# edge_timestamp

**edge_timestamp: cell classes on the final placement**

The bar under the picture is 20 um long. Fill, decap, tap and diode cells in grey.
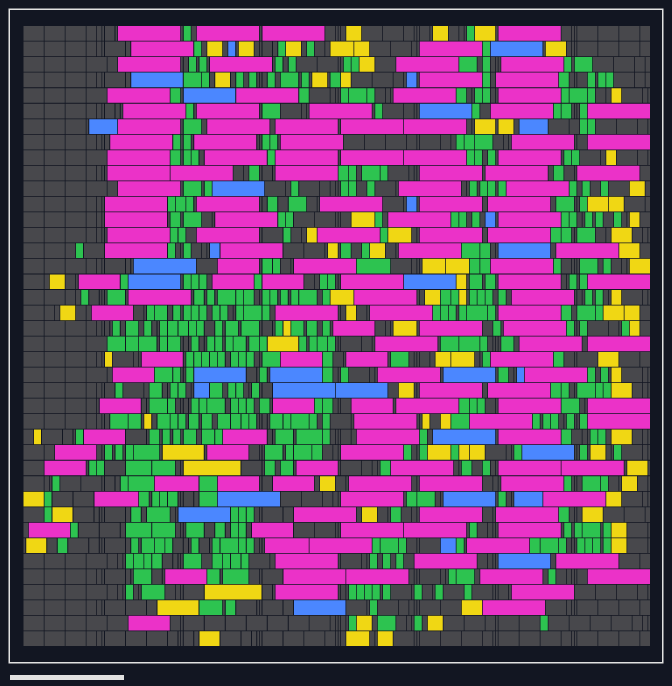
**edge_timestamp: signal wires on met2**

The bar under the picture is 20 um long.
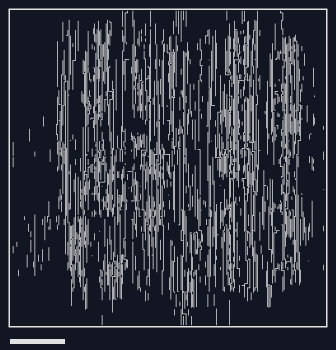
**edge_timestamp: floorplan with the power grid**

Pins as bars on the die edge. Tap cells in grey.
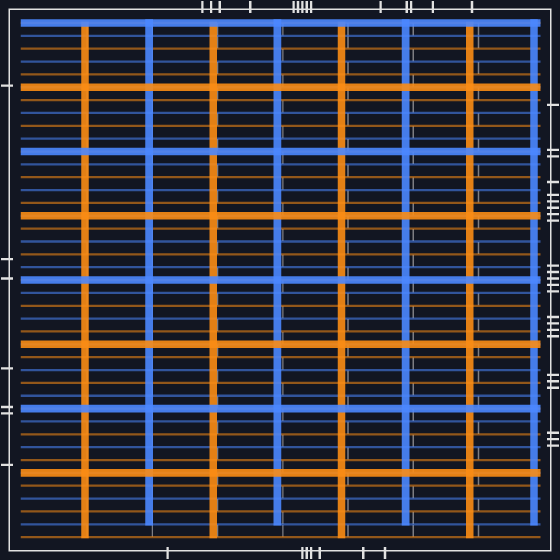
[src/rtl/edge_timestamp_pkg.sv]
// ============================================================================
// edge_timestamp_pkg
// Shared constants, FIFO entry record and entry-width helper for edge_timestamp.
// Honours macro EDGE_TIMESTAMP_FALLING_EN (adds the edge bit to stored entries).
// Revision: 1.0
// ============================================================================
`default_nettype none

package edge_timestamp_pkg;

    localparam int C_DIVFACTOR = 12500;
    localparam int C_PHASE_W   = 14;
    localparam int C_PERIOD_W  = 16;
    localparam int C_DEPTH     = 4;

    typedef struct packed {
        logic [C_PHASE_W-1:0]  phase;
        logic [C_PERIOD_W-1:0] period;
        logic                  rising;
    } ts_entry_t;

    // Rising-only builds never need to store the edge direction.
    function automatic int entry_width(input int phase_w, input int period_w);
`ifdef EDGE_TIMESTAMP_FALLING_EN
        return phase_w + period_w + 1;
`else
        return phase_w + period_w;
`endif
    endfunction

    localparam int C_ENTRY_W = entry_width(C_PHASE_W, C_PERIOD_W);

endpackage

`default_nettype wire

[src/rtl/edge_timestamp_fifo.sv]
// ============================================================================
// ts_fifo
// Parameterised synchronous show-ahead FIFO; head data is visible while !empty.
// Revision: 1.0
// ============================================================================
`default_nettype none

module ts_fifo #(
    parameter int WIDTH = 30,
    parameter int DEPTH = 4
) (
    input  logic             clk,
    input  logic             reset,
    input  logic             i_push,
    input  logic             i_pop,
    input  logic [WIDTH-1:0] i_data,
    output logic [WIDTH-1:0] o_data,
    output logic             o_full,
    output logic             o_empty
);

    localparam int AW = (DEPTH > 1) ? $clog2(DEPTH) : 1;

    logic [WIDTH-1:0] r_mem [DEPTH];
    logic [AW:0]      r_wr_ptr;
    logic [AW:0]      r_rd_ptr;
    logic             w_do_push;
    logic             w_do_pop;

    // A pop in the same cycle frees the slot a full-FIFO push needs.
    assign w_do_pop  = i_pop & ~o_empty;
    assign w_do_push = i_push & (~o_full | w_do_pop);

    assign o_empty = (r_wr_ptr == r_rd_ptr);
    assign o_full  = (r_wr_ptr[AW] != r_rd_ptr[AW]) &&
                     (r_wr_ptr[AW-1:0] == r_rd_ptr[AW-1:0]);
    assign o_data  = r_mem[r_rd_ptr[AW-1:0]];

    always_ff @(posedge clk) begin
        if (reset) begin
            r_wr_ptr <= '0;
            r_rd_ptr <= '0;
        end else begin
            if (w_do_push) begin
                r_wr_ptr <= r_wr_ptr + (AW+1)'(1);
            end
            if (w_do_pop) begin
                r_rd_ptr <= r_rd_ptr + (AW+1)'(1);
            end
        end
    end

    always_ff @(posedge clk) begin
        if (w_do_push) begin
            r_mem[r_wr_ptr[AW-1:0]] <= i_data;
        end
    end

endmodule

`default_nettype wire

[src/rtl/edge_timestamp.sv]
// ============================================================================
// edge_timestamp
// Timestamps sig_in edges with {phase, period} and queues them on a stream.
// Macro EDGE_TIMESTAMP_FALLING_EN: also queue falling edges (out_rising = 0).
// Revision: 1.0
// ============================================================================
`default_nettype none

module edge_timestamp
    import edge_timestamp_pkg::*;
#(
    parameter int DIVFACTOR = C_DIVFACTOR,
    parameter int PHASE_W   = C_PHASE_W,
    parameter int PERIOD_W  = C_PERIOD_W,
    parameter int DEPTH     = C_DEPTH
) (
    input  logic                clk,
    input  logic                reset,
    input  logic [PHASE_W-1:0]  phase_in,
    input  logic                sig_in,
    output logic                out_valid,
    input  logic                out_ready,
    output logic [PHASE_W-1:0]  out_phase,
    output logic [PERIOD_W-1:0] out_period,
    output logic                out_rising,
    output logic                overflow,
    input  logic                clear_ovf
);

    localparam int                 ENTRY_W      = entry_width(PHASE_W, PERIOD_W);
    localparam logic [PHASE_W-1:0] C_PHASE_LAST = PHASE_W'(DIVFACTOR - 1);

    logic                r_s1;
    logic                r_s2;
    logic                r_s3;
    logic [PERIOD_W-1:0] r_period;
    logic                r_overflow;

    logic                w_rise;
    logic                w_event;
    logic                w_wrap;
    logic                w_pop;
    logic                w_full;
    logic                w_empty;
    logic                w_drop;
    logic [ENTRY_W-1:0]  w_wr_data;
    logic [ENTRY_W-1:0]  w_rd_data;
    logic [PHASE_W-1:0]  w_head_phase;
    logic [PERIOD_W-1:0] w_head_period;
    logic                w_head_rising;

    // s1/s2 resynchronise; s3 is the previous s2 for edge detection.
    always_ff @(posedge clk) begin
        if (reset) begin
            r_s1 <= 1'b0;
            r_s2 <= 1'b0;
            r_s3 <= 1'b0;
        end else begin
            r_s1 <= sig_in;
            r_s2 <= r_s1;
            r_s3 <= r_s2;
        end
    end

    assign w_rise = r_s2 & ~r_s3;
    assign w_wrap = (phase_in == C_PHASE_LAST);

    always_ff @(posedge clk) begin
        if (reset) begin
            r_period <= '0;
        end else if (w_wrap) begin
            r_period <= r_period + PERIOD_W'(1);
        end
    end

`ifdef EDGE_TIMESTAMP_FALLING_EN
    logic w_fall;
    assign w_fall        = ~r_s2 & r_s3;
    assign w_event       = w_rise | w_fall;
    assign w_wr_data     = {phase_in, r_period, w_rise};
    assign w_head_phase  = w_rd_data[ENTRY_W-1 -: PHASE_W];
    assign w_head_period = w_rd_data[PERIOD_W:1];
    assign w_head_rising = w_rd_data[0];
`else
    assign w_event       = w_rise;
    assign w_wr_data     = {phase_in, r_period};
    assign w_head_phase  = w_rd_data[ENTRY_W-1 -: PHASE_W];
    assign w_head_period = w_rd_data[PERIOD_W-1:0];
    assign w_head_rising = 1'b1;
`endif

    assign w_pop  = out_valid & out_ready;
    assign w_drop = w_event & w_full & ~w_pop;

    ts_fifo #(
        .WIDTH (ENTRY_W),
        .DEPTH (DEPTH)
    ) u_fifo (
        .clk     (clk),
        .reset   (reset),
        .i_push  (w_event),
        .i_pop   (w_pop),
        .i_data  (w_wr_data),
        .o_data  (w_rd_data),
        .o_full  (w_full),
        .o_empty (w_empty)
    );

    // A drop in the same cycle as clear_ovf keeps the flag set.
    always_ff @(posedge clk) begin
        if (reset) begin
            r_overflow <= 1'b0;
        end else if (w_drop) begin
            r_overflow <= 1'b1;
        end else if (clear_ovf) begin
            r_overflow <= 1'b0;
        end
    end

    // Stale RAM contents never leak out while the queue is empty.
    assign out_valid  = ~w_empty;
    assign out_phase  = out_valid ? w_head_phase  : '0;
    assign out_period = out_valid ? w_head_period : '0;
    assign out_rising = out_valid & w_head_rising;
    assign overflow   = r_overflow;

endmodule

`default_nettype wire

[config.mk]
export PLATFORM = sky130hd
export DESIGN_NAME = edge_timestamp
export DESIGN_NICKNAME = d
export VERILOG_FILES = /design/src/rtl/edge_timestamp_pkg.sv /design/src/rtl/edge_timestamp_fifo.sv /design/src/rtl/edge_timestamp.sv
export SDC_FILE = /design/constraint.sdc
export NUM_CORES = 1
export LEC_CHECK = 0
export ABC_AREA = 1
export CORE_MARGIN = 2
export CORE_UTILIZATION = 52
export DETAILED_ROUTE_END_ITERATION = 8
export GPL_TIMING_DRIVEN = 0
export MAX_ROUTING_LAYER = met4
export PLACE_DENSITY = 0.75
export SYNTH_ARGS = -nofsm -noshare
export SYNTH_HDL_FRONTEND = slang
export SYNTH_SLANG_ARGS = --single-unit
[constraint.sdc]
create_clock -name clk -period 2.43 [get_ports clk]
set_input_delay 0.486 -clock clk [delete_from_list [all_inputs] [get_ports clk]]
set_output_delay 0.486 -clock clk [all_outputs]
set_load 0.05 [all_outputs]
==> flow_metrics.env <==
# source this file to load flow results
export IMPL_logic_gate_count=358
export IMPL_layout_nonclk_buf_share_pct=9.21
export IMPL_r2r_setup_slack_ps=230
export IMPL_nClkBuffers=22
export IMPL_tap_cells=147
export IMPL_vias_per_cell=5.54
export IMPL_finalHoldViolations=0
export IMPL_power_mw=7.17
export IMPL_synthTopCellsByCount="nor2_1, edfxtp_1, nand2_1"
export IMPL_htree_levels=4
export IMPL_pin_count=52
export IMPL_fillers=896
export IMPL_path_max_fanout=10
export IMPL_diodes=0
export IMPL_first_pass_iters=5
export IMPL_final_instance_count_excl_fill=828
export IMPL_clock_latency_late_pin_ps=420
export IMPL_dp_cells=797
export IMPL_pwr_share_seq_pct=38.8
export IMPL_n_all_inverters=61
export IMPL_fa_ha_area_share_pct=1.19
export IMPL_root_buffer="clkbuf_16"
export IMPL_comb_cell_share_pct=23.7
export IMPL_cp_arrival_ps=1870
export IMPL_yosysTopAreaCell="edfxtp_1"
export IMPL_antenna_found_initial=0
export IMPL_required_ps=1940
export IMPL_port_buffers=50
export IMPL_yosys_warnings=0
export IMPL_buffers=82
export IMPL_powerComb_mw=1.63
export IMPL_netlist_area_sq_mm=0.00632
export IMPL_cts_hold_buffers=0
export IMPL_period_needed_ps=2360
export IMPL_synthSimpleGateAreaFrac_pct=16.5
export IMPL_cp_endpoint="out_phase[6]"
export IMPL_mux_share_pct=0
export IMPL_power_frac_comb_pct=22.8
export IMPL_critPathKind="flip-flop to output port"
export IMPL_grt_first_pass_wirelength_um=22700
export IMPL_status="completed"
export IMPL_synth_area_yosys_sq_mm=0.00632
export IMPL_grt_usage_pct=24.0
export IMPL_clock_sinks=148
export IMPL_wirelength_met1_um=5770
export IMPL_die_y_um=114
export IMPL_hold_ws_ps=409
export IMPL_hp_start="r_s1$_SDFF_PP0_"
export IMPL_pg_clk_mw=2.75
export IMPL_xor_area_share_pct=1.66
export IMPL_worstPathCellList="buf_4 > buf_6 > nor2_1 > o32ai_1 > nand2_1 > inv_1 > buf_2"
export IMPL_drv_slew=0
export IMPL_cts_tree="built"
## Picture notes: 'cell classes on the final placement' of edge_timestamp
Blue marks clock drivers and dummy loads, cells 32, share of their area 8.3%. Yellow marks remaining buffers and delay cells, cells 82, share of their area 9.4%. Green marks combinational and other logic, cells 419, share of their area 27%. Magenta marks sequential cells, cells 148, share of their area 55%.
# rows: 40
design area: 0.00777 sq mm
fraction of area in registers: 53.6%

## Picture notes: 'signal wires on met2' of edge_timestamp
The layer carries 7510 um of wire. 563 nets have wire on it. The longest straight run is 62.6 um. The layer holds 53% of the routed length. The wires run mostly vertical.
met2 Track Usage GR: 39.9%
vias: 4588
WL final: 14300 um

## Picture notes: 'floorplan with the power grid' of edge_timestamp
Blue marks VDD. Orange marks VSS.
8 straps on met5. 8 straps on met4. 41 met1 rails follow the rows. 147 tap cells. The core has 40 rows.

==> per-layer routing <==
layer	vias up	global-route usage (%)
met2	150	39.9
met4	0	12.8
li1	2172	-
met5	-	-
met3	27	5.35
met1	2239	27.3
==> logic make-up after synthesis <==
family          after synthesis
buf+inv                      90
simple gates                257
compound gates               83
flops                       148
xor+xnor                     12
fa+ha+maj                     6
==> what timing repair did <==
item,in CTS,in global routing
buffers inserted,0,0
endpoints found under the setup margin,32,32
gates resized,191,42
pin swaps,0,1

# logic_unit_flat

**logic_unit_flat: cell classes on the final placement**

The bar under the picture is 20 um long. Fill, decap, tap and diode cells in grey.
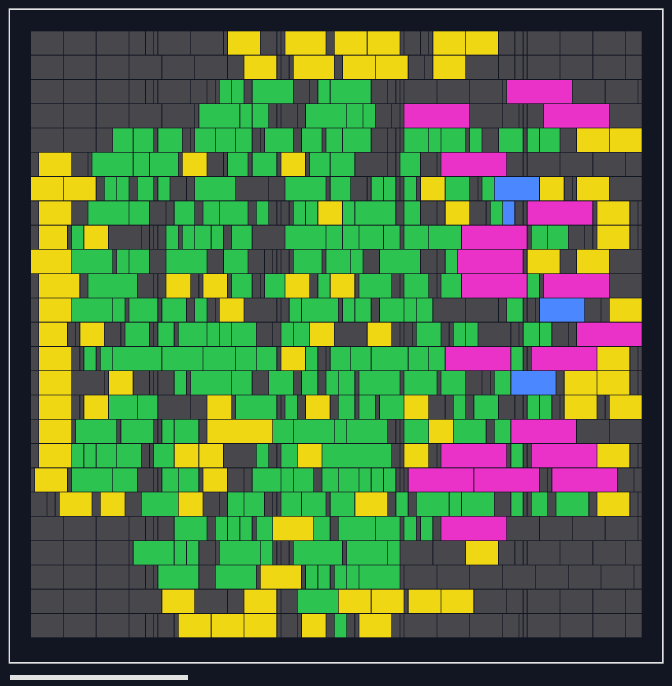
**logic_unit_flat: cell outlines without signal wires**

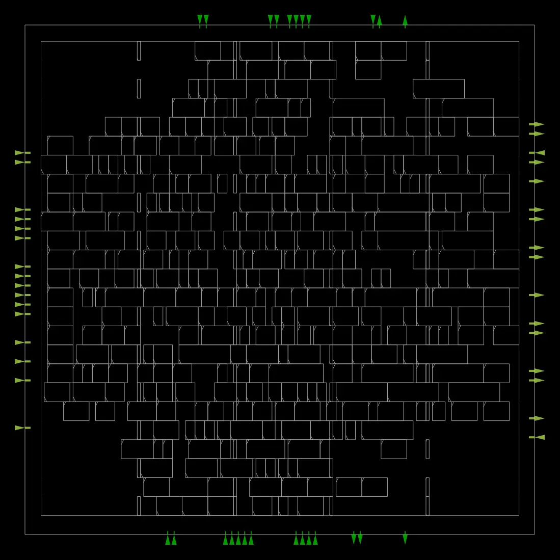
**logic_unit_flat: clock network drawn from the DEF**

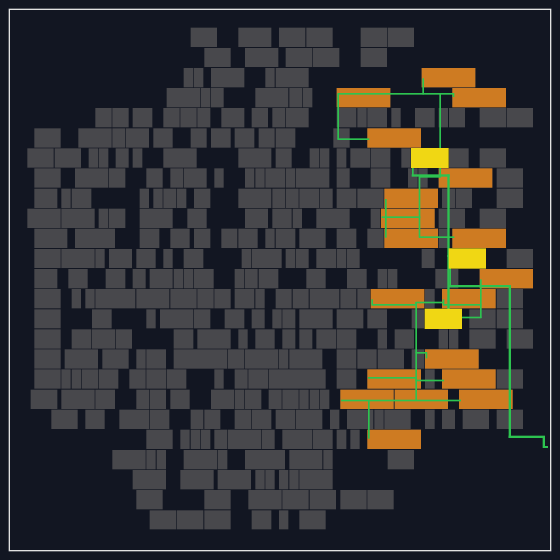
--- src/rtl/logic_unit_pkg.sv ---
// Shared opcode encoding and default width for the registered bitwise logic unit.
// Optional parity output is controlled by the LOGIC_UNIT_PARITY_EN macro.
package logic_unit_pkg;

    localparam int DEFAULT_WIDTH = 16;
    localparam int OP_BITS       = 3;

    typedef enum logic [OP_BITS-1:0] {
        OP_OR   = 3'b000,
        OP_NOT  = 3'b001,
        OP_OR1  = 3'b010,
        OP_AND  = 3'b011,
        OP_XOR  = 3'b100,
        OP_NOR  = 3'b101,
        OP_RSV6 = 3'b110,
        OP_RSV7 = 3'b111
    } op_e;

endpackage : logic_unit_pkg

--- src/rtl/logic_unit_if.sv ---
// Operand/opcode request and registered result bundle for logic_unit.
// The parity signal exists only when LOGIC_UNIT_PARITY_EN is defined.
interface logic_unit_if
    import logic_unit_pkg::*;
#(
    parameter int WIDTH = DEFAULT_WIDTH
) ();

    logic               in_valid;
    logic [OP_BITS-1:0] op;
    logic [WIDTH-1:0]   a;
    logic [WIDTH-1:0]   b;
    logic               out_valid;
    logic [WIDTH-1:0]   result;
    logic               op_err;
    logic               zero;
`ifdef LOGIC_UNIT_PARITY_EN
    logic               parity;

    modport master (
        output in_valid, op, a, b,
        input  out_valid, result, op_err, zero, parity
    );

    modport slave (
        input  in_valid, op, a, b,
        output out_valid, result, op_err, zero, parity
    );
`else
    modport master (
        output in_valid, op, a, b,
        input  out_valid, result, op_err, zero
    );

    modport slave (
        input  in_valid, op, a, b,
        output out_valid, result, op_err, zero
    );
`endif

endinterface : logic_unit_if

--- src/rtl/logic_unit_core.sv ---
// Combinational opcode decode and bitwise evaluation; reserved opcodes yield
// a zero result with the error flag set.
module logic_unit_core
    import logic_unit_pkg::*;
#(
    parameter int WIDTH = DEFAULT_WIDTH
) (
    input  logic [WIDTH-1:0]   a_i,
    input  logic [WIDTH-1:0]   b_i,
    input  logic [OP_BITS-1:0] op_i,
    output logic [WIDTH-1:0]   res_o,
    output logic               err_o
);

    // Opcode decode and bitwise evaluation
    always_comb begin
        res_o = {WIDTH{1'b0}};
        err_o = 1'b0;
        case (op_i)
            OP_OR:   res_o = a_i | b_i;
            OP_NOT:  res_o = ~a_i;
            OP_OR1:  res_o = {{(WIDTH-1){1'b0}}, a_i[0] | b_i[0]};
            OP_AND:  res_o = a_i & b_i;
            OP_XOR:  res_o = a_i ^ b_i;
            OP_NOR:  res_o = ~(a_i | b_i);
            default: begin
                res_o = {WIDTH{1'b0}};
                err_o = 1'b1;
            end
        endcase
    end

endmodule : logic_unit_core

--- src/rtl/logic_unit.sv ---
// Registered bitwise logic unit: one-cycle latency, full throughput, flags held
// while idle. Defining LOGIC_UNIT_PARITY_EN adds a registered parity output.
module logic_unit
    import logic_unit_pkg::*;
#(
    parameter int WIDTH = DEFAULT_WIDTH
) (
    input  logic         clk,
    input  logic         rst,
    logic_unit_if.slave  bus
);

    logic [WIDTH-1:0] core_res_s;
    logic             core_err_s;

    logic             valid_q,  valid_d;
    logic [WIDTH-1:0] result_q, result_d;
    logic             err_q,    err_d;
    logic             zero_q,   zero_d;

    logic_unit_core #(.WIDTH(WIDTH)) u_core (
        .a_i   (bus.a),
        .b_i   (bus.b),
        .op_i  (bus.op),
        .res_o (core_res_s),
        .err_o (core_err_s)
    );

    // Capture on in_valid; otherwise drop the strobe and hold the last result
    always_comb begin
        valid_d  = bus.in_valid;
        result_d = result_q;
        err_d    = err_q;
        zero_d   = zero_q;
        if (bus.in_valid) begin
            result_d = core_res_s;
            err_d    = core_err_s;
            zero_d   = (core_res_s == {WIDTH{1'b0}});
        end else begin
            result_d = result_q;
            err_d    = err_q;
            zero_d   = zero_q;
        end
    end

    // Output pipeline register with synchronous reset
    always_ff @(posedge clk) begin
        if (rst) begin
            valid_q  <= 1'b0;
            result_q <= {WIDTH{1'b0}};
            err_q    <= 1'b0;
            zero_q   <= 1'b0;
        end else begin
            valid_q  <= valid_d;
            result_q <= result_d;
            err_q    <= err_d;
            zero_q   <= zero_d;
        end
    end

    assign bus.out_valid = valid_q;
    assign bus.result    = result_q;
    assign bus.op_err    = err_q;
    assign bus.zero      = zero_q;

`ifdef LOGIC_UNIT_PARITY_EN
    function automatic logic even_parity(input logic [WIDTH-1:0] value);
        return ^value;
    endfunction

    logic parity_q, parity_d;

    // Parity follows the same capture/hold rule as zero
    always_comb begin
        parity_d = parity_q;
        if (bus.in_valid) begin
            parity_d = even_parity(core_res_s);
        end else begin
            parity_d = parity_q;
        end
    end

    // Parity register with synchronous reset
    always_ff @(posedge clk) begin
        if (rst) begin
            parity_q <= 1'b0;
        end else begin
            parity_q <= parity_d;
        end
    end

    assign bus.parity = parity_q;
`endif

endmodule : logic_unit

--- src/flat_wrapper.sv ---
// flat-port wrapper written by rule: the top's interface ports become plain ports
module logic_unit_flat import logic_unit_pkg::*;
#(
    parameter int WIDTH = DEFAULT_WIDTH
)
  (clk, rst, bus_in_valid, bus_op, bus_a, bus_b, bus_out_valid, bus_result, bus_op_err, bus_zero);
  logic_unit_if #(.WIDTH(WIDTH)) bus_i ();
  input  logic clk;
  input  logic rst;
  input wire logic [$bits(bus_i.in_valid)-1:0] bus_in_valid;
  input wire logic [$bits(bus_i.op)-1:0] bus_op;
  input wire logic [$bits(bus_i.a)-1:0] bus_a;
  input wire logic [$bits(bus_i.b)-1:0] bus_b;
  output wire logic [$bits(bus_i.out_valid)-1:0] bus_out_valid;
  output wire logic [$bits(bus_i.result)-1:0] bus_result;
  output wire logic [$bits(bus_i.op_err)-1:0] bus_op_err;
  output wire logic [$bits(bus_i.zero)-1:0] bus_zero;
  assign bus_i.in_valid = bus_in_valid;
  assign bus_i.op = bus_op;
  assign bus_i.a = bus_a;
  assign bus_i.b = bus_b;
  assign bus_out_valid = bus_i.out_valid;
  assign bus_result = bus_i.result;
  assign bus_op_err = bus_i.op_err;
  assign bus_zero = bus_i.zero;
  logic_unit #(.WIDTH(WIDTH)) u_core (.clk(clk), .rst(rst), .bus(bus_i));
endmodule
--- config.mk ---
export PLATFORM = sky130hd
export DESIGN_NAME = logic_unit_flat
export DESIGN_NICKNAME = d
export VERILOG_FILES = /design/src/rtl/logic_unit_pkg.sv /design/src/rtl/logic_unit_if.sv /design/src/rtl/logic_unit_core.sv /design/src/rtl/logic_unit.sv /design/src/flat_wrapper.sv
export SDC_FILE = /design/constraint.sdc
export NUM_CORES = 1
export LEC_CHECK = 0
export CORE_MARGIN = 2
export CORE_UTILIZATION = 41
export CTS_CLUSTER_DIAMETER = 120
export CTS_CLUSTER_SIZE = 14
export DETAILED_ROUTE_END_ITERATION = 16
export GPL_ROUTABILITY_DRIVEN = 0
export GPL_TIMING_DRIVEN = 1
export PLACE_DENSITY = 0.77
export SLEW_MARGIN = 20
export SYNTH_ARGS = -nofsm -noshare
export SYNTH_HDL_FRONTEND = slang
export SYNTH_SLANG_ARGS = --single-unit
--- constraint.sdc ---
create_clock -name clk -period 3 [get_ports clk]
set_clock_uncertainty 0.1 [all_clocks]
set_input_delay 0.6 -clock clk [delete_from_list [all_inputs] [get_ports clk]]
set_output_delay 0.6 -clock clk [all_outputs]
set_load 0.01 [all_outputs]
==> flow_metrics.env <==
# source this file to load flow results
export IMPL_hold_ws_ps=364
export IMPL_drv_slew=0
export IMPL_cts_made_buffers=3
export IMPL_min_to="u_core.bus.zero$_SDFFE_PP0P_"
export IMPL_wirelength_met1_um=2220
export IMPL_drive_gt1_share_pct=13.6
export IMPL_port_buffers=56
export IMPL_buffers=87
export IMPL_area_delta_synth_final_pct=45.0
export IMPL_crit_buf_inv=2
export IMPL_comb_cell_share_pct=49.1
export IMPL_cpLargestDelayFamily="simple AND/OR/NAND/NOR gates"
export IMPL_synthFlopType="dfxtp_1"
export IMPL_tightest_slew_ps=545
export IMPL_antenna_left=0
export IMPL_syn_area_per_cell_sq_um=7.44
export IMPL_yosysCellCount=263
export IMPL_r2r_setup_slack_ps=2200
export IMPL_cts_resized=4
export IMPL_ys_seq_share_pct=19.4
export IMPL_synth_area_yosys_sq_mm=0.00196
export IMPL_core_util_floorplan_pct=42.0
export IMPL_xor_area_share_pct=0
export IMPL_vias_per_cell=5.34
export IMPL_layout_nonclk_buf_share_pct=28.9
export IMPL_place_ws_ps=-323
export IMPL_hpwl_um=4000
export IMPL_powerDensity_mw_per_mm2=270
export IMPL_use_met3_pct=2.21
export IMPL_antenna_found_initial=0
export IMPL_ys_sh_aoi_pct=23.5
export IMPL_logic_area_sq_mm=0.00139
export IMPL_async_flop_share_pct=0
export IMPL_die_y_um=73.1
export IMPL_dp_cells=386
export IMPL_clock_sinks=19
export IMPL_hold_path_depth=2
export IMPL_synthSimpleGateAreaFrac_pct=22.0
export IMPL_grt_max_degree=32
export IMPL_status="completed"
export IMPL_fp_dieW_um=73.1
export IMPL_synth_cell_types=45
export IMPL_busiest_layer="met2"
export IMPL_worst_slack_ps=124
export IMPL_grt_pass1_vias=1955
export IMPL_edf_count=0
export IMPL_yosys_top_cells_area="ha_1, dfxtp_1, inv_1"
export IMPL_fin_crit_sh_pct=95.9
export IMPL_nClkBuffers=4
export IMPL_reg2regPathDepth=2
export IMPL_reg2reg_from="u_core.bus.result[2]$_SDFFE_PP0P_"
export IMPL_vias=2087
export IMPL_grt_usage_pct=19.8
export IMPL_diodes=0
export IMPL_wl_met3_um=260
export IMPL_largest_class="multi-input combinational cells"
export IMPL_worstPathCellList="dlygate4sd2_1 > inv_1 > ha_2 > or4_4 > o31ai_4 > o21ai_2 > a2111o_1 > or4b_1 > o21ai_1"
export IMPL_period_needed_ps=2880
export IMPL_fa_ha_area_share_pct=20.5
export IMPL_first_pass_iters=4
export IMPL_final_nets=408
export IMPL_cp_slowest_cell="or4_4"
Notes on 'cell classes on the final placement' of logic_unit_flat above:
Yellow marks remaining buffers and delay cells, cells 87, share of their area 30%. Magenta marks sequential cells, cells 19, share of their area 14%. Green marks combinational and other logic, cells 227, share of their area 55%. Blue marks clock drivers and dummy loads, cells 4, share of their area 1.6%.
design area: 0.00284 sq mm
core area: 0.00466 sq mm

Notes on 'cell outlines without signal wires' of logic_unit_flat above:
tap cells: 54
fraction of area in registers: 13.4%
number of fillers in the final layout: 417
Final Instance Count excl. Fillers: 391

Notes on 'clock network drawn from the DEF' of logic_unit_flat above:
Yellow marks clock drivers, count 3. Orange marks flip-flops, count 19. Green marks clock wires, length 209 um.
There are 4 routed clock nets.
Clk power: 0.170 mW
Worst-Skew Late Latency: 250 ps
Clk pwr share: 22.3%

[state kept, by name, summed over array words and instances, names as in the netlist]
register / count
u_core.bus.op_err: 1
u_core.bus.out_valid: 1
u_core.bus.result: 16
u_core.bus.zero: 1
[power breakdown]
part	total, mW	switching, mW	leakage [nW]	internal (mW)
sequential	0.277	0.00849	0.157	0.269
combinational	0.317	0.147	1.18	0.171
clock	0.170	0.0760	0.0228	0.0942
total	0.765	0.231	1.36	0.533
[stage by stage]
step	total power, mW	area [sq um]
after floorplan	0.439	1960
after global routing	0.814	2840
final	0.765	2840
after CTS	0.765	2810
after global placement	0.587	2750
after detailed placement	0.595	2750

# tt_sweep_ctrl

**tt_sweep_ctrl: cell classes on the final placement**

The bar under the picture is 20 um long. Fill, decap, tap and diode cells in grey.
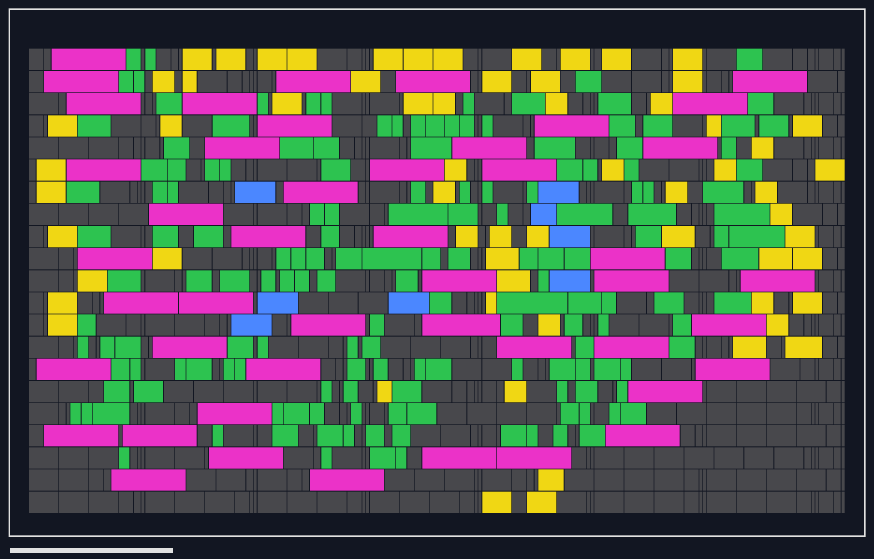
**tt_sweep_ctrl: floorplan with the power grid**

Pins as bars on the die edge. Tap cells in grey.
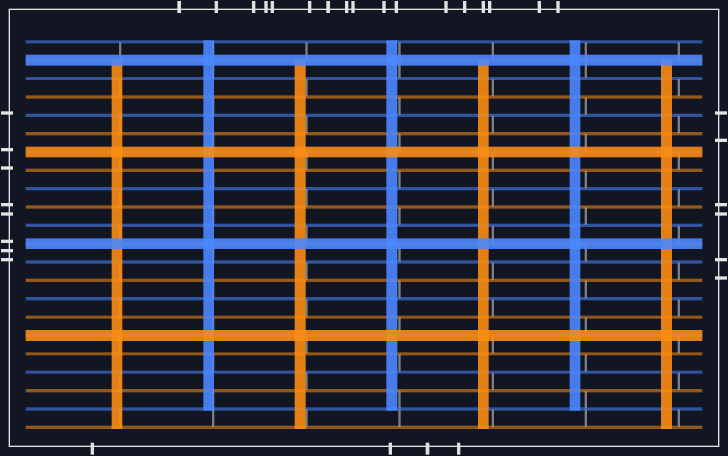
**tt_sweep_ctrl: cell outlines without signal wires**

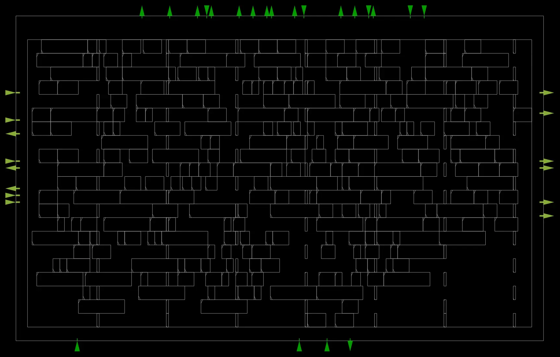
$ cat config.mk
export PLATFORM = sky130hd
export DESIGN_NAME = tt_sweep_ctrl
export DESIGN_NICKNAME = d
export VERILOG_FILES = /design/src/rtl/tt_sweep_pkg.sv /design/src/rtl/tt_settle_timer.sv /design/src/rtl/tt_sweep_ctrl.sv
export SDC_FILE = /design/constraint.sdc
export NUM_CORES = 1
export LEC_CHECK = 0
export CELL_PAD_IN_SITES_DETAIL_PLACEMENT = 0
export CELL_PAD_IN_SITES_GLOBAL_PLACEMENT = 1
export CORE_ASPECT_RATIO = 0.6
export CORE_MARGIN = 2
export CORE_UTILIZATION = 38
export CTS_BUF_LIST = sky130_fd_sc_hd__clkbuf_8 sky130_fd_sc_hd__clkbuf_16
export CTS_CLUSTER_SIZE = 28
export DETAILED_ROUTE_END_ITERATION = 6
export GPL_TIMING_DRIVEN = 0
export HOLD_SLACK_MARGIN = 0.05
export PLACE_DENSITY = 0.74
export SKIP_LAST_GASP = 1
export SLEW_MARGIN = 30
export SYNTH_ARGS = -nofsm -noshare
export SYNTH_HDL_FRONTEND = slang
export SYNTH_SLANG_ARGS = --single-unit
$ cat constraint.sdc
create_clock -name i_clk -period 1.7 [get_ports i_clk]
set_input_delay 0.17 -clock i_clk [delete_from_list [all_inputs] [get_ports i_clk]]
set_output_delay 0.17 -clock i_clk [all_outputs]
set_load 0.01 [all_outputs]
$ cat src/rtl/tt_sweep_pkg.sv
// Shared types and helpers for the truth-table sweep controller.
package tt_sweep_pkg;

  localparam int TT_W  = 8;
  localparam int VEC_W = 3;

  typedef enum logic [1:0] {
    IDLE   = 2'd0,
    SETTLE = 2'd1,
    SAMPLE = 2'd2,
    REPORT = 2'd3
  } state_t;

  // Vector 000 lands in the MSB of the truth-table code.
  function automatic logic [VEC_W-1:0] tt_bit_index(input logic [VEC_W-1:0] v);
    return VEC_W'(TT_W - 1) - v;
  endfunction

endpackage

$ cat src/rtl/tt_settle_timer.sv
// Settle-time counter: counts while enabled, flags the last settle cycle.
module tt_settle_timer
  import tt_sweep_pkg::*;
#(
  parameter int SETTLE_CYCLES = 16,
  parameter int CNT_W         = 16
) (
  input  logic i_clk,
  input  logic i_rst,
  input  logic i_clr,
  input  logic i_en,
  output logic o_expire
);

  logic [CNT_W-1:0] r_cnt;

  always_ff @(posedge i_clk or posedge i_rst) begin
    if (i_rst) begin
      r_cnt <= '0;
    end else if (i_clr) begin
      r_cnt <= '0;
    end else if (i_en) begin
      r_cnt <= r_cnt + CNT_W'(1);
    end
  end

  assign o_expire = i_en && (r_cnt == CNT_W'(SETTLE_CYCLES - 1));

endmodule

$ cat src/rtl/tt_sweep_ctrl.sv
// Sweeps all 8 input vectors of a 3-input gate and assembles its truth-table code.
//   state  | meaning
//   IDLE   | waiting for start; gate_in parked at 000
//   SETTLE | vector applied, waiting SETTLE_CYCLES cycles
//   SAMPLE | capture gate_out into table_q at the closing edge
//   REPORT | one-cycle done pulse with pass/fail_mask valid
module tt_sweep_ctrl
  import tt_sweep_pkg::*;
#(
  parameter int SETTLE_CYCLES = 16,
  parameter int CNT_W         = 16
) (
  input  logic       i_clk,
  input  logic       i_rst,
  input  logic       i_start,
  input  logic       i_abort,
  input  logic [7:0] i_expected,
  input  logic       i_gate_out,
  output logic [2:0] o_gate_in,
  output logic       o_busy,
  output logic       o_done,
  output logic [7:0] o_table_q,
  output logic       o_pass,
  output logic [7:0] o_fail_mask
);

  state_t            r_state;
  state_t            w_state_nxt;
  logic [VEC_W-1:0]  r_vec;
  logic [TT_W-1:0]   r_table;
  logic [TT_W-1:0]   r_exp;
  logic              r_pass;
  logic [TT_W-1:0]   r_fail_mask;
  logic [TT_W-1:0]   w_table_cap;
  logic              w_accept;
  logic              w_last_vec;
  logic              w_expire;

  assign w_accept   = (r_state == IDLE) && i_start && !i_abort;
  assign w_last_vec = (r_vec == VEC_W'(TT_W - 1));

  tt_settle_timer #(
    .SETTLE_CYCLES(SETTLE_CYCLES),
    .CNT_W        (CNT_W)
  ) u_timer (
    .i_clk   (i_clk),
    .i_rst   (i_rst),
    .i_clr   (r_state != SETTLE),
    .i_en    (r_state == SETTLE),
    .o_expire(w_expire)
  );

  always_comb begin
    w_state_nxt = r_state;
    case (r_state)
      IDLE:    if (w_accept) w_state_nxt = SETTLE;
      SETTLE: begin
        if (i_abort)       w_state_nxt = IDLE;
        else if (w_expire) w_state_nxt = SAMPLE;
      end
      SAMPLE: begin
        if (i_abort)         w_state_nxt = IDLE;
        else if (w_last_vec) w_state_nxt = REPORT;
        else                 w_state_nxt = SETTLE;
      end
      REPORT:  w_state_nxt = IDLE;
      default: w_state_nxt = IDLE;
    endcase
  end

  // Table including the bit being captured this cycle, so pass/fail see all 8 bits.
  always_comb begin
    w_table_cap = r_table;
    w_table_cap[tt_bit_index(r_vec)] = i_gate_out;
  end

  always_ff @(posedge i_clk or posedge i_rst) begin
    if (i_rst) begin
      r_state     <= IDLE;
      r_vec       <= '0;
      r_table     <= '0;
      r_exp       <= '0;
      r_pass      <= 1'b0;
      r_fail_mask <= '0;
    end else begin
      r_state <= w_state_nxt;
      case (r_state)
        IDLE: begin
          if (w_accept) begin
            r_exp   <= i_expected;
            r_table <= '0;
            r_vec   <= '0;
          end
        end
        SETTLE: begin
          if (i_abort) r_vec <= '0;
        end
        SAMPLE: begin
          if (i_abort) begin
            r_vec <= '0;
          end else begin
            r_table <= w_table_cap;
            if (w_last_vec) begin
              r_vec       <= '0;
              r_pass      <= (w_table_cap == r_exp);
              r_fail_mask <= w_table_cap ^ r_exp;
            end else begin
              r_vec <= r_vec + VEC_W'(1);
            end
          end
        end
        default: ;
      endcase
    end
  end

  assign o_gate_in   = r_vec;
  assign o_busy      = (r_state != IDLE);
  assign o_done      = (r_state == REPORT);
  assign o_table_q   = r_table;
  assign o_pass      = r_pass;
  assign o_fail_mask = r_fail_mask;

endmodule

==> flow_metrics.env <==
# source this file to load flow results
export IMPL_cp_endpoint="o_pass$_DFFE_PP0P_"
export IMPL_path_max_fanout=10
export IMPL_period_needed_ps=1830
export IMPL_edf_count=0
export IMPL_tap_cells=80
export IMPL_cp_arrival_ps=2040
export IMPL_cts_buffer_depth=2
export IMPL_port_buffers=34
export IMPL_synth_area_yosys_sq_mm=0.00232
export IMPL_root_buffer="clkbuf_8"
export IMPL_maxCapViolations=0
export IMPL_antenna_left=0
export IMPL_drt_initial_drc_count=92
export IMPL_status="finished with violations"
export IMPL_largest_class="registers"
export IMPL_end_kind="flip-flop"
export IMPL_xor_area_share_pct=8.30
export IMPL_cts_resized=13
export IMPL_worstPathCellList="buf_6 > nor3b_4 > mux2i_1 > xor2_1 > nand4_1 > o31ai_2"
export IMPL_grt_max_degree=47
export IMPL_nClkBuffers=7
export IMPL_netlist_area_sq_mm=0.00232
export IMPL_clock_sinks=46
export IMPL_pin_count=35
export IMPL_crit_buf_inv=1
export IMPL_clock_latency_late_pin_ps=300
export IMPL_violations="setup timing"
export IMPL_synth_cell_types=42
export IMPL_worst_slack_ps=-128
export IMPL_wirelength_met1_um=2870
export IMPL_wl_met3_um=224
export IMPL_vias_per_cell=5.02
export IMPL_antenna_found_initial=0
export IMPL_required_ps=1910
export IMPL_setup_tns_ps=-169
export IMPL_fin_crit_sh_pct=108
export IMPL_power_leakage_nw=1.43
export IMPL_setup_violations=2
export IMPL_first_pass_iters=4
export IMPL_power_mw=2.92
Notes on 'cell classes on the final placement' of tt_sweep_ctrl above:
Yellow marks remaining buffers and delay cells, cells 63, share of their area 19%. Magenta marks sequential cells, cells 46, share of their area 38%. Green marks combinational and other logic, cells 160, share of their area 39%. Blue marks clock drivers and dummy loads, cells 8, share of their area 3.5%.

Notes on 'floorplan with the power grid' of tt_sweep_ctrl above:
Blue marks VDD. Orange marks VSS.
7 straps on met4. 22 met1 rails follow the rows. 4 straps on met5.
die extent in y: 64.6 um
core area: 0.00573 sq mm
Die W: 105 um
worst vdd ir: 461 uV

Notes on 'cell outlines without signal wires' of tt_sweep_ctrl above:
number of fillers in the final layout: 537
Final Instance Count excl. Fillers: 357

## power by group
part / internal [mW] / leakage, nW / switching (mW) / total (mW)
sequential: 1.22 / 0.620 / 0.0964 / 1.32
combinational: 0.442 / 0.752 / 0.420 / 0.862
clock: 0.373 / 0.0544 / 0.372 / 0.745
## flip-flops by register name (all words and copies together), names as in the netlist
name	cells
u_timer.r_cnt	16
r_state	2
o_fail_mask	8
o_gate_in	3
o_table_q	8
o_pass	1
r_exp	8
## layer usage
metal	vias to the layer above	GRT usage [%]
li1	876	-
met4	0	4.00
met1	881	27.1
met2	34	23.1
met5	-	0
met3	2	3.32

# pcie_us_cq_cc_responder

### src/rtl/pcie_us_cq_cc_responder.sv
// Completer for single-dword memory reads/writes against a 16 x 32-bit register file.
// Accepts requests on the CQ stream and answers reads with a two-beat CC completion.
module pcie_us_cq_cc_responder #(
  parameter int unsigned DATA_WIDTH    = 64,
  parameter int unsigned KEEP_WIDTH    = DATA_WIDTH / 32,
  parameter int unsigned CQ_USER_WIDTH = 88,
  parameter int unsigned CC_USER_WIDTH = 33
) (
  input  logic                     user_clk,
  input  logic                     user_reset,

  input  logic [DATA_WIDTH-1:0]    s_axis_cq_tdata,
  input  logic [KEEP_WIDTH-1:0]    s_axis_cq_tkeep,
  input  logic                     s_axis_cq_tlast,
  input  logic [CQ_USER_WIDTH-1:0] s_axis_cq_tuser,
  input  logic                     s_axis_cq_tvalid,
  output logic                     s_axis_cq_tready,

  output logic [DATA_WIDTH-1:0]    m_axis_cc_tdata,
  output logic [KEEP_WIDTH-1:0]    m_axis_cc_tkeep,
  output logic                     m_axis_cc_tlast,
  output logic [CC_USER_WIDTH-1:0] m_axis_cc_tuser,
  output logic                     m_axis_cc_tvalid,
  input  logic                     m_axis_cc_tready,

  output logic [1:0]               pcie_cq_np_req,
  input  logic [7:0]               cfg_bus_number,
  output logic                     stat_err_req
);

  typedef enum logic [2:0] {
    StIdle,
    StHdr1,
    StWdata,
    StDrop,
    StCpl0,
    StCpl1
  } state_e;

  localparam logic [2:0] CplSc = 3'b000;
  localparam logic [2:0] CplUr = 3'b001;

  state_e      r_state;
  state_e      w_state_nxt;
  logic        r_cpl_pend;
  logic        w_cpl_pend_nxt;
  logic [2:0]  r_status;
  logic [2:0]  w_status_nxt;
  logic [4:0]  r_addr;
  logic [3:0]  r_first_be;
  logic [15:0] r_req_id;
  logic [7:0]  r_tag;
  logic [7:0]  r_func;
  logic [2:0]  r_tc;
  logic [2:0]  r_attr;
  logic [31:0] r_rdata;
  logic [31:0] r_regs [16];

  logic        w_cq_hs;
  logic        w_cc_hs;
  logic        w_err;
  logic        w_enter_cpl0;
  logic [3:0]  w_req_type;
  logic [10:0] w_dw_count;
  logic        w_dw_one;
  logic        w_ur;
  logic [63:0] w_beat0;
  logic [63:0] w_beat1;
  logic        w_unused;

  assign w_unused = ^{s_axis_cq_tkeep, s_axis_cq_tuser[CQ_USER_WIDTH-1:4],
                      s_axis_cq_tdata[63], s_axis_cq_tdata[56:48], s_axis_cq_tdata[15]};

  assign s_axis_cq_tready = !user_reset &&
                            (r_state == StIdle || r_state == StHdr1 ||
                             r_state == StWdata || r_state == StDrop);
  assign m_axis_cc_tvalid = !user_reset && (r_state == StCpl0 || r_state == StCpl1);

  assign w_cq_hs    = s_axis_cq_tvalid && s_axis_cq_tready;
  assign w_cc_hs    = m_axis_cc_tvalid && m_axis_cc_tready;
  assign w_req_type = s_axis_cq_tdata[14:11];
  assign w_dw_count = s_axis_cq_tdata[10:0];
  assign w_dw_one   = (w_dw_count == 11'd1);

  always_comb begin
    w_state_nxt    = r_state;
    w_cpl_pend_nxt = r_cpl_pend;
    w_status_nxt   = r_status;
    w_err          = 1'b0;
    case (r_state)
      StIdle: begin
        if (w_cq_hs) begin
          if (s_axis_cq_tlast) w_err = 1'b1;
          else                 w_state_nxt = StHdr1;
        end
      end
      StHdr1: begin
        if (w_cq_hs) begin
          if (w_req_type == 4'b0000) begin
            w_status_nxt   = w_dw_one ? CplSc : CplUr;
            w_err          = !w_dw_one;
            w_cpl_pend_nxt = 1'b1;
            w_state_nxt    = s_axis_cq_tlast ? StCpl0 : StDrop;
          end else if (w_req_type == 4'b0001 && w_dw_one && !s_axis_cq_tlast) begin
            w_state_nxt = StWdata;
          end else begin
            // Includes a write header carrying tlast: no data beat will follow.
            w_err          = 1'b1;
            w_cpl_pend_nxt = 1'b0;
            w_state_nxt    = s_axis_cq_tlast ? StIdle : StDrop;
          end
        end
      end
      StWdata: begin
        if (w_cq_hs) begin
          w_cpl_pend_nxt = 1'b0;
          w_state_nxt    = s_axis_cq_tlast ? StIdle : StDrop;
        end
      end
      StDrop: begin
        if (w_cq_hs && s_axis_cq_tlast) begin
          w_state_nxt = r_cpl_pend ? StCpl0 : StIdle;
        end
      end
      StCpl0: begin
        if (w_cc_hs) w_state_nxt = StCpl1;
      end
      StCpl1: begin
        if (w_cc_hs) begin
          w_cpl_pend_nxt = 1'b0;
          w_state_nxt    = StIdle;
        end
      end
      default: w_state_nxt = StIdle;
    endcase
  end

  assign w_enter_cpl0 = (w_state_nxt == StCpl0) && (r_state != StCpl0);

  always_ff @(posedge user_clk) begin
    if (user_reset) begin
      r_state    <= StIdle;
      r_cpl_pend <= 1'b0;
      r_status   <= CplSc;
      r_addr     <= '0;
      r_first_be <= '0;
      r_req_id   <= '0;
      r_tag      <= '0;
      r_func     <= '0;
      r_tc       <= '0;
      r_attr     <= '0;
      r_rdata    <= '0;
      for (int i = 0; i < 16; i++) r_regs[i] <= '0;
    end else begin
      r_state    <= w_state_nxt;
      r_cpl_pend <= w_cpl_pend_nxt;
      r_status   <= w_status_nxt;
      if (r_state == StIdle && w_cq_hs) begin
        r_addr     <= s_axis_cq_tdata[6:2];
        r_first_be <= s_axis_cq_tuser[3:0];
      end
      if (r_state == StHdr1 && w_cq_hs) begin
        r_req_id <= s_axis_cq_tdata[31:16];
        r_tag    <= s_axis_cq_tdata[39:32];
        r_func   <= s_axis_cq_tdata[47:40];
        r_tc     <= s_axis_cq_tdata[59:57];
        r_attr   <= s_axis_cq_tdata[62:60];
      end
      if (r_state == StWdata && w_cq_hs) begin
        for (int b = 0; b < 4; b++) begin
          if (r_first_be[b]) r_regs[r_addr[3:0]][8*b +: 8] <= s_axis_cq_tdata[8*b +: 8];
        end
      end
      if (w_enter_cpl0) r_rdata <= r_regs[r_addr[3:0]];
    end
  end

  assign w_ur = (r_status == CplUr);

  // Bit 47 is reserved, bit 46 is the poisoned flag.
  assign w_beat0 = {r_req_id, 1'b0, 1'b0, r_status, (w_ur ? 11'd0 : 11'd1), 3'b000,
                    13'd4, 6'b000000, 2'b00, 1'b0, r_addr, 2'b00};
  assign w_beat1 = {(w_ur ? 32'h0 : r_rdata), 1'b0, r_attr, r_tc, 1'b1, cfg_bus_number,
                    r_func, r_tag};

  always_comb begin
    m_axis_cc_tdata = '0;
    m_axis_cc_tkeep = '0;
    m_axis_cc_tlast = 1'b0;
    if (m_axis_cc_tvalid) begin
      if (r_state == StCpl0) begin
        m_axis_cc_tdata = w_beat0;
        m_axis_cc_tkeep = 2'b11;
      end else begin
        m_axis_cc_tdata = w_beat1;
        m_axis_cc_tkeep = w_ur ? 2'b01 : 2'b11;
        m_axis_cc_tlast = 1'b1;
      end
    end
  end

  assign m_axis_cc_tuser = '0;
  assign pcie_cq_np_req  = (r_state == StCpl1 && w_cc_hs) ? 2'b01 : 2'b00;
  assign stat_err_req    = w_err;

endmodule

### config.mk
export PLATFORM = sky130hd
export DESIGN_NAME = pcie_us_cq_cc_responder
export DESIGN_NICKNAME = d
export VERILOG_FILES = /design/src/rtl/pcie_us_cq_cc_responder.sv
export SDC_FILE = /design/constraint.sdc
export NUM_CORES = 1
export LEC_CHECK = 0
export CAP_MARGIN = 20
export CORE_MARGIN = 2
export CORE_UTILIZATION = 40
export CTS_BUF_LIST = sky130_fd_sc_hd__clkbuf_8
export DETAILED_ROUTE_END_ITERATION = 10
export PLACE_DENSITY = 0.65
export SLEW_MARGIN = 40
export SYNTH_ARGS = -nofsm -noshare
export SYNTH_HDL_FRONTEND = slang
export SYNTH_SLANG_ARGS = --single-unit
### constraint.sdc
create_clock -name user_clk -period 3.05 [get_ports user_clk]
set_clock_uncertainty 0.1 [all_clocks]
set_input_delay 0.61 -clock user_clk [delete_from_list [all_inputs] [get_ports user_clk]]
set_output_delay 0.61 -clock user_clk [all_outputs]
set_load 0.005 [all_outputs]
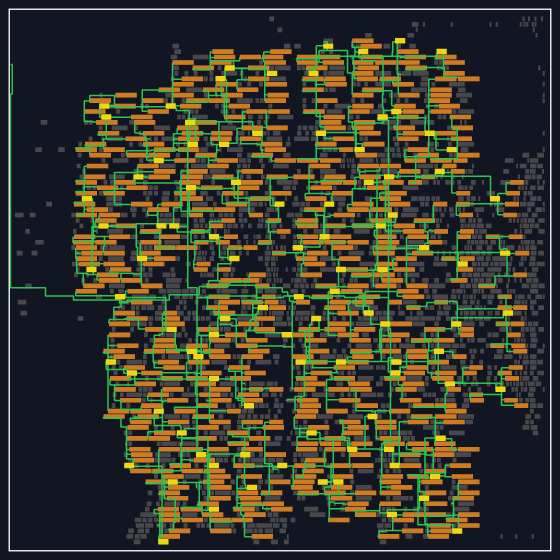
**Above:** pcie_us_cq_cc_responder (clock network drawn from the DEF).
Yellow marks clock drivers, count 97. Green marks clock wires, length 7770 um. Orange marks flip-flops, count 596.
There are 98 routed clock nets.
Clk power: 6.58 mW
Worst-Skew Late Latency: 700 ps
Clk pwr share: 38.6%

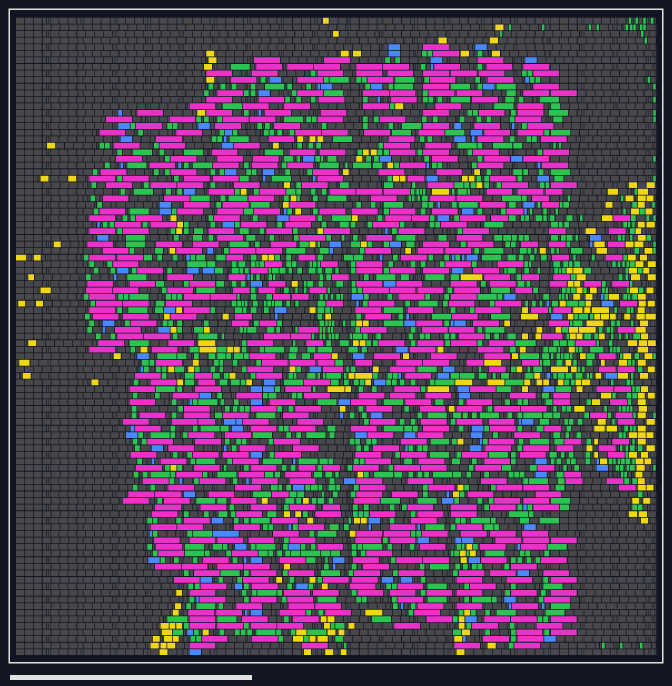
**Above:** pcie_us_cq_cc_responder (cell classes on the final placement).
The bar under the picture is 100 um long. Fill, decap, tap and diode cells in grey.
Magenta marks sequential cells, cells 596, share of their area 53%. Blue marks clock drivers and dummy loads, cells 182, share of their area 5.7%. Green marks combinational and other logic, cells 1308, share of their area 33%. Yellow marks remaining buffers and delay cells, cells 301, share of their area 8.8%.
fraction of area in registers: 51.0%
# rows: 97
design area: 0.0335 sq mm
core area: 0.0699 sq mm

==> flow_metrics.env <==
# source this file to load flow results
export IMPL_synth_cell_types=49
export IMPL_logic_gate_count=1305
export IMPL_startpoint="r_state[0]$_SDFF_PP0_"
export IMPL_final_core_util_pct=47.9
export IMPL_yosysCellCount=2041
export IMPL_worst_slack_ps=37.8
export IMPL_design_seq_count=596
export IMPL_wl_per_cell_um=22.4
export IMPL_status="completed"
export IMPL_lay_top_count="and2_1"
export IMPL_yosys_top_cells_area="edfxtp_1, and2_1, mux4_2"
export IMPL_root_buffer="clkbuf_8"
export IMPL_seq_area_sq_mm=0.0171
export IMPL_comb_cell_share_pct=31.5
export IMPL_dp_cells=3126
export IMPL_antenna_found_initial=3
export IMPL_drt_initial_drc_count=1543
export IMPL_n_all_inverters=3
export IMPL_largest_class="registers"
export IMPL_layout_nonclk_buf_share_pct=8.45
export IMPL_end_kind="output port"
export IMPL_hpwl_um=48700
export IMPL_final_instance_count_excl_fill=3328
export IMPL_path_clk_slew_ps=50
export IMPL_reg2regPathDepth=7
export IMPL_hold_class="primary input to flip-flop"
export IMPL_drv_slew=0
export IMPL_dpl_instance_area_sq_mm=0.0313
export IMPL_netlist_area_sq_mm=0.0282
export IMPL_tool_warnings=123
export IMPL_final_nets=2471
export IMPL_post_cts_buffers=7
export IMPL_mux_share_pct=13.0
export IMPL_grt_first_pass_wirelength_um=109000
export IMPL_synthTopCellsByCount="and2_1, edfxtp_1, mux4_2"
export IMPL_vias_per_cell=5.23
export IMPL_busiest_layer="met2"
export IMPL_fillers=6061
export IMPL_synth_area_yosys_sq_mm=0.0282
export IMPL_xor_area_share_pct=0
export IMPL_port_buffers=140
export IMPL_reg2reg_from="r_state[0]$_SDFF_PP0_"
export IMPL_clock_sinks=596
export IMPL_first_pass_iters=6
export IMPL_yosys_warnings=0
export IMPL_ys_ff=596
export IMPL_core_util_floorplan_pct=40.4
export IMPL_cp_endpoint="m_axis_cc_tdata[57]"
export IMPL_place_ws_ps=-638
export IMPL_grt_pass1_vias=17700
export IMPL_clock_cell_area_share_pct=5.50
export IMPL_critPathLaunchType="flip-flop"
export IMPL_powerDensity_mw_per_mm2=509
export IMPL_r2r_setup_slack_ps=470
export IMPL_vias=17400
export IMPL_synth_dominant_cell_count="and2_1"
export IMPL_grt_ovfl_total=0
export IMPL_remaining_drc_errors=0
export IMPL_highest_layer="met5"
export IMPL_mostFrequentLayoutCells="and2_1, edfxtp_1, buf_4"
export IMPL_ir_drop_uv=314
export IMPL_synthSimpleGateAreaFrac_pct=20.2
export IMPL_edf_count=512
export IMPL_cts_buffer_depth=3
critical path, cell delays in order (launching register included):
cell and delay [ps]:
dfxtp_4 360, nor2b_4 180, buf_4 150, buf_4 170, buf_4 140, a22oi_1 90, nor2_2 240, dlygate4sd2_1 270
power breakdown:
group	switching (mW)	internal [mW]
logic	0.748	0.538
clock network	3.22	3.36
registers	0.103	9.07
total	4.07	13.0
flip-flops by register name, indices dropped and copies added (netlist names), 4 cells and up:
name        flops
r_func          8
r_regs        512
r_tag           8
r_rdata        32
r_req_id       16
r_first_be      4
r_addr          5

# instr_fetch_unit

**instr_fetch_unit: clock network drawn from the DEF**

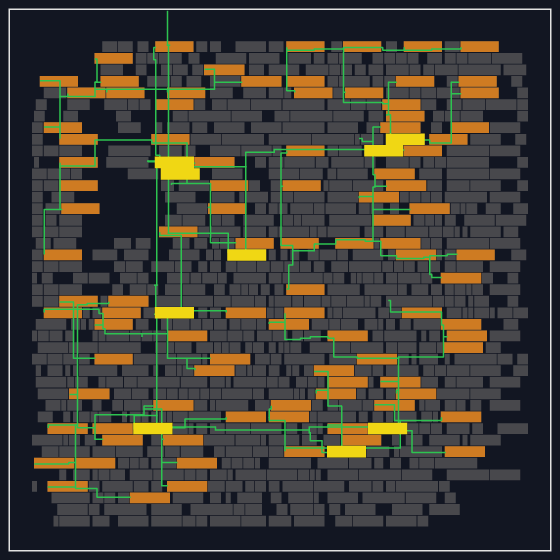
**instr_fetch_unit: cell outlines without signal wires**

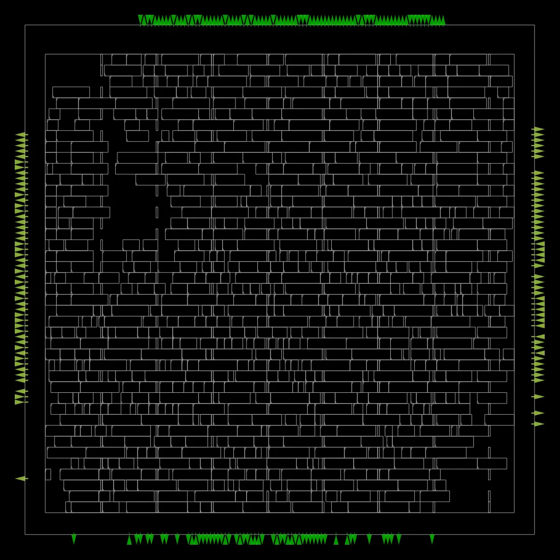
**instr_fetch_unit: signal wires on met2**

The bar under the picture is 50 um long.
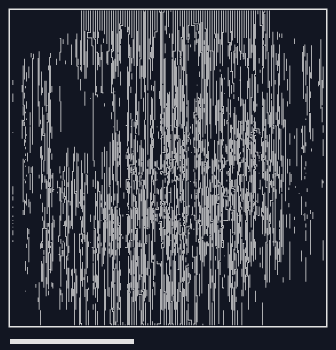
==> config.mk <==
export PLATFORM = sky130hd
export DESIGN_NAME = instr_fetch_unit
export DESIGN_NICKNAME = d
export VERILOG_FILES = /design/src/rtl/riscv_pkg.sv /design/src/rtl/fetch_pc_gen.sv /design/src/rtl/instr_fetch_unit.sv
export SDC_FILE = /design/constraint.sdc
export NUM_CORES = 1
export LEC_CHECK = 0
export ABC_CLOCK_PERIOD_IN_PS = 1700
export CAP_MARGIN = 20
export CORE_MARGIN = 5
export CORE_UTILIZATION = 38
export CTS_CLUSTER_DIAMETER = 50
export CTS_CLUSTER_SIZE = 14
export DETAILED_ROUTE_END_ITERATION = 6
export HOLD_SLACK_MARGIN = 0.1
export PLACE_DENSITY = 0.75
export SLEW_MARGIN = 20
export SYNTH_ARGS = -nofsm -noshare
export SYNTH_HDL_FRONTEND = slang
export SYNTH_SLANG_ARGS = --single-unit
==> constraint.sdc <==
create_clock -name clk -period 1.7 [get_ports clk]
set_clock_uncertainty 0.1 [all_clocks]
set_input_delay 0.255 -clock clk [delete_from_list [all_inputs] [get_ports clk]]
set_output_delay 0.255 -clock clk [all_outputs]
set_load 0.05 [all_outputs]
==> src/rtl/riscv_pkg.sv <==
// Shared definitions for the RV32I fetch slice.
// Holds the decoder field widths, the canonical NOP encoding, the bit
// positions of the instruction fields and the fetch FSM state type.
package riscv_pkg;

  localparam int unsigned OPCODE_LENGTH  = 7;
  localparam int unsigned FUNCT3_LENGTH  = 3;
  localparam int unsigned FUNCT7_LENGTH  = 7;
  localparam int unsigned REG_IDX_LENGTH = 5;

  // addi x0,x0,0: presented to the decoder whenever no real instruction is held
  localparam logic [31:0] NOP_INSTR = 32'h0000_0013;

  // Least-significant bit of each field inside the instruction word
  localparam int unsigned OPCODE_LSB = 0;
  localparam int unsigned RD_LSB     = 7;
  localparam int unsigned FUNCT3_LSB = 12;
  localparam int unsigned RS1_LSB    = 15;
  localparam int unsigned RS2_LSB    = 20;
  localparam int unsigned FUNCT7_LSB = 25;

  typedef enum logic [1:0] {
    S_REQ,
    S_WAIT,
    S_HOLD
  } fetch_state_t;

endpackage

==> src/rtl/fetch_pc_gen.sv <==
// Program counter for the fetch stage.
// Ports:
//   clk, rst_n     clock and asynchronous active-low reset
//   incr           advance pc by one word (instruction captured)
//   redirectValid  taken branch/jalr; wins over incr
//   redirectPc     redirect target; low two bits are dropped
//   pc             current fetch address (always word aligned)
//   misalign       one-cycle pulse after a redirect to a non-word-aligned target
module fetch_pc_gen #(
  parameter int unsigned           ADDR_WIDTH = 32,
  parameter logic [ADDR_WIDTH-1:0] RESET_PC   = '0
) (
  input  logic                  clk,
  input  logic                  rst_n,
  input  logic                  incr,
  input  logic                  redirectValid,
  input  logic [ADDR_WIDTH-1:0] redirectPc,
  output logic [ADDR_WIDTH-1:0] pc,
  output logic                  misalign
);

  logic [ADDR_WIDTH-1:0] pcQ;
  logic [ADDR_WIDTH-1:0] pcNext;
  logic                  misalignQ;

  // +4 wraps naturally modulo 2^ADDR_WIDTH
  always_comb begin
    pcNext = pcQ;
    if (redirectValid) begin
      pcNext = {redirectPc[ADDR_WIDTH-1:2], 2'b00};
    end else if (incr) begin
      pcNext = pcQ + ADDR_WIDTH'(4);
    end
  end

  always_ff @(posedge clk or negedge rst_n) begin
    if (!rst_n) begin
      pcQ       <= RESET_PC;
      misalignQ <= 1'b0;
    end else begin
      pcQ       <= pcNext;
      misalignQ <= redirectValid && (redirectPc[1:0] != 2'b00);
    end
  end

  assign pc       = pcQ;
  assign misalign = misalignQ;

endmodule

==> src/rtl/instr_fetch_unit.sv <==
// Fetch stage of the RV32I core.
// Issues one instruction-memory request at a time, captures the returned word
// into the instruction register and presents it (plus decoded fields) to the
// control decoder until downstream consumes it.
// Ports:
//   clk, rst_n                      clock, asynchronous active-low reset
//   imem_req/imem_addr/imem_ready   request handshake to instruction memory
//   imem_rvalid/imem_rdata          read data return
//   instr_ready                     downstream consumes the held instruction
//   redirect_valid/redirect_pc      taken branch/jalr from execute
//   instr_valid/instr/instr_pc      held instruction and its address
//   pc_plus4                        instr_pc + 4 (link value)
//   Opcode/Funct3/Funct7/rd/rs1/rs2 field slices of the held instruction
//   misalign                        pulse after a redirect to an unaligned target
module instr_fetch_unit #(
  parameter int unsigned           ADDR_WIDTH    = 32,
  parameter int unsigned           INSTR_WIDTH   = 32,
  parameter logic [ADDR_WIDTH-1:0] RESET_PC      = '0,
  parameter int unsigned           OPCODE_LENGTH = riscv_pkg::OPCODE_LENGTH,
  parameter int unsigned           FUNCT3_LENGTH = riscv_pkg::FUNCT3_LENGTH,
  parameter int unsigned           FUNCT7_LENGTH = riscv_pkg::FUNCT7_LENGTH
) (
  input  logic                     clk,
  input  logic                     rst_n,
  output logic                     imem_req,
  output logic [ADDR_WIDTH-1:0]    imem_addr,
  input  logic                     imem_ready,
  input  logic                     imem_rvalid,
  input  logic [INSTR_WIDTH-1:0]   imem_rdata,
  input  logic                     instr_ready,
  input  logic                     redirect_valid,
  input  logic [ADDR_WIDTH-1:0]    redirect_pc,
  output logic                     instr_valid,
  output logic [INSTR_WIDTH-1:0]   instr,
  output logic [ADDR_WIDTH-1:0]    instr_pc,
  output logic [ADDR_WIDTH-1:0]    pc_plus4,
  output logic [OPCODE_LENGTH-1:0] Opcode,
  output logic [FUNCT3_LENGTH-1:0] Funct3,
  output logic [FUNCT7_LENGTH-1:0] Funct7,
  output logic [4:0]               rd,
  output logic [4:0]               rs1,
  output logic [4:0]               rs2,
  output logic                     misalign
);

  import riscv_pkg::*;

  fetch_state_t          state;
  fetch_state_t          stateNext;
  logic                  kill;
  logic                  killNext;
  logic                  capture;
  logic [ADDR_WIDTH-1:0] pc;
  logic [INSTR_WIDTH-1:0] ir;
  logic [ADDR_WIDTH-1:0] instrPcQ;

  // A returning word is kept only if its request was not overtaken by a redirect
  assign capture = (state == S_WAIT) && imem_rvalid && !kill && !redirect_valid;

  fetch_pc_gen #(
    .ADDR_WIDTH (ADDR_WIDTH),
    .RESET_PC   (RESET_PC)
  ) uPcGen (
    .clk           (clk),
    .rst_n         (rst_n),
    .incr          (capture),
    .redirectValid (redirect_valid),
    .redirectPc    (redirect_pc),
    .pc            (pc),
    .misalign      (misalign)
  );

  always_ff @(posedge clk or negedge rst_n) begin
    if (!rst_n) begin
      state <= S_REQ;
      kill  <= 1'b0;
    end else begin
      state <= stateNext;
      kill  <= killNext;
    end
  end

  // kill marks the single outstanding request as stale; it clears when that
  // request's data returns, so it never outlives one transaction.
  always_comb begin
    stateNext = state;
    killNext  = kill;
    unique case (state)
      S_REQ: begin
        killNext = 1'b0;
        if (imem_ready) begin
          stateNext = S_WAIT;
          killNext  = redirect_valid;
        end
      end
      S_WAIT: begin
        if (imem_rvalid) begin
          killNext  = 1'b0;
          stateNext = capture ? S_HOLD : S_REQ;
        end else if (redirect_valid) begin
          killNext = 1'b1;
        end
      end
      S_HOLD: begin
        killNext = 1'b0;
        if (redirect_valid || instr_ready) begin
          stateNext = S_REQ;
        end
      end
      default: begin
        stateNext = S_REQ;
        killNext  = 1'b0;
      end
    endcase
  end

  // Request is masked while reset is asserted even though the state is S_REQ
  always_comb begin
    imem_req    = rst_n && (state == S_REQ);
    instr_valid = (state == S_HOLD);
  end

  always_ff @(posedge clk or negedge rst_n) begin
    if (!rst_n) begin
      ir       <= INSTR_WIDTH'(NOP_INSTR);
      instrPcQ <= RESET_PC;
    end else if (capture) begin
      ir       <= imem_rdata;
      instrPcQ <= pc;
    end
  end

  assign imem_addr = pc;
  assign instr     = ir;
  assign instr_pc  = instrPcQ;
  assign pc_plus4  = instrPcQ + ADDR_WIDTH'(4);

  assign Opcode = ir[OPCODE_LSB +: OPCODE_LENGTH];
  assign Funct3 = ir[FUNCT3_LSB +: FUNCT3_LENGTH];
  assign Funct7 = ir[FUNCT7_LSB +: FUNCT7_LENGTH];
  assign rd     = ir[RD_LSB     +: REG_IDX_LENGTH];
  assign rs1    = ir[RS1_LSB    +: REG_IDX_LENGTH];
  assign rs2    = ir[RS2_LSB    +: REG_IDX_LENGTH];

endmodule

==> flow_metrics.env <==
# source this file to load flow results
export IMPL_status="finished with violations"
export IMPL_ys_ff=96
export IMPL_buffers=377
export IMPL_grt_pass1_vias=5777
export IMPL_fa_ha_area_share_pct=0.481
export IMPL_worst_slack_ps=-846
export IMPL_design_seq_count=96
export IMPL_reg2reg_to="uPcGen.pc[21]$_DFFE_PN0P_"
export IMPL_power_leakage_nw=4.78
export IMPL_pg_clk_mw=2.08
export IMPL_maxCapViolations=0
export IMPL_violations="setup timing"
export IMPL_synthFlopType="dfrtp_1"
export IMPL_use_met3_pct=6.77
export IMPL_grt_usage_pct=25.9
export IMPL_tool_warnings=29
export IMPL_xor_area_share_pct=6.23
export IMPL_setup_violations=114
export IMPL_post_cts_buffers=30
export IMPL_syn_area_per_cell_sq_um=10.6
export IMPL_max_stage_delay_ps=430
export IMPL_required_ps=1340
export IMPL_ys_seq_share_pct=46.3
## Picture notes: 'clock network drawn from the DEF' of instr_fetch_unit
Yellow marks clock drivers, count 9. Orange marks flip-flops, count 96. Green marks clock wires, length 1310 um.
There are 10 routed clock nets.

## Picture notes: 'cell outlines without signal wires' of instr_fetch_unit
fraction of area in registers: 22.2%
Final Instance Count excl. Fillers: 1010
# rows: 42

## Picture notes: 'signal wires on met2' of instr_fetch_unit
860 nets have wire on it. The layer carries 12100 um of wire. The layer holds 52% of the routed length.
WL final: 23400 um
met2 Track Usage GR: 46.0%
vias: 5746

==> worst register-to-register path, cell delays in order (launching register included) <==
cell	delay (ps)
dfrtp_1	400
buf_6	120
and4bb_4	400
nand3_4	130
or4_1	470
a31oi_1	310
==> synth_stat cells, drive strengths merged (3+ instances only) <==
master and number:
o311ai 3, xnor2 27, nor3 6, xor2 10
o31ai 13, dfrtp 93, nand3 30, and2 3
and3 9, o21ai 14, nand2 39, nor4 3
or2 3, buf 48, mux2 60, nor2b 5
nor2 24, a31oi 12, dfstp 3, a21oi 5
nand4 19, clkbuf 11, inv 7, or4 15
and4 6

# or_gate

**or_gate: cell classes on the final placement**

The bar under the picture is 10 um long. Fill, decap, tap and diode cells in grey.
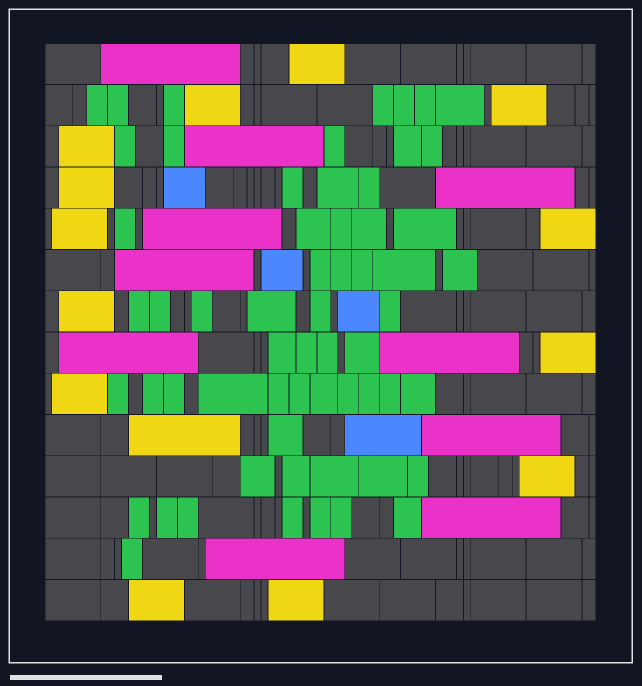
**or_gate: signal wires on met2**

The bar under the picture is 10 um long.
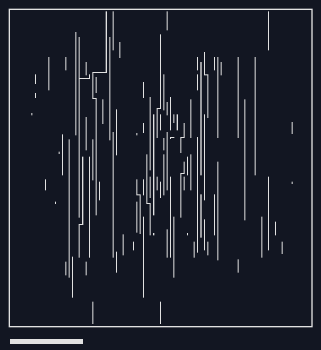
**config.mk**
```make
export PLATFORM = sky130hd
export DESIGN_NAME = or_gate
export DESIGN_NICKNAME = d
export VERILOG_FILES = /design/src/rtl/or_gate.sv
export SDC_FILE = /design/constraint.sdc
export NUM_CORES = 1
export LEC_CHECK = 0
export ABC_AREA = 1
export CAP_MARGIN = 15
export CORE_AREA = 2 2 39 41
export DETAILED_ROUTE_END_ITERATION = 8
export DIE_AREA = 0 0 41 43
export PLACE_DENSITY_LB_ADDON = 0.15
export REMOVE_ABC_BUFFERS = 1
export SLEW_MARGIN = 20
export SYNTH_ARGS = -nofsm -noshare
export SYNTH_HDL_FRONTEND = slang
export SYNTH_SLANG_ARGS = --single-unit
```
**constraint.sdc**
```tcl
create_clock -name clk -period 2.5 [get_ports clk]
set_input_delay 0.625 -clock clk [delete_from_list [all_inputs] [get_ports clk]]
set_output_delay 0.625 -clock clk [all_outputs]
set_load 0.05 [all_outputs]
```
**src/rtl/or_gate.sv**
```systemverilog
// Two-input OR with a registered copy, a rising-edge pulse and a saturating
// count of those pulses. y itself is purely combinational and ignores clk/rst.
module or_gate #(
  parameter int CNT_W = 8
) (
  input  logic             clk,
  input  logic             rst,
  input  logic             a,
  input  logic             b,
  output logic             y,
  output logic             y_q,
  output logic             y_rise,
  output logic [CNT_W-1:0] rise_cnt
);

  localparam logic [CNT_W-1:0] CNT_MAX = '1;
  localparam logic [CNT_W-1:0] CNT_ONE = CNT_W'(1);

  logic rise_next;

  assign y         = a | b;
  // A rise is "y is 1 now but the registered copy is still 0".
  assign rise_next = y & ~y_q;

  // NOTE: non-blocking assignments keep every register sampling pre-edge
  // values, so y_rise and rise_cnt both see the old y_q in the same edge.
  always_ff @(posedge clk or posedge rst) begin
    if (rst) begin
      y_q      <= 1'b0;
      y_rise   <= 1'b0;
      rise_cnt <= '0;
    end else begin
      y_q    <= y;
      y_rise <= rise_next;
      // An unknown rise_next is not true, so X never advances the count.
      if (rise_next && (rise_cnt != CNT_MAX))
        rise_cnt <= rise_cnt + CNT_ONE;
    end
  end

endmodule

```
==> flow_metrics.env <==
# source this file to load flow results
export IMPL_seq_area_share_pct=33.2
export IMPL_clock_latency_late_pin_ps=260
export IMPL_ys_ff=10
export IMPL_fmax_mhz=455
export IMPL_path_max_fanout=7
export IMPL_place_congestion=0.732
export IMPL_power_frac_comb_pct=40.9
export IMPL_antenna_left=0
export IMPL_cts_hold_buffers=0
export IMPL_fin_skew_ps=4.37
export IMPL_core_util_floorplan_pct=39.5
export IMPL_layout_nonclk_buf_share_pct=19.9
export IMPL_synth_area_yosys_sq_um=547
export IMPL_final_nets=94
export IMPL_status="completed"
export IMPL_post_cts_buffers=0
export IMPL_finalHoldViolations=0
export IMPL_lay_top_count="nand2_1"
export IMPL_mostFrequentLayoutCells="nand2_1, clkdlybuf4s50_1, inv_1, dfrtp_1"
export IMPL_slew_limit_headroom_pct=67.2
export IMPL_async_flop_share_pct=100
export IMPL_cpLargestDelayFamily="buffers and inverters"
export IMPL_yosysTopAreaCell="dfrtp_1"
export IMPL_fillers=137
export IMPL_powerSeq_mw=0.242
export IMPL_max_stage_delay_ps=850
export IMPL_hpwl_um=813
export IMPL_design_seq_count=10
export IMPL_yosys_top_cells_area="dfrtp_1, nand2_1, inv_1"
export IMPL_worstPathCellList="clkdlybuf4s50_1"
export IMPL_cts_buffer_depth=2
export IMPL_seq_area_sq_um=250
export IMPL_edf_count=0
export IMPL_nClkBuffers=4
export IMPL_vias_per_cell=4.50
export IMPL_power_leakage_nw=0.370
export IMPL_diodes=0
export IMPL_tap_cells=16
export IMPL_cts_tree="built"
export IMPL_setup_violations=0
export IMPL_worst_slack_ps=302
export IMPL_p_int_mw=0.377
export IMPL_r2r_setup_slack_ps=1100
export IMPL_reg2regPathDepth=8
export IMPL_power_mw=0.652
export IMPL_dpl_instance_area_sq_um=717
export IMPL_powerDensity_mw_per_mm2=866
export IMPL_reg2reg_from="rise_cnt[0]$_DFFE_PP0P_"
export IMPL_min_to="rise_cnt[7]$_DFFE_PP0P_"
export IMPL_area_delta_synth_final_pct=37.8
export IMPL_core_sq_mm=0.00138
export IMPL_grt_first_pass_wirelength_um=1810
export IMPL_period_needed_ps=2200
export IMPL_wl_per_cell_um=10.0
export IMPL_largest_class="multi-input combinational cells"
export IMPL_grt_ovfl_total=0
export IMPL_reg2reg_to="rise_cnt[5]$_DFFE_PP0P_"
export IMPL_drive_gt1_share_pct=15.9
export IMPL_remaining_drc_errors=0
export IMPL_synthCells=70
export IMPL_cp_endpoint="rise_cnt[2]"
Notes on 'cell classes on the final placement' of or_gate above:
Green marks combinational and other logic, cells 60, share of their area 40%. Blue marks clock drivers and dummy loads, cells 4, share of their area 4.9%. Magenta marks sequential cells, cells 10, share of their area 34%. Yellow marks remaining buffers and delay cells, cells 14, share of their area 20%.

Notes on 'signal wires on met2' of or_gate above:
The wires run mostly vertical. 72 nets have wire on it. The layer holds 53% of the routed length. The longest straight run is 24.5 um. The layer carries 556 um of wire.
met2 Track Usage GR: 24.1%
WL final: 1040 um
vias: 468

metal layers:
layer	up-vias	GRT usage (%)	share of wire, %
met5	-	0	0
met4	0	6.00	0.96
met3	2	6.28	6.5
met2	17	24.1	53
met1	206	19.2	39
li1	243	-	-
logic make-up after synthesis:
group           share of synthesized area [%]
flops                                    45.8
compound gates                           2.29
fa+ha+maj                                2.29
simple gates                             36.8
xor+xnor                                 4.81
buf+inv                                  8.01
state kept, by name, indices dropped and copies added (netlist names):
register and cells:
rise_cnt 8, y_rise 1, y_q 1

# fp_mul_norm_round

**fp_mul_norm_round: clock network drawn from the DEF**

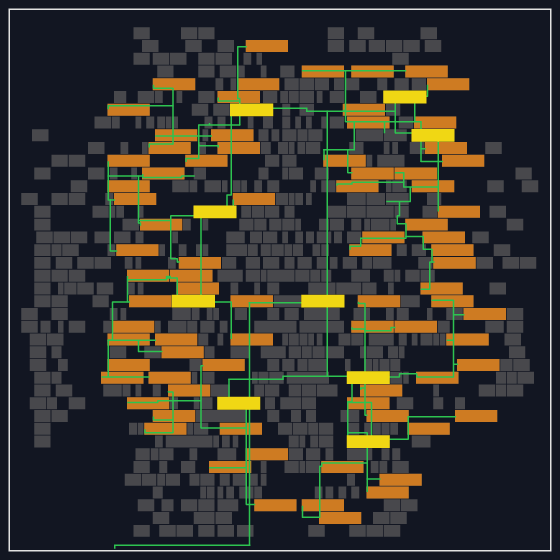
[src/rtl/fp_mul_norm_round.sv]
// fp_mul_norm_round: normalize, round and pack stage of the fp32 multiplier.
// Optional macro FP_MUL_STICKY_FLAGS_EN adds flags_clr / flags_sticky.
module fp_mul_norm_round #(
    parameter int          EXP_W = 10,
    parameter logic [31:0] QNAN  = 32'h7FC00000
) (
    input  logic                    clk,
    input  logic                    rst_n,
`ifdef FP_MUL_STICKY_FLAGS_EN
    input  logic                    flags_clr,
    output logic [2:0]              flags_sticky,
`endif
    input  logic                    in_valid,
    output logic                    in_ready,
    input  logic                    in_sign,
    input  logic signed [EXP_W-1:0] in_exp,
    input  logic [47:0]             in_frc,
    input  logic [2:0]              in_rmode,
    input  logic                    in_zero,
    input  logic                    in_inf,
    input  logic                    in_nan,
    output logic                    out_valid,
    input  logic                    out_ready,
    output logic [31:0]             fp_Z,
    output logic                    ovrf,
    output logic                    udrf,
    output logic                    nx
);

    localparam int EW = EXP_W + 1;
    localparam logic signed [EW-1:0] L_EMAX = EW'(255);

    // S1 state
    logic                 r_s1_v;
    logic                 r_s1_sign;
    logic signed [EW-1:0] r_s1_e;
    logic [22:0]          r_s1_man;
    logic                 r_s1_g;
    logic                 r_s1_st;
    logic [2:0]           r_s1_rm;
    logic                 r_s1_zero;
    logic                 r_s1_inf;
    logic                 r_s1_nan;

    // S2 (output) state
    logic                 r_s2_v;
    logic [31:0]          r_fpz;
    logic                 r_ovrf;
    logic                 r_udrf;
    logic                 r_nx;

    logic                 w_s2_ready;
    logic                 w_load;
    logic signed [EW-1:0] w_exp_x;
    logic signed [EW-1:0] w_n_e;
    logic [22:0]          w_n_man;
    logic                 w_n_g;
    logic                 w_n_st;

    logic                 w_inc;
    logic                 w_carry;
    logic [22:0]          w_man_rnd;
    logic signed [EW-1:0] w_e_rnd;
    logic                 w_udf;
    logic                 w_ovf;
    logic                 w_ovf_inf;
    logic [31:0]          w_fpz;
    logic                 w_ovrf;
    logic                 w_udrf;
    logic                 w_nx;

    assign w_s2_ready = !r_s2_v | out_ready;
    assign in_ready   = !r_s1_v | w_s2_ready;
    assign w_load     = in_valid & in_ready;

    assign out_valid  = r_s2_v;
    assign fp_Z       = r_fpz;
    assign ovrf       = r_ovrf;
    assign udrf       = r_udrf;
    assign nx         = r_nx;

    // Normalize: a set bit 47 means the product is in [2,4)
    assign w_exp_x = {in_exp[EXP_W-1], in_exp};
    assign w_n_e   = w_exp_x + {{(EW-1){1'b0}}, in_frc[47]};
    assign w_n_man = in_frc[47] ? in_frc[46:24] : in_frc[45:23];
    assign w_n_g   = in_frc[47] ? in_frc[23] : in_frc[22];
    assign w_n_st  = in_frc[47] ? (|in_frc[22:0]) : (|in_frc[21:0]);

    // S1 register: captures a normalized item on every input transfer
    always_ff @(posedge clk or negedge rst_n) begin
        if (!rst_n) begin
            r_s1_v    <= 1'b0;
            r_s1_sign <= 1'b0;
            r_s1_e    <= '0;
            r_s1_man  <= '0;
            r_s1_g    <= 1'b0;
            r_s1_st   <= 1'b0;
            r_s1_rm   <= '0;
            r_s1_zero <= 1'b0;
            r_s1_inf  <= 1'b0;
            r_s1_nan  <= 1'b0;
        end else if (in_ready) begin
            r_s1_v <= in_valid;
            if (w_load) begin
                r_s1_sign <= in_sign;
                r_s1_e    <= w_n_e;
                r_s1_man  <= w_n_man;
                r_s1_g    <= w_n_g;
                r_s1_st   <= w_n_st;
                r_s1_rm   <= in_rmode;
                r_s1_zero <= in_zero;
                r_s1_inf  <= in_inf;
                r_s1_nan  <= in_nan;
            end
        end
    end

    // Round-up decision; unused mode codes fall back to RNE
    always_comb begin
        w_inc = r_s1_g & (r_s1_st | r_s1_man[0]);
        case (r_s1_rm)
            3'b001:  w_inc = 1'b0;
            3'b010:  w_inc = r_s1_sign & (r_s1_g | r_s1_st);
            3'b011:  w_inc = !r_s1_sign & (r_s1_g | r_s1_st);
            3'b100:  w_inc = r_s1_g;
            default: w_inc = r_s1_g & (r_s1_st | r_s1_man[0]);
        endcase
    end

    // A carry out of the mantissa leaves it zero and bumps the exponent
    assign {w_carry, w_man_rnd} = {1'b0, r_s1_man} + {23'd0, w_inc};
    assign w_e_rnd = r_s1_e + {{(EW-1){1'b0}}, w_carry};
    assign w_udf   = r_s1_e[EW-1] | (r_s1_e == '0);
    assign w_ovf   = !w_e_rnd[EW-1] & (w_e_rnd >= L_EMAX);

    // Overflow saturates to max finite when rounding toward zero
    always_comb begin
        w_ovf_inf = 1'b1;
        case (r_s1_rm)
            3'b001:  w_ovf_inf = 1'b0;
            3'b010:  w_ovf_inf = r_s1_sign;
            3'b011:  w_ovf_inf = !r_s1_sign;
            default: w_ovf_inf = 1'b1;
        endcase
    end

    // Result select in priority order nan > inf > zero > udf > ovf
    always_comb begin
        w_fpz  = {r_s1_sign, w_e_rnd[7:0], w_man_rnd};
        w_ovrf = 1'b0;
        w_udrf = 1'b0;
        w_nx   = r_s1_g | r_s1_st;
        if (r_s1_nan) begin
            w_fpz = QNAN;
            w_nx  = 1'b0;
        end else if (r_s1_inf) begin
            w_fpz = {r_s1_sign, 8'hFF, 23'h0};
            w_nx  = 1'b0;
        end else if (r_s1_zero) begin
            w_fpz = {r_s1_sign, 31'h0};
            w_nx  = 1'b0;
        end else if (w_udf) begin
            w_fpz  = {r_s1_sign, 31'h0};
            w_udrf = 1'b1;
            w_nx   = 1'b1;
        end else if (w_ovf) begin
            w_fpz  = w_ovf_inf ? {r_s1_sign, 8'hFF, 23'h0}
                               : {r_s1_sign, 8'hFE, 23'h7FFFFF};
            w_ovrf = 1'b1;
            w_nx   = 1'b1;
        end
    end

    // S2 register: holds the packed result until downstream accepts
    always_ff @(posedge clk or negedge rst_n) begin
        if (!rst_n) begin
            r_s2_v <= 1'b0;
            r_fpz  <= '0;
            r_ovrf <= 1'b0;
            r_udrf <= 1'b0;
            r_nx   <= 1'b0;
        end else if (w_s2_ready) begin
            r_s2_v <= r_s1_v;
            if (r_s1_v) begin
                r_fpz  <= w_fpz;
                r_ovrf <= w_ovrf;
                r_udrf <= w_udrf;
                r_nx   <= w_nx;
            end
        end
    end

`ifdef FP_MUL_STICKY_FLAGS_EN
    logic [2:0] r_sticky;
    logic       w_out_xfer;

    assign w_out_xfer   = r_s2_v & out_ready;
    assign flags_sticky = r_sticky;

    // Accumulate flags of delivered results; a same-cycle transfer survives clear
    always_ff @(posedge clk or negedge rst_n) begin
        if (!rst_n) begin
            r_sticky <= '0;
        end else if (flags_clr) begin
            r_sticky <= w_out_xfer ? {r_ovrf, r_udrf, r_nx} : 3'b000;
        end else if (w_out_xfer) begin
            r_sticky <= r_sticky | {r_ovrf, r_udrf, r_nx};
        end
    end
`endif

endmodule

[config.mk]
export PLATFORM = sky130hd
export DESIGN_NAME = fp_mul_norm_round
export DESIGN_NICKNAME = d
export VERILOG_FILES = /design/src/rtl/fp_mul_norm_round.sv
export SDC_FILE = /design/constraint.sdc
export NUM_CORES = 1
export LEC_CHECK = 0
export ABC_CLOCK_PERIOD_IN_PS = 3740
export CAP_MARGIN = 30
export CORE_MARGIN = 2
export CORE_UTILIZATION = 35
export CTS_CLUSTER_DIAMETER = 30
export CTS_CLUSTER_SIZE = 28
export DETAILED_ROUTE_END_ITERATION = 16
export HOLD_SLACK_MARGIN = 0.03
export PLACE_DENSITY = 0.61
export SETUP_SLACK_MARGIN = 0.5
export SYNTH_ARGS = -nofsm -noshare
export SYNTH_HDL_FRONTEND = slang
export SYNTH_SLANG_ARGS = --single-unit
[constraint.sdc]
create_clock -name clk -period 3.74 [get_ports clk]
set_input_delay 0.561 -clock clk [delete_from_list [all_inputs] [get_ports clk]]
set_output_delay 0.561 -clock clk [all_outputs]
set_load 0.005 [all_outputs]
==> flow_metrics.env <==
# source this file to load flow results
export IMPL_status="completed"
export IMPL_layout_nonclk_buf_share_pct=21.5
export IMPL_hold_ws_ps=144
export IMPL_ys_seq_share_pct=46.3
export IMPL_comb_cell_share_pct=38.2
export IMPL_yosys_top_cells_area="dfrtp_1, nand2_1, mux2i_1"
export IMPL_fin_crit_sh_pct=98.7
export IMPL_grt_usage_pct=16.9
export IMPL_hold_class="primary input to async pin"
export IMPL_maxCapViolations=0
export IMPL_cts_made_buffers=9
export IMPL_synthSimpleGateAreaFrac_pct=18.5
export IMPL_fp_dieArea_sq_mm=0.0132
export IMPL_powerDensity_mw_per_mm2=432
export IMPL_slew_limit_headroom_pct=37.0
export IMPL_xor_area_share_pct=6.28
export IMPL_crit_buf_inv=2
export IMPL_remaining_drc_errors=0
export IMPL_design_area_sq_mm=0.00621
export IMPL_p_int_mw=1.91
export IMPL_cts_hold_buffers=0
export IMPL_yosys_warnings=0
export IMPL_synthFlopType="dfrtp_1"
export IMPL_highest_layer="met4"
export IMPL_pin_count=106
export IMPL_cts_resized=23
export IMPL_post_cts_buffers=11
export IMPL_core_util_floorplan_pct=36.0
export IMPL_power_frac_comb_pct=24.4
export IMPL_dp_cells=677
export IMPL_mux_share_pct=8.14
## Picture notes: 'clock network drawn from the DEF' of fp_mul_norm_round
Orange marks flip-flops, count 80. Yellow marks clock drivers, count 9. Green marks clock wires, length 1030 um.
There are 10 routed clock nets.
Worst-Skew Late Latency: 330 ps
Clk pwr share: 33.4%
Clk power: 0.894 mW
Final Skew: 4.65 ps

[sequential cells by signal, indices dropped and copies added, names as in the netlist]
register / count
fp_Z: 32
nx: 1
out_valid: 1
ovrf: 1
r_s1_e: 11
r_s1_g: 1
r_s1_inf: 1
r_s1_man: 23
r_s1_nan: 1
r_s1_rm: 3
r_s1_sign: 1
r_s1_st: 1
r_s1_v: 1
r_s1_zero: 1
udrf: 1
[per-stage QoR]
step,setup TNS [ps],util (%),power [mW]
final,0,51.7,2.68
after global routing,-5030,51.7,2.81
after CTS,0,50.1,2.64
after global placement,0,45.6,1.68
after floorplan,0,-,1.40
after detailed placement,0,45.9,1.70

# chroma_key_mixer

**chroma_key_mixer: cell classes on the final placement**

The bar under the picture is 50 um long. Fill, decap, tap and diode cells in grey.
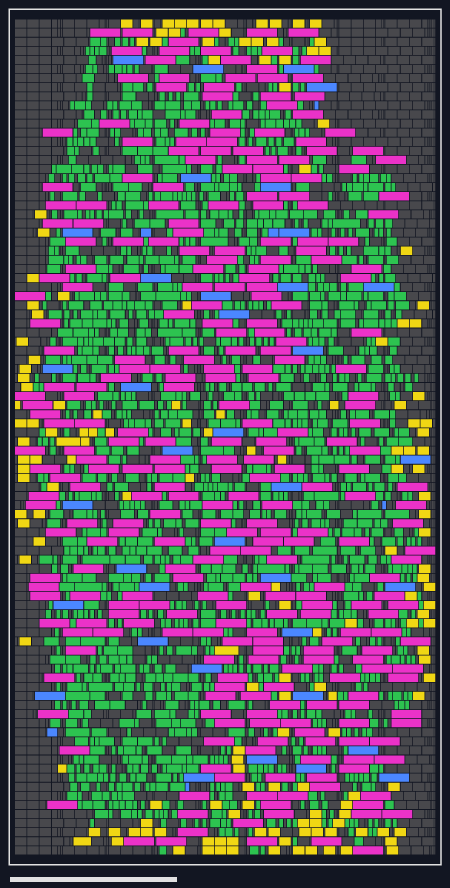
**chroma_key_mixer: floorplan with the power grid**

Pins as bars on the die edge. Tap cells in grey.
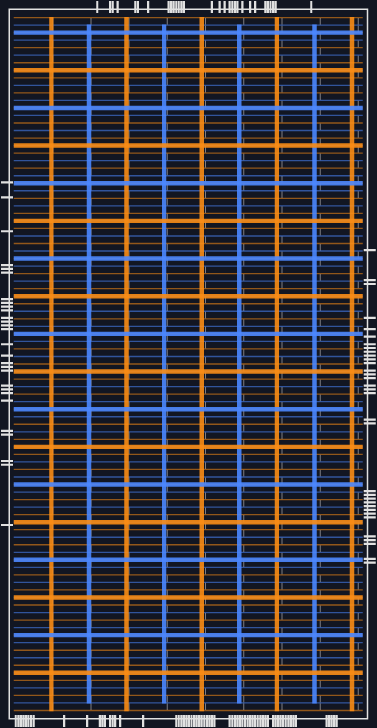
**src/rtl/chroma_key_mixer.sv**
```systemverilog
// rtl/chroma_key_mixer.sv - chroma-key compositor of frame-aligned foreground/background pixel streams
// Optional macro CHROMA_KEY_MIXER_KEYED_COUNT_EN: per-frame keyed-pixel counter in register 3.
module chroma_key_mixer #(
    parameter int COLOR_BITS = 8,
    parameter int NUM_KEYS   = 2
) (
    input  logic                    clk,
    input  logic                    reset_n,
    input  logic [3*COLOR_BITS-1:0] fg_data,
    input  logic                    fg_valid,
    input  logic                    fg_sop,
    input  logic                    fg_eop,
    output logic                    fg_ready,
    input  logic [3*COLOR_BITS-1:0] bg_data,
    input  logic                    bg_valid,
    input  logic                    bg_sop,
    input  logic                    bg_eop,
    output logic                    bg_ready,
    output logic [3*COLOR_BITS-1:0] out_data,
    output logic                    out_valid,
    output logic                    out_sop,
    output logic                    out_eop,
    input  logic                    out_ready,
    input  logic [3:0]              avs_address,
    input  logic                    avs_write,
    input  logic                    avs_read,
    input  logic [31:0]             avs_writedata,
    output logic [31:0]             avs_readdata
);
    localparam int PW = 3 * COLOR_BITS;
    localparam int DW = COLOR_BITS + 1;
    localparam logic [0:0] ST_ALIGN  = 1'b0;
    localparam logic [0:0] ST_STREAM = 1'b1;

    logic [0:0]    state_q, state_d;
    logic          aligned_q, aligned_d;
    logic          desync_q, desync_d;
    logic [1:0]    ctrl_q, ctrl_d;
    logic          sh_en_q, sh_en_d;
    logic          sh_inv_q, sh_inv_d;
    logic [31:0]   frames_q, frames_d;
    logic [PW-1:0] key_q [NUM_KEYS];
    logic [PW-1:0] tol_q [NUM_KEYS];

    logic adv, accept, pair_bad, pair_ok, out_fire, both_sop;
    logic wr_ctrl, wr_status, wr_frames;
    logic en_eff, inv_eff;

    logic          s1_valid_q, s1_sop_q, s1_eop_q, s1_en_q, s1_inv_q;
    logic [PW-1:0] s1_fg_q, s1_bg_q;
    logic [DW-1:0] s1_diff_q [NUM_KEYS][3];
    logic [DW-1:0] diff_d [NUM_KEYS][3];

    logic          match_any, key_hit, sel_bg;
    logic [PW-1:0] s2_data_d;
    logic          s2_valid_q, s2_sop_q, s2_eop_q;
    logic [PW-1:0] s2_data_q;

    logic [31:0]   rd_d;
    logic [31:0]   keyed_rd;
    logic          unused_wdata;

    // Magnitude of a - b; the extra bit of the subtraction is the borrow.
    function automatic logic [DW-1:0] abs_diff(input logic [COLOR_BITS-1:0] a,
                                               input logic [COLOR_BITS-1:0] b);
        logic [DW-1:0] d;
        d = {1'b0, a} - {1'b0, b};
        if (d[DW-1]) d = {1'b0, b} - {1'b0, a};
        return d;
    endfunction

    assign adv       = !s2_valid_q || out_ready;
    assign both_sop  = fg_valid && fg_sop && bg_valid && bg_sop;
    assign accept    = (state_q == ST_STREAM) && fg_valid && bg_valid && adv;
    assign pair_bad  = accept && ((fg_sop != bg_sop) || (fg_eop != bg_eop));
    assign pair_ok   = accept && !pair_bad;
    assign out_fire  = s2_valid_q && out_ready;
    assign wr_ctrl   = avs_write && (avs_address == 4'd0);
    assign wr_status = avs_write && (avs_address == 4'd1);
    assign wr_frames = avs_write && (avs_address == 4'd2);

    // The SOP pixel of a frame already uses the freshly shadowed CTRL bits.
    assign en_eff  = fg_sop ? ctrl_q[0] : sh_en_q;
    assign inv_eff = fg_sop ? ctrl_q[1] : sh_inv_q;

    always_comb begin
        fg_ready = 1'b0;
        bg_ready = 1'b0;
        if (state_q == ST_ALIGN) begin
            fg_ready = fg_valid && !fg_sop;
            bg_ready = bg_valid && !bg_sop;
        end else begin
            fg_ready = adv && fg_valid && bg_valid;
            bg_ready = adv && fg_valid && bg_valid;
        end
    end

    always_comb begin
        state_d   = state_q;
        aligned_d = aligned_q;
        desync_d  = desync_q;
        ctrl_d    = ctrl_q;
        sh_en_d   = sh_en_q;
        sh_inv_d  = sh_inv_q;
        frames_d  = frames_q;
        if (state_q == ST_ALIGN) begin
            if (both_sop) begin
                state_d   = ST_STREAM;
                aligned_d = 1'b1;
            end
        end else if (pair_bad) begin
            state_d   = ST_ALIGN;
            aligned_d = 1'b0;
        end
        if (pair_ok && fg_sop) begin
            sh_en_d  = ctrl_q[0];
            sh_inv_d = ctrl_q[1];
        end
        if (wr_ctrl) ctrl_d = avs_writedata[1:0];
        if (wr_status && avs_writedata[1]) desync_d = 1'b0;
        if (pair_bad) desync_d = 1'b1;
        if (out_fire && s2_eop_q) frames_d = frames_q + 32'd1;
        if (wr_frames) frames_d = 32'd0;
    end

    always_ff @(posedge clk or negedge reset_n) begin
        if (!reset_n) begin
            state_q   <= ST_ALIGN;
            aligned_q <= 1'b0;
            desync_q  <= 1'b0;
            ctrl_q    <= 2'b00;
            sh_en_q   <= 1'b0;
            sh_inv_q  <= 1'b0;
            frames_q  <= 32'd0;
        end else begin
            state_q   <= state_d;
            aligned_q <= aligned_d;
            desync_q  <= desync_d;
            ctrl_q    <= ctrl_d;
            sh_en_q   <= sh_en_d;
            sh_inv_q  <= sh_inv_d;
            frames_q  <= frames_d;
        end
    end

    always_ff @(posedge clk or negedge reset_n) begin
        if (!reset_n) begin
            for (int k = 0; k < NUM_KEYS; k++) begin
                key_q[k] <= '0;
                tol_q[k] <= '0;
            end
        end else if (avs_write) begin
            for (int k = 0; k < NUM_KEYS; k++) begin
                if (avs_address == 4'(4 + 2 * k)) key_q[k] <= avs_writedata[PW-1:0];
                if (avs_address == 4'(5 + 2 * k)) tol_q[k] <= avs_writedata[PW-1:0];
            end
        end
    end

    always_comb begin
        for (int k = 0; k < NUM_KEYS; k++) begin
            for (int c = 0; c < 3; c++) begin
                diff_d[k][c] = abs_diff(fg_data[c*COLOR_BITS +: COLOR_BITS],
                                        key_q[k][c*COLOR_BITS +: COLOR_BITS]);
            end
        end
    end

    always_comb begin
        match_any = 1'b0;
        key_hit   = 1'b0;
        for (int k = 0; k < NUM_KEYS; k++) begin
            key_hit = 1'b1;
            for (int c = 0; c < 3; c++) begin
                if (s1_diff_q[k][c] > {1'b0, tol_q[k][c*COLOR_BITS +: COLOR_BITS]}) key_hit = 1'b0;
            end
            match_any = match_any | key_hit;
        end
        sel_bg    = s1_en_q & (match_any ^ s1_inv_q);
        s2_data_d = sel_bg ? s1_bg_q : s1_fg_q;
    end

    // Both stages move together; a dropped (desynced) pair simply leaves a bubble.
    always_ff @(posedge clk or negedge reset_n) begin
        if (!reset_n) begin
            s1_valid_q <= 1'b0;
            s1_sop_q   <= 1'b0;
            s1_eop_q   <= 1'b0;
            s1_en_q    <= 1'b0;
            s1_inv_q   <= 1'b0;
            s1_fg_q    <= '0;
            s1_bg_q    <= '0;
            for (int k = 0; k < NUM_KEYS; k++) begin
                for (int c = 0; c < 3; c++) s1_diff_q[k][c] <= '0;
            end
            s2_valid_q <= 1'b0;
            s2_sop_q   <= 1'b0;
            s2_eop_q   <= 1'b0;
            s2_data_q  <= '0;
        end else if (adv) begin
            s2_valid_q <= s1_valid_q;
            s2_sop_q   <= s1_sop_q;
            s2_eop_q   <= s1_eop_q;
            s2_data_q  <= s2_data_d;
            s1_valid_q <= pair_ok;
            s1_sop_q   <= fg_sop;
            s1_eop_q   <= fg_eop;
            s1_en_q    <= en_eff;
            s1_inv_q   <= inv_eff;
            s1_fg_q    <= fg_data;
            s1_bg_q    <= bg_data;
            for (int k = 0; k < NUM_KEYS; k++) begin
                for (int c = 0; c < 3; c++) s1_diff_q[k][c] <= diff_d[k][c];
            end
        end
    end

    assign out_valid = s2_valid_q;
    assign out_sop   = s2_sop_q;
    assign out_eop   = s2_eop_q;
    assign out_data  = s2_data_q;

`ifdef CHROMA_KEY_MIXER_KEYED_COUNT_EN
    logic        s2_keyed_q;
    logic [31:0] kcnt_q, kcnt_d, ktot_q, ktot_d, kinc;

    always_comb begin
        kcnt_d = kcnt_q;
        ktot_d = ktot_q;
        kinc   = (s2_keyed_q && (kcnt_q != 32'hFFFF_FFFF)) ? kcnt_q + 32'd1 : kcnt_q;
        if (out_fire) begin
            if (s2_eop_q) begin
                ktot_d = kinc;
                kcnt_d = 32'd0;
            end else begin
                kcnt_d = kinc;
            end
        end
        if (avs_write && (avs_address == 4'd3)) begin
            kcnt_d = 32'd0;
            ktot_d = 32'd0;
        end
    end

    always_ff @(posedge clk or negedge reset_n) begin
        if (!reset_n) begin
            s2_keyed_q <= 1'b0;
            kcnt_q     <= 32'd0;
            ktot_q     <= 32'd0;
        end else begin
            if (adv) s2_keyed_q <= s1_en_q & match_any;
            kcnt_q <= kcnt_d;
            ktot_q <= ktot_d;
        end
    end

    assign keyed_rd = ktot_q;
`else
    assign keyed_rd = 32'd0;
`endif

    always_comb begin
        rd_d = 32'd0;
        case (avs_address)
            4'd0:    rd_d = {30'd0, ctrl_q};
            4'd1:    rd_d = {30'd0, desync_q, aligned_q};
            4'd2:    rd_d = frames_q;
            4'd3:    rd_d = keyed_rd;
            default: begin
                for (int k = 0; k < NUM_KEYS; k++) begin
                    if (avs_address == 4'(4 + 2 * k)) rd_d = 32'(key_q[k]);
                    if (avs_address == 4'(5 + 2 * k)) rd_d = 32'(tol_q[k]);
                end
            end
        endcase
    end

    always_ff @(posedge clk or negedge reset_n) begin
        if (!reset_n) begin
            avs_readdata <= 32'd0;
        end else if (avs_read) begin
            avs_readdata <= rd_d;
        end
    end

    assign unused_wdata = &{1'b0, avs_writedata[31:PW]};

endmodule

```
**config.mk**
```make
export PLATFORM = sky130hd
export DESIGN_NAME = chroma_key_mixer
export DESIGN_NICKNAME = d
export VERILOG_FILES = /design/src/rtl/chroma_key_mixer.sv
export SDC_FILE = /design/constraint.sdc
export NUM_CORES = 1
export LEC_CHECK = 0
export CAP_MARGIN = 20
export CORE_ASPECT_RATIO = 2
export CORE_UTILIZATION = 55
export CTS_CLUSTER_SIZE = 10
export DETAILED_ROUTE_END_ITERATION = 16
export PLACE_DENSITY = 0.81
export SLEW_MARGIN = 20
export SYNTH_ARGS = -nofsm -noshare
export SYNTH_HDL_FRONTEND = slang
export SYNTH_SLANG_ARGS = --single-unit
```
**constraint.sdc**
```tcl
create_clock -name clk -period 4.77 [get_ports clk]
set_input_delay 0.477 -clock clk [delete_from_list [all_inputs] [get_ports clk]]
set_output_delay 0.477 -clock clk [all_outputs]
set_load 0.005 [all_outputs]
```
==> flow_metrics.env <==
# source this file to load flow results
export IMPL_hpwl_um=38000
export IMPL_end_kind="flip-flop"
export IMPL_hold_class="primary input to async pin"
export IMPL_swShare_pct=35.1
export IMPL_status="completed"
export IMPL_power_frac_comb_pct=34.7
export IMPL_wl_met3_um=2290
export IMPL_reg2regPathDepth=11
export IMPL_tightest_slew_ps=973
export IMPL_antenna_found_initial=1
export IMPL_wl_um=50600
export IMPL_fin_skew_ps=16.2
export IMPL_drt_initial_drc_count=982
export IMPL_yosysCellCount=1905
export IMPL_vias_per_cell=5.99
export IMPL_vias=14700
export IMPL_grt_first_pass_wirelength_um=79800
export IMPL_busiest_layer="met2"
export IMPL_cp_num_cells=11
export IMPL_highest_layer="met4"
export IMPL_p_int_mw=5.97
export IMPL_drv_slew=0
export IMPL_place_congestion=0.957
export IMPL_yosysTopAreaCell="dfrtp_1"
export IMPL_power_leader="registers"
export IMPL_synthCells=1905
export IMPL_drive_gt1_share_pct=8.55
export IMPL_use_met3_pct=3.47
export IMPL_fmax_mhz=308
export IMPL_synthTopCellsByCount="nand2_1, dfrtp_1, inv_1"
export IMPL_fa_ha_area_share_pct=11.6
export IMPL_synth_area_yosys_sq_mm=0.0177
export IMPL_fillers=2607
export IMPL_powerSeq_mw=3.61
export IMPL_path_clk_slew_ps=60
export IMPL_grt_usage_pct=31.8
export IMPL_htree_levels=2
export IMPL_cts_made_buffers=36
export IMPL_powerComb_mw=3.19
export IMPL_dr_wl_met2_um=25600
export IMPL_wl_per_cell_um=20.6
export IMPL_maxCapViolations=0
export IMPL_pg_clk_mw=2.41
export IMPL_switchingPower_mw=3.23
export IMPL_mux_share_pct=7.39
export IMPL_root_buffer="clkbuf_16"
export IMPL_async_flop_share_pct=100
export IMPL_antenna_left=0
export IMPL_cts_hold_buffers=0
export IMPL_remaining_drc_errors=0
export IMPL_top_register="s1_diff_q"
export IMPL_area_delta_synth_final_pct=16.1
export IMPL_power_mw=9.21
Notes on 'cell classes on the final placement' of chroma_key_mixer above:
Blue marks clock drivers and dummy loads, cells 43, share of their area 4.8%. Magenta marks sequential cells, cells 301, share of their area 38%. Green marks combinational and other logic, cells 1524, share of their area 49%. Yellow marks remaining buffers and delay cells, cells 168, share of their area 8.2%.
# rows: 92
design area: 0.0206 sq mm
Core Util, Final: 65.2%

Notes on 'floorplan with the power grid' of chroma_key_mixer above:
Blue marks VDD. Orange marks VSS.
423 tap cells. 9 straps on met4. 18 straps on met5. 93 met1 rails follow the rows. The core has 92 rows.
die extent in y: 256 um
worst vdd ir: 277 uV
core area: 0.0315 sq mm
Die W: 129 um

## layout make-up
cell class	count	area [sq um]	area share (%)
clock inverter	3	26.3	0.128
sequential	301	7530	36.7
inverter	171	642	3.12
multi-input combinational	1353	9230	44.9
antenna	1	2.50	0.0122
timing repair buffer	168	1650	8.04
tap	423	529	2.58
clock buffer	40	937	4.56
## metrics by stage
stage               instance area, sq um  std cells  hold slack [ps]
CTS                                20500       2459              104
floorplan                          17700       1905              181
detailed placement                 19600       2416              455
global route                       20600       2460              142
finish                             20600       2460             42.8
global placement                   19600       2416              447

# minutnik

**minutnik: cell outlines without signal wires**

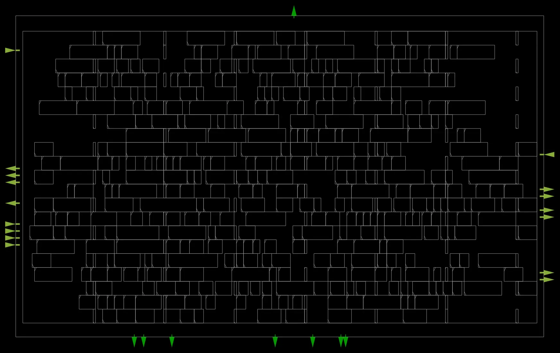
**minutnik: signal wires on met2**

The bar under the picture is 20 um long.
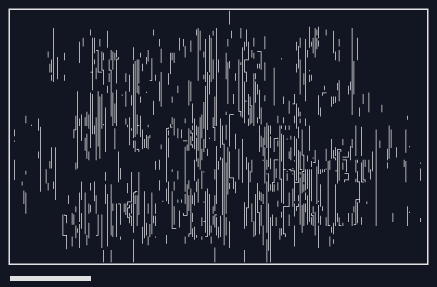
**minutnik: clock network drawn from the DEF**

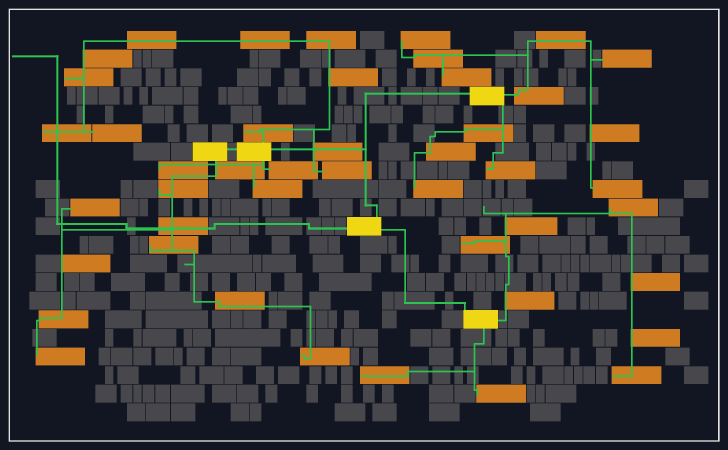
### src/rtl/minutnik.sv
// Cooking timer: BCD mm:ss load via two buttons, countdown while heat is high,
// raises finish when the time is spent.
module minutnik #(
  parameter int TICKS_PER_SEC = 50_000_000
) (
  input  logic       clk,
  input  logic       rst,
  input  logic       add_min,
  input  logic       add_10s,
  input  logic       clear,
  input  logic       heat,
  output logic       finish,
  output logic [3:0] mm_tens,
  output logic [3:0] mm_ones,
  output logic [3:0] ss_tens,
  output logic [3:0] ss_ones,
  output logic       zero
);

  localparam int CW = (TICKS_PER_SEC > 2) ? $clog2(TICKS_PER_SEC) : 1;
  localparam logic [CW-1:0] LAST = CW'(TICKS_PER_SEC - 1);

  logic [CW-1:0] cnt;
  logic          prev_min;
  logic          prev_10s;

  logic       press_min;
  logic       press_10s;
  logic       press;
  logic       tick;

  logic [3:0] st_add;
  logic       c10;
  logic [1:0] madd;
  logic [4:0] mo_sum;
  logic [3:0] mo_add;
  logic       mo_c;
  logic       sat;
  logic [3:0] mt_add;

  logic [3:0] so_dec;
  logic [3:0] st_dec;
  logic [3:0] mo_dec;
  logic [3:0] mt_dec;

  assign zero      = (mm_tens == 4'd0) && (mm_ones == 4'd0) &&
                     (ss_tens == 4'd0) && (ss_ones == 4'd0);
  assign press_min = add_min & ~prev_min;
  assign press_10s = add_10s & ~prev_10s;
  assign press     = press_min | press_10s;
  assign tick      = heat & ~zero & (cnt == LAST);

  // Press arithmetic: ten seconds carry into minutes, minutes overflow saturates
  always_comb begin
    st_add = ss_tens;
    c10    = 1'b0;
    if (press_10s) begin
      if (ss_tens == 4'd5) begin
        st_add = 4'd0;
        c10    = 1'b1;
      end else begin
        st_add = ss_tens + 4'd1;
      end
    end
    madd   = {1'b0, press_min} + {1'b0, c10};
    mo_sum = {1'b0, mm_ones} + {3'b000, madd};
    mo_c   = (mo_sum >= 5'd10);
    mo_add = mo_c ? 4'(mo_sum - 5'd10) : mo_sum[3:0];
    sat    = mo_c && (mm_tens == 4'd9);
    mt_add = mm_tens + {3'b000, mo_c};
  end

  // One-second BCD borrow chain; only used while time is non-zero
  always_comb begin
    so_dec = ss_ones;
    st_dec = ss_tens;
    mo_dec = mm_ones;
    mt_dec = mm_tens;
    if (ss_ones != 4'd0) begin
      so_dec = ss_ones - 4'd1;
    end else begin
      so_dec = 4'd9;
      if (ss_tens != 4'd0) begin
        st_dec = ss_tens - 4'd1;
      end else begin
        st_dec = 4'd5;
        if (mm_ones != 4'd0) begin
          mo_dec = mm_ones - 4'd1;
        end else begin
          mo_dec = 4'd9;
          mt_dec = mm_tens - 4'd1;
        end
      end
    end
  end

  always_ff @(posedge clk) begin
    if (rst) begin
      mm_tens  <= 4'd0;
      mm_ones  <= 4'd0;
      ss_tens  <= 4'd0;
      ss_ones  <= 4'd0;
      cnt      <= '0;
      finish   <= 1'b0;
      prev_min <= 1'b1;
      prev_10s <= 1'b1;
    end else begin
      prev_min <= add_min;
      prev_10s <= add_10s;
      if (clear) begin
        mm_tens <= 4'd0;
        mm_ones <= 4'd0;
        ss_tens <= 4'd0;
        ss_ones <= 4'd0;
        cnt     <= '0;
        finish  <= 1'b0;
      end else begin
        if (zero)
          cnt <= '0;
        else if (heat)
          cnt <= (cnt == LAST) ? '0 : cnt + 1'b1;
        if (press) begin
          finish <= 1'b0;
          if (sat) begin
            mm_tens <= 4'd9;
            mm_ones <= 4'd9;
            ss_tens <= 4'd5;
            ss_ones <= 4'd9;
          end else begin
            mm_tens <= mt_add;
            mm_ones <= mo_add;
            ss_tens <= st_add;
          end
        end else begin
          if (tick) begin
            mm_tens <= mt_dec;
            mm_ones <= mo_dec;
            ss_tens <= st_dec;
            ss_ones <= so_dec;
          end
          if (heat && zero)
            finish <= 1'b1;
        end
      end
    end
  end

endmodule

### config.mk
export PLATFORM = sky130hd
export DESIGN_NAME = minutnik
export DESIGN_NICKNAME = d
export VERILOG_FILES = /design/src/rtl/minutnik.sv
export SDC_FILE = /design/constraint.sdc
export NUM_CORES = 1
export LEC_CHECK = 0
export CORE_ASPECT_RATIO = 0.6
export CORE_UTILIZATION = 45
export CTS_CLUSTER_SIZE = 24
export DETAILED_ROUTE_END_ITERATION = 10
export PLACE_DENSITY = 0.65
export SYNTH_ARGS = -nofsm -noshare
export SYNTH_HDL_FRONTEND = slang
export SYNTH_SLANG_ARGS = --single-unit
### constraint.sdc
create_clock -name clk -period 3.14 [get_ports clk]
set_input_delay 0.628 -clock clk [delete_from_list [all_inputs] [get_ports clk]]
set_output_delay 0.628 -clock clk [all_outputs]
set_load 0.03 [all_outputs]
==> flow_metrics.env <==
# source this file to load flow results
export IMPL_status="completed"
export IMPL_antenna_found_initial=0
export IMPL_powerSeq_mw=0.590
export IMPL_async_flop_share_pct=0
export IMPL_synth_area_yosys_sq_mm=0.00278
export IMPL_yosys_warnings=0
export IMPL_area_delta_synth_final_pct=25.8
export IMPL_dr_wl_met2_um=2450
export IMPL_final_instance_count_excl_fill=462
export IMPL_worstPathCellList="inv_2 > ha_4 > nand3b_1 > nor2_2 > fa_2 > ha_4 > nor2b_4 > o211ai_1 > buf_4 > a311oi_4 > buf_4 > buf_6 > o22a_1 > or4_1 > nand3_1"
export IMPL_wl_um=6830
export IMPL_cts_made_buffers=5
export IMPL_gr_usage_met1_pct=38.4
export IMPL_fillers=499
export IMPL_end_kind="flip-flop"
export IMPL_critPathKind="flip-flop to flip-flop"
export IMPL_logic_gate_count=260
export IMPL_port_buffers=23
export IMPL_maxCapViolations=0
export IMPL_htree_levels=2
export IMPL_power_leader="registers"
export IMPL_grt_first_pass_wirelength_um=11300
export IMPL_swShare_pct=26.5
export IMPL_cts_tree="built"
export IMPL_syn_area_per_cell_sq_um=8.42
export IMPL_remaining_drc_errors=0
Notes on 'cell outlines without signal wires' of minutnik above:
# rows: 21
flip-flops: 45
Core Util, Final: 60.7%
tap cells: 80

Notes on 'signal wires on met2' of minutnik above:
324 nets have wire on it. The layer holds 36% of the routed length. The layer carries 2450 um of wire. The wires run mostly vertical.

Notes on 'clock network drawn from the DEF' of minutnik above:
Yellow marks clock drivers, count 5. Orange marks flip-flops, count 45. Green marks clock wires, length 604 um.
There are 6 routed clock nets. Position of the flops: all over the die.
Final Skew: 4.02 ps
Clk pwr share: 37.4%
Worst-Skew Late Latency: 300 ps
Clk power: 0.468 mW

==> cell families (layout without fill, tap and decap cells) <==
logic type / Yosys count / after routing / share of synthesized area [%]
AOI/OAI and AO/OA: 56 / 56 / 14.5
xor gates and xnor gates: 26 / 26 / 8.19
adders and majority gates: 14 / 14 / 6.57
buffers and inverters: 25 / 77 / 4.41
DFF: 45 / 45 / 32.4
muxes: 6 / 6 / 2.25
and+or+nand+nor: 158 / 158 / 31.6
==> flip-flops by register name, indices dropped and copies added (netlist names) <==
signal    count
ss_ones       4
mm_tens       4
cnt          26
prev_10s      1
finish        1
ss_tens       4
prev_min      1
mm_ones       4

# grn_attractor_ctrl

`src/rtl/grn_attractor_ctrl.sv`:
```
// Sequencer that sweeps every initial state of a gene-regulatory-network node array,
// finds its attractor with Floyd tortoise/hare stepping, then measures the attractor period.
module grn_attractor_ctrl #(
    parameter int NODES  = 4,
    parameter int STEP_W = 16
) (
    input  logic              clk,
    input  logic              rst_n,
    input  logic              start,
    input  logic [STEP_W-1:0] max_steps,
    output logic              reset_nos,
    output logic [NODES-1:0]  init_state,
    output logic              start_s0,
    output logic              start_s1,
    input  logic [NODES-1:0]  s0_state,
    input  logic [NODES-1:0]  s1_state,
    output logic              res_valid,
    input  logic              res_ready,
    output logic [NODES-1:0]  res_init,
    output logic [NODES-1:0]  res_attr,
    output logic [STEP_W-1:0] res_meet,
    output logic [STEP_W-1:0] res_period,
    output logic              res_tmo,
    output logic              busy,
    output logic              done
);

    typedef enum logic [2:0] {
        S_IDLE, S_LOAD, S_STEP, S_CMP, S_PSTEP, S_PCMP, S_REPORT, S_DONE
    } state_t;

    state_t            state, state_nx;
    logic [STEP_W-1:0] max_q;
    logic [STEP_W-1:0] k_q;
    logic [STEP_W-1:0] p_q;
    logic [NODES-1:0]  cur_init;

    logic meet_hit, k_lim, per_hit, p_lim, accept, last_init;

    function automatic logic [STEP_W-1:0] sat_inc(input logic [STEP_W-1:0] v,
                                                  input logic [STEP_W-1:0] lim);
        return (v < lim) ? v + STEP_W'(1) : v;
    endfunction

    function automatic logic [STEP_W-1:0] floor_one(input logic [STEP_W-1:0] v);
        return (v == '0) ? STEP_W'(1) : v;
    endfunction

    // Odd step counts leave the tortoise one pass ahead of f^(k/2), so only even k >= 2 may compare
    assign meet_hit   = !k_q[0] && (k_q >= STEP_W'(2)) && (s0_state == s1_state);
    assign k_lim      = k_q >= max_q;
    assign per_hit    = s1_state == res_attr;
    assign p_lim      = p_q >= max_q;
    assign accept     = (state == S_REPORT) && res_valid && res_ready;
    assign last_init  = &cur_init;
    assign init_state = cur_init;

    always_comb begin
        state_nx = state;
        case (state)
            S_IDLE:   if (start) state_nx = S_LOAD;
            S_LOAD:   state_nx = S_STEP;
            S_STEP:   state_nx = S_CMP;
            S_CMP: begin
                if (meet_hit)   state_nx = S_PSTEP;
                else if (k_lim) state_nx = S_REPORT;
                else            state_nx = S_STEP;
            end
            S_PSTEP:  state_nx = S_PCMP;
            S_PCMP:   state_nx = (per_hit || p_lim) ? S_REPORT : S_PSTEP;
            S_REPORT: if (accept) state_nx = last_init ? S_DONE : S_LOAD;
            S_DONE:   state_nx = S_IDLE;
            default:  state_nx = S_IDLE;
        endcase
    end

    always_ff @(posedge clk) begin
        if (!rst_n) begin
            state      <= S_IDLE;
            max_q      <= '0;
            k_q        <= '0;
            p_q        <= '0;
            cur_init   <= '0;
            reset_nos  <= 1'b0;
            start_s0   <= 1'b0;
            start_s1   <= 1'b0;
            res_valid  <= 1'b0;
            res_init   <= '0;
            res_attr   <= '0;
            res_meet   <= '0;
            res_period <= '0;
            res_tmo    <= 1'b0;
            busy       <= 1'b0;
            done       <= 1'b0;
        end else begin
            state <= state_nx;
            // Strobes and status are decoded from the next state so they line up with the state they belong to
            reset_nos <= (state_nx == S_LOAD);
            start_s0  <= (state_nx == S_STEP);
            start_s1  <= (state_nx == S_STEP) || (state_nx == S_PSTEP);
            res_valid <= (state_nx == S_REPORT);
            busy      <= (state_nx != S_IDLE) && (state_nx != S_DONE);
            done      <= (state_nx == S_DONE);

            case (state)
                S_IDLE: begin
                    if (start) begin
                        max_q    <= floor_one(max_steps);
                        cur_init <= '0;
                    end
                end
                S_LOAD: begin
                    k_q        <= '0;
                    p_q        <= '0;
                    res_init   <= cur_init;
                    res_attr   <= '0;
                    res_meet   <= '0;
                    res_period <= '0;
                    res_tmo    <= 1'b0;
                end
                S_STEP:  k_q <= sat_inc(k_q, max_q);
                S_CMP: begin
                    if (meet_hit) begin
                        res_meet <= k_q;
                        res_attr <= s0_state;
                        p_q      <= '0;
                    end else if (k_lim) begin
                        res_tmo    <= 1'b1;
                        res_period <= '0;
                    end
                end
                S_PSTEP: p_q <= sat_inc(p_q, max_q);
                S_PCMP: begin
                    if (per_hit) begin
                        res_period <= p_q;
                    end else if (p_lim) begin
                        res_tmo    <= 1'b1;
                        res_period <= '0;
                    end
                end
                S_REPORT: begin
                    if (accept && !last_init) cur_init <= cur_init + NODES'(1);
                end
                default: ;
            endcase
        end
    end

endmodule

```
`config.mk`:
```
export PLATFORM = sky130hd
export DESIGN_NAME = grn_attractor_ctrl
export DESIGN_NICKNAME = d
export VERILOG_FILES = /design/src/rtl/grn_attractor_ctrl.sv
export SDC_FILE = /design/constraint.sdc
export NUM_CORES = 1
export LEC_CHECK = 0
export CORE_MARGIN = 2
export CORE_UTILIZATION = 55
export CTS_BUF_LIST = sky130_fd_sc_hd__clkbuf_8 sky130_fd_sc_hd__clkbuf_16
export DETAILED_ROUTE_END_ITERATION = 16
export GPL_ROUTABILITY_DRIVEN = 0
export PLACE_DENSITY_LB_ADDON = 0.15
export SLEW_MARGIN = 30
export SYNTH_ARGS = -nofsm -noshare
export SYNTH_HDL_FRONTEND = slang
export SYNTH_SLANG_ARGS = --single-unit
```
`constraint.sdc`:
```
create_clock -name clk -period 5.6 [get_ports clk]
set_input_delay 0.84 -clock clk [delete_from_list [all_inputs] [get_ports clk]]
set_output_delay 0.84 -clock clk [all_outputs]
set_load 0.01 [all_outputs]
```
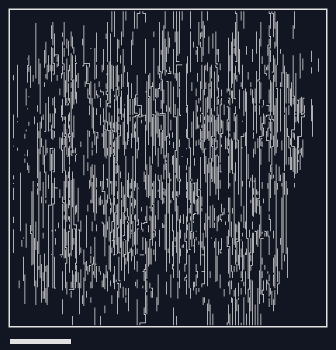
**Above:** grn_attractor_ctrl (signal wires on met2).
The bar under the picture is 20 um long.
695 nets have wire on it. The layer holds 49% of the routed length. The layer carries 6800 um of wire. The wires run mostly vertical.
vias: 5065
met2 Track Usage GR: 45.8%

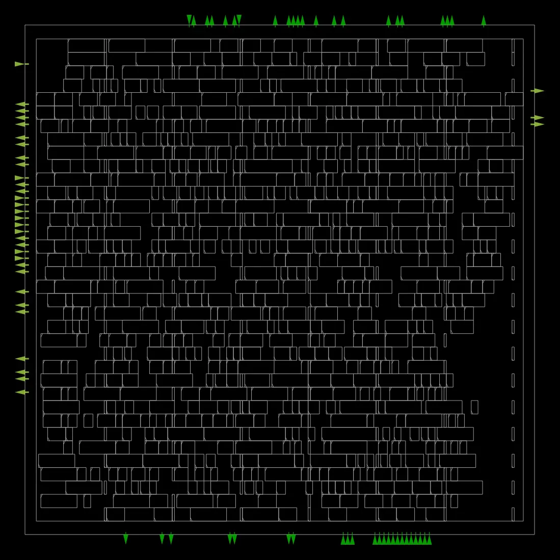
**Above:** grn_attractor_ctrl (cell outlines without signal wires).
flip-flops: 102
tap cells: 133
core area: 0.00968 sq mm
Core Util, Final: 66.5%

==> flow_metrics.env <==
# source this file to load flow results
export IMPL_power_mw=1.44
export IMPL_remaining_drc_errors=0
export IMPL_status="completed"
export IMPL_logic_area_sq_mm=0.00312
export IMPL_setup_tns_ps=0
export IMPL_synthFlopType="dfxtp_1"
export IMPL_ys_ff=102
export IMPL_period_needed_ps=4110
export IMPL_port_buffers=78
export IMPL_mostFrequentLayoutCells="nand2_1, dfxtp_1, clkdlybuf4s50_1"
export IMPL_power_leader="registers"
export IMPL_grt_ovfl_total=0
export IMPL_yosys_warnings=0
export IMPL_core_util_floorplan_pct=56.2
export IMPL_critPathKind="primary input to flip-flop"
export IMPL_final_instance_count_excl_fill=862
[kinds of logic after synthesis]
group | Yosys count
mux | 20
compound gates | 150
xor+xnor | 11
flops | 102
simple gates | 282
fa+ha+maj | 36
buf+inv | 64
[worst max-delay path: cells and delay by family]
kind | cells | cell delay [ps]
AOI/OAI and AO/OA | 1 | 770
buffers and inverters | 2 | 1630
muxes | 1 | 160
and+or+nand+nor | 2 | 990
[area by class of cell]
type,count,area share [%]
sequential,102,31.7
inverter,31,1.81
clock inverter,7,1.03
clock buffer,9,1.92
timing repair buffer,81,12.5
multi-input combinational,499,48.5
tap,133,2.58


==> screenshots <==
Clock network drawn from the DEF.
image #1
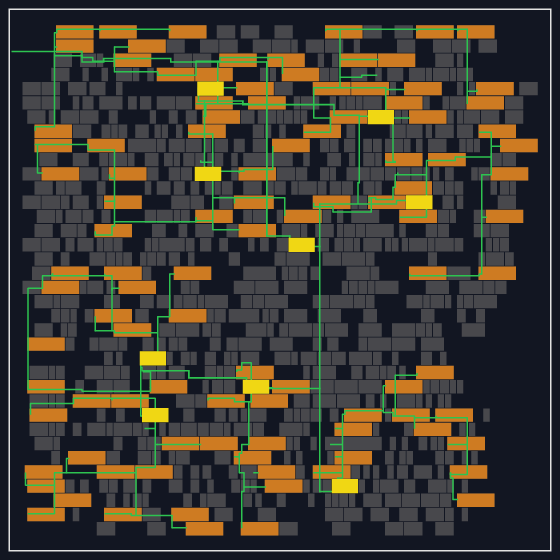
image #2
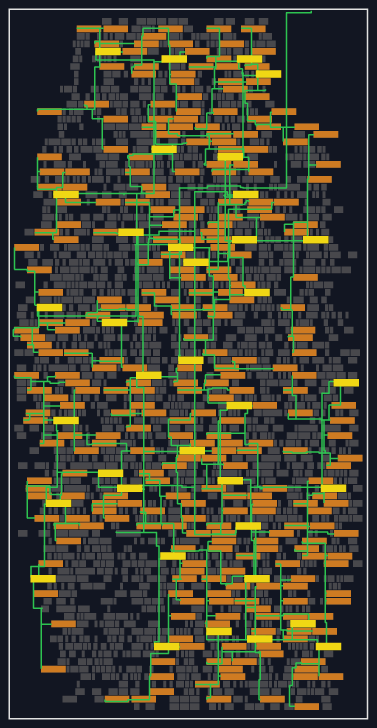
image #3
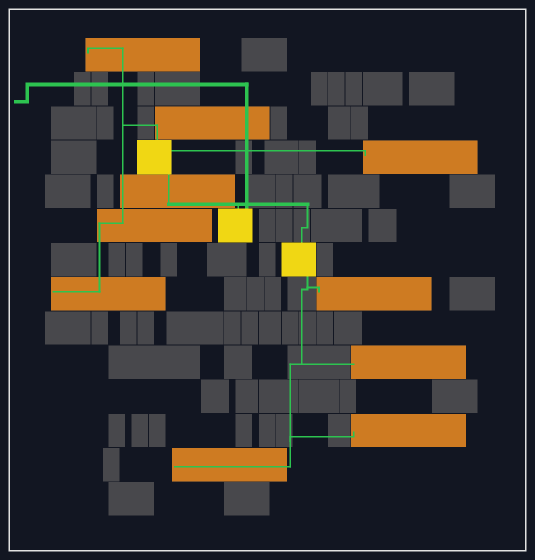
image #4
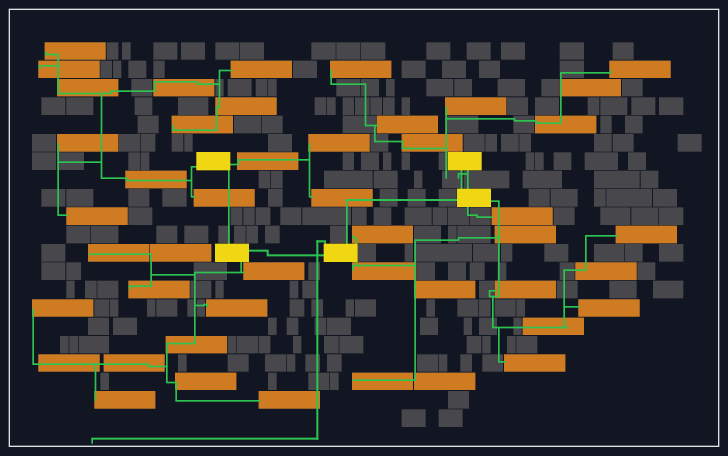
image #5
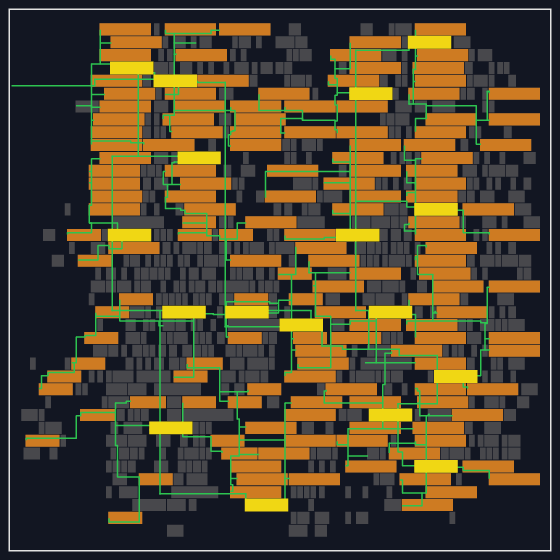
The one with the fewest sequential cells is image #3.
or_gate: image #3
tt_sweep_ctrl: image #4
chroma_key_mixer: image #2
grn_attractor_ctrl: image #1
edge_timestamp: image #5

Key to image #2:
Orange marks flip-flops, count 301. Green marks clock wires, length 3990 um. Yellow marks clock drivers, count 36.
Position of the flops: all over the die.


## Gallery

Cell classes on the final placement.
shot_01.png
The bar under the picture is 20 um long. Fill, decap, tap and diode cells in grey.
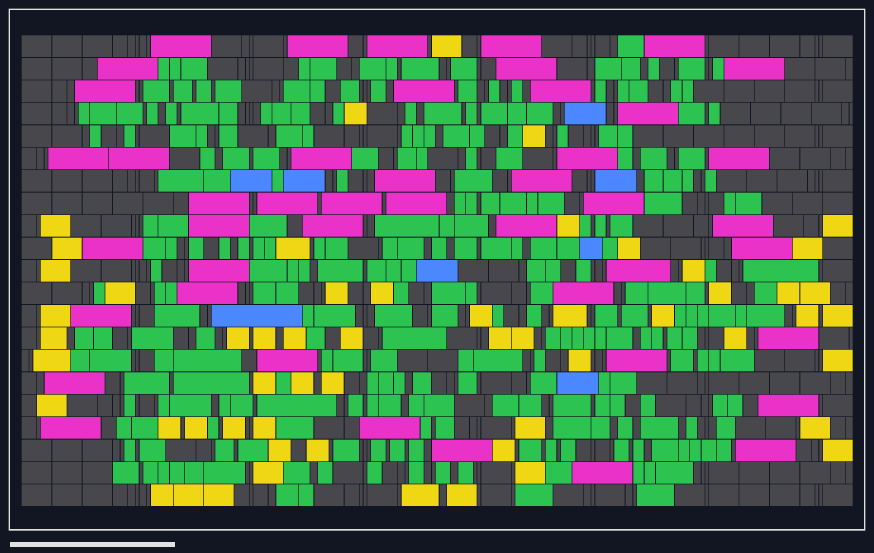
shot_02.png
The bar under the picture is 20 um long. Fill, decap, tap and diode cells in grey.
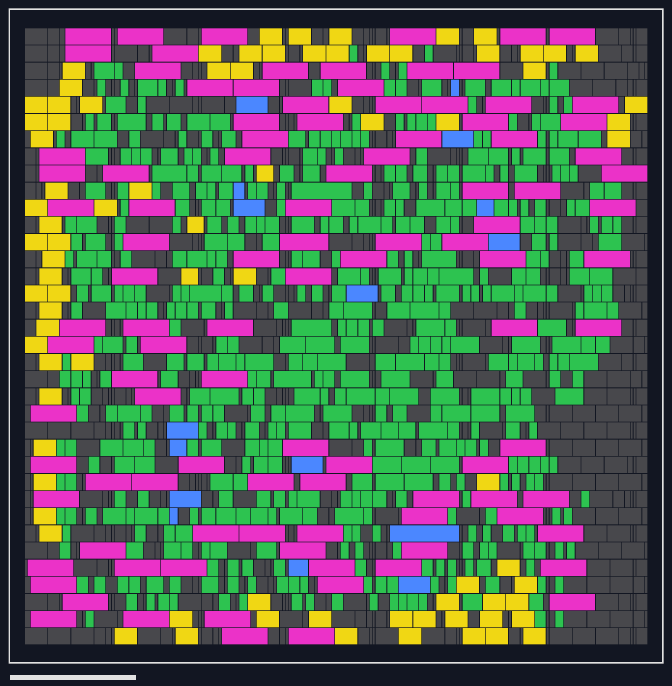
shot_03.png
The bar under the picture is 50 um long. Fill, decap, tap and diode cells in grey.
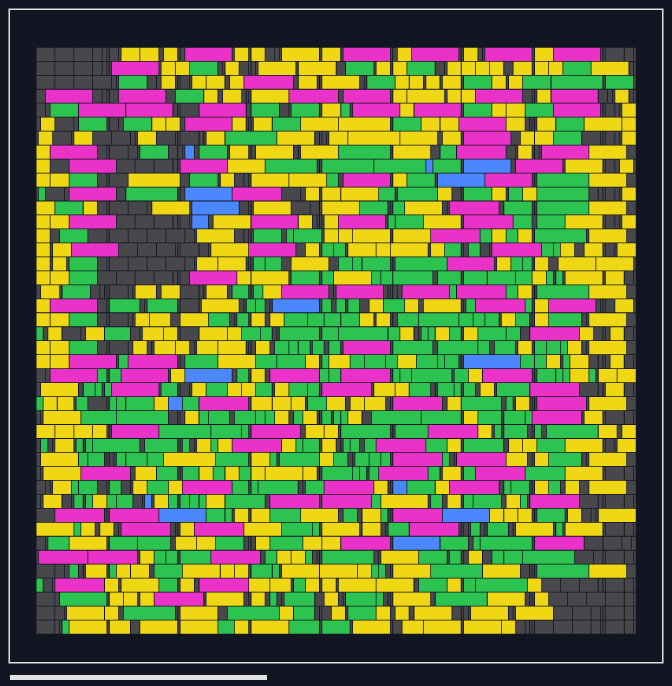
shot_04.png
The bar under the picture is 20 um long. Fill, decap, tap and diode cells in grey.
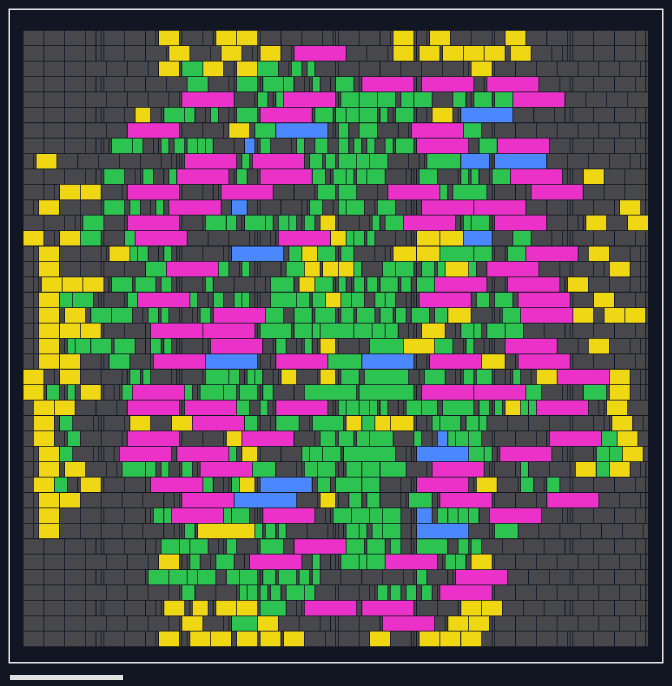
grn_attractor_ctrl is shot_02.png.
minutnik is shot_01.png.
instr_fetch_unit is shot_03.png.
fp_mul_norm_round is shot_04.png.
Of these, fewest cells: shot_01.png

Key to shot_03.png:
Green marks combinational and other logic, cells 344, share of their area 35%. Blue marks clock drivers and dummy loads, cells 16, share of their area 2.7%. Yellow marks remaining buffers and delay cells, cells 377, share of their area 40%. Magenta marks sequential cells, cells 96, share of their area 23%.

Power figures rest on the tool's default switching activity, not on a simulated workload.
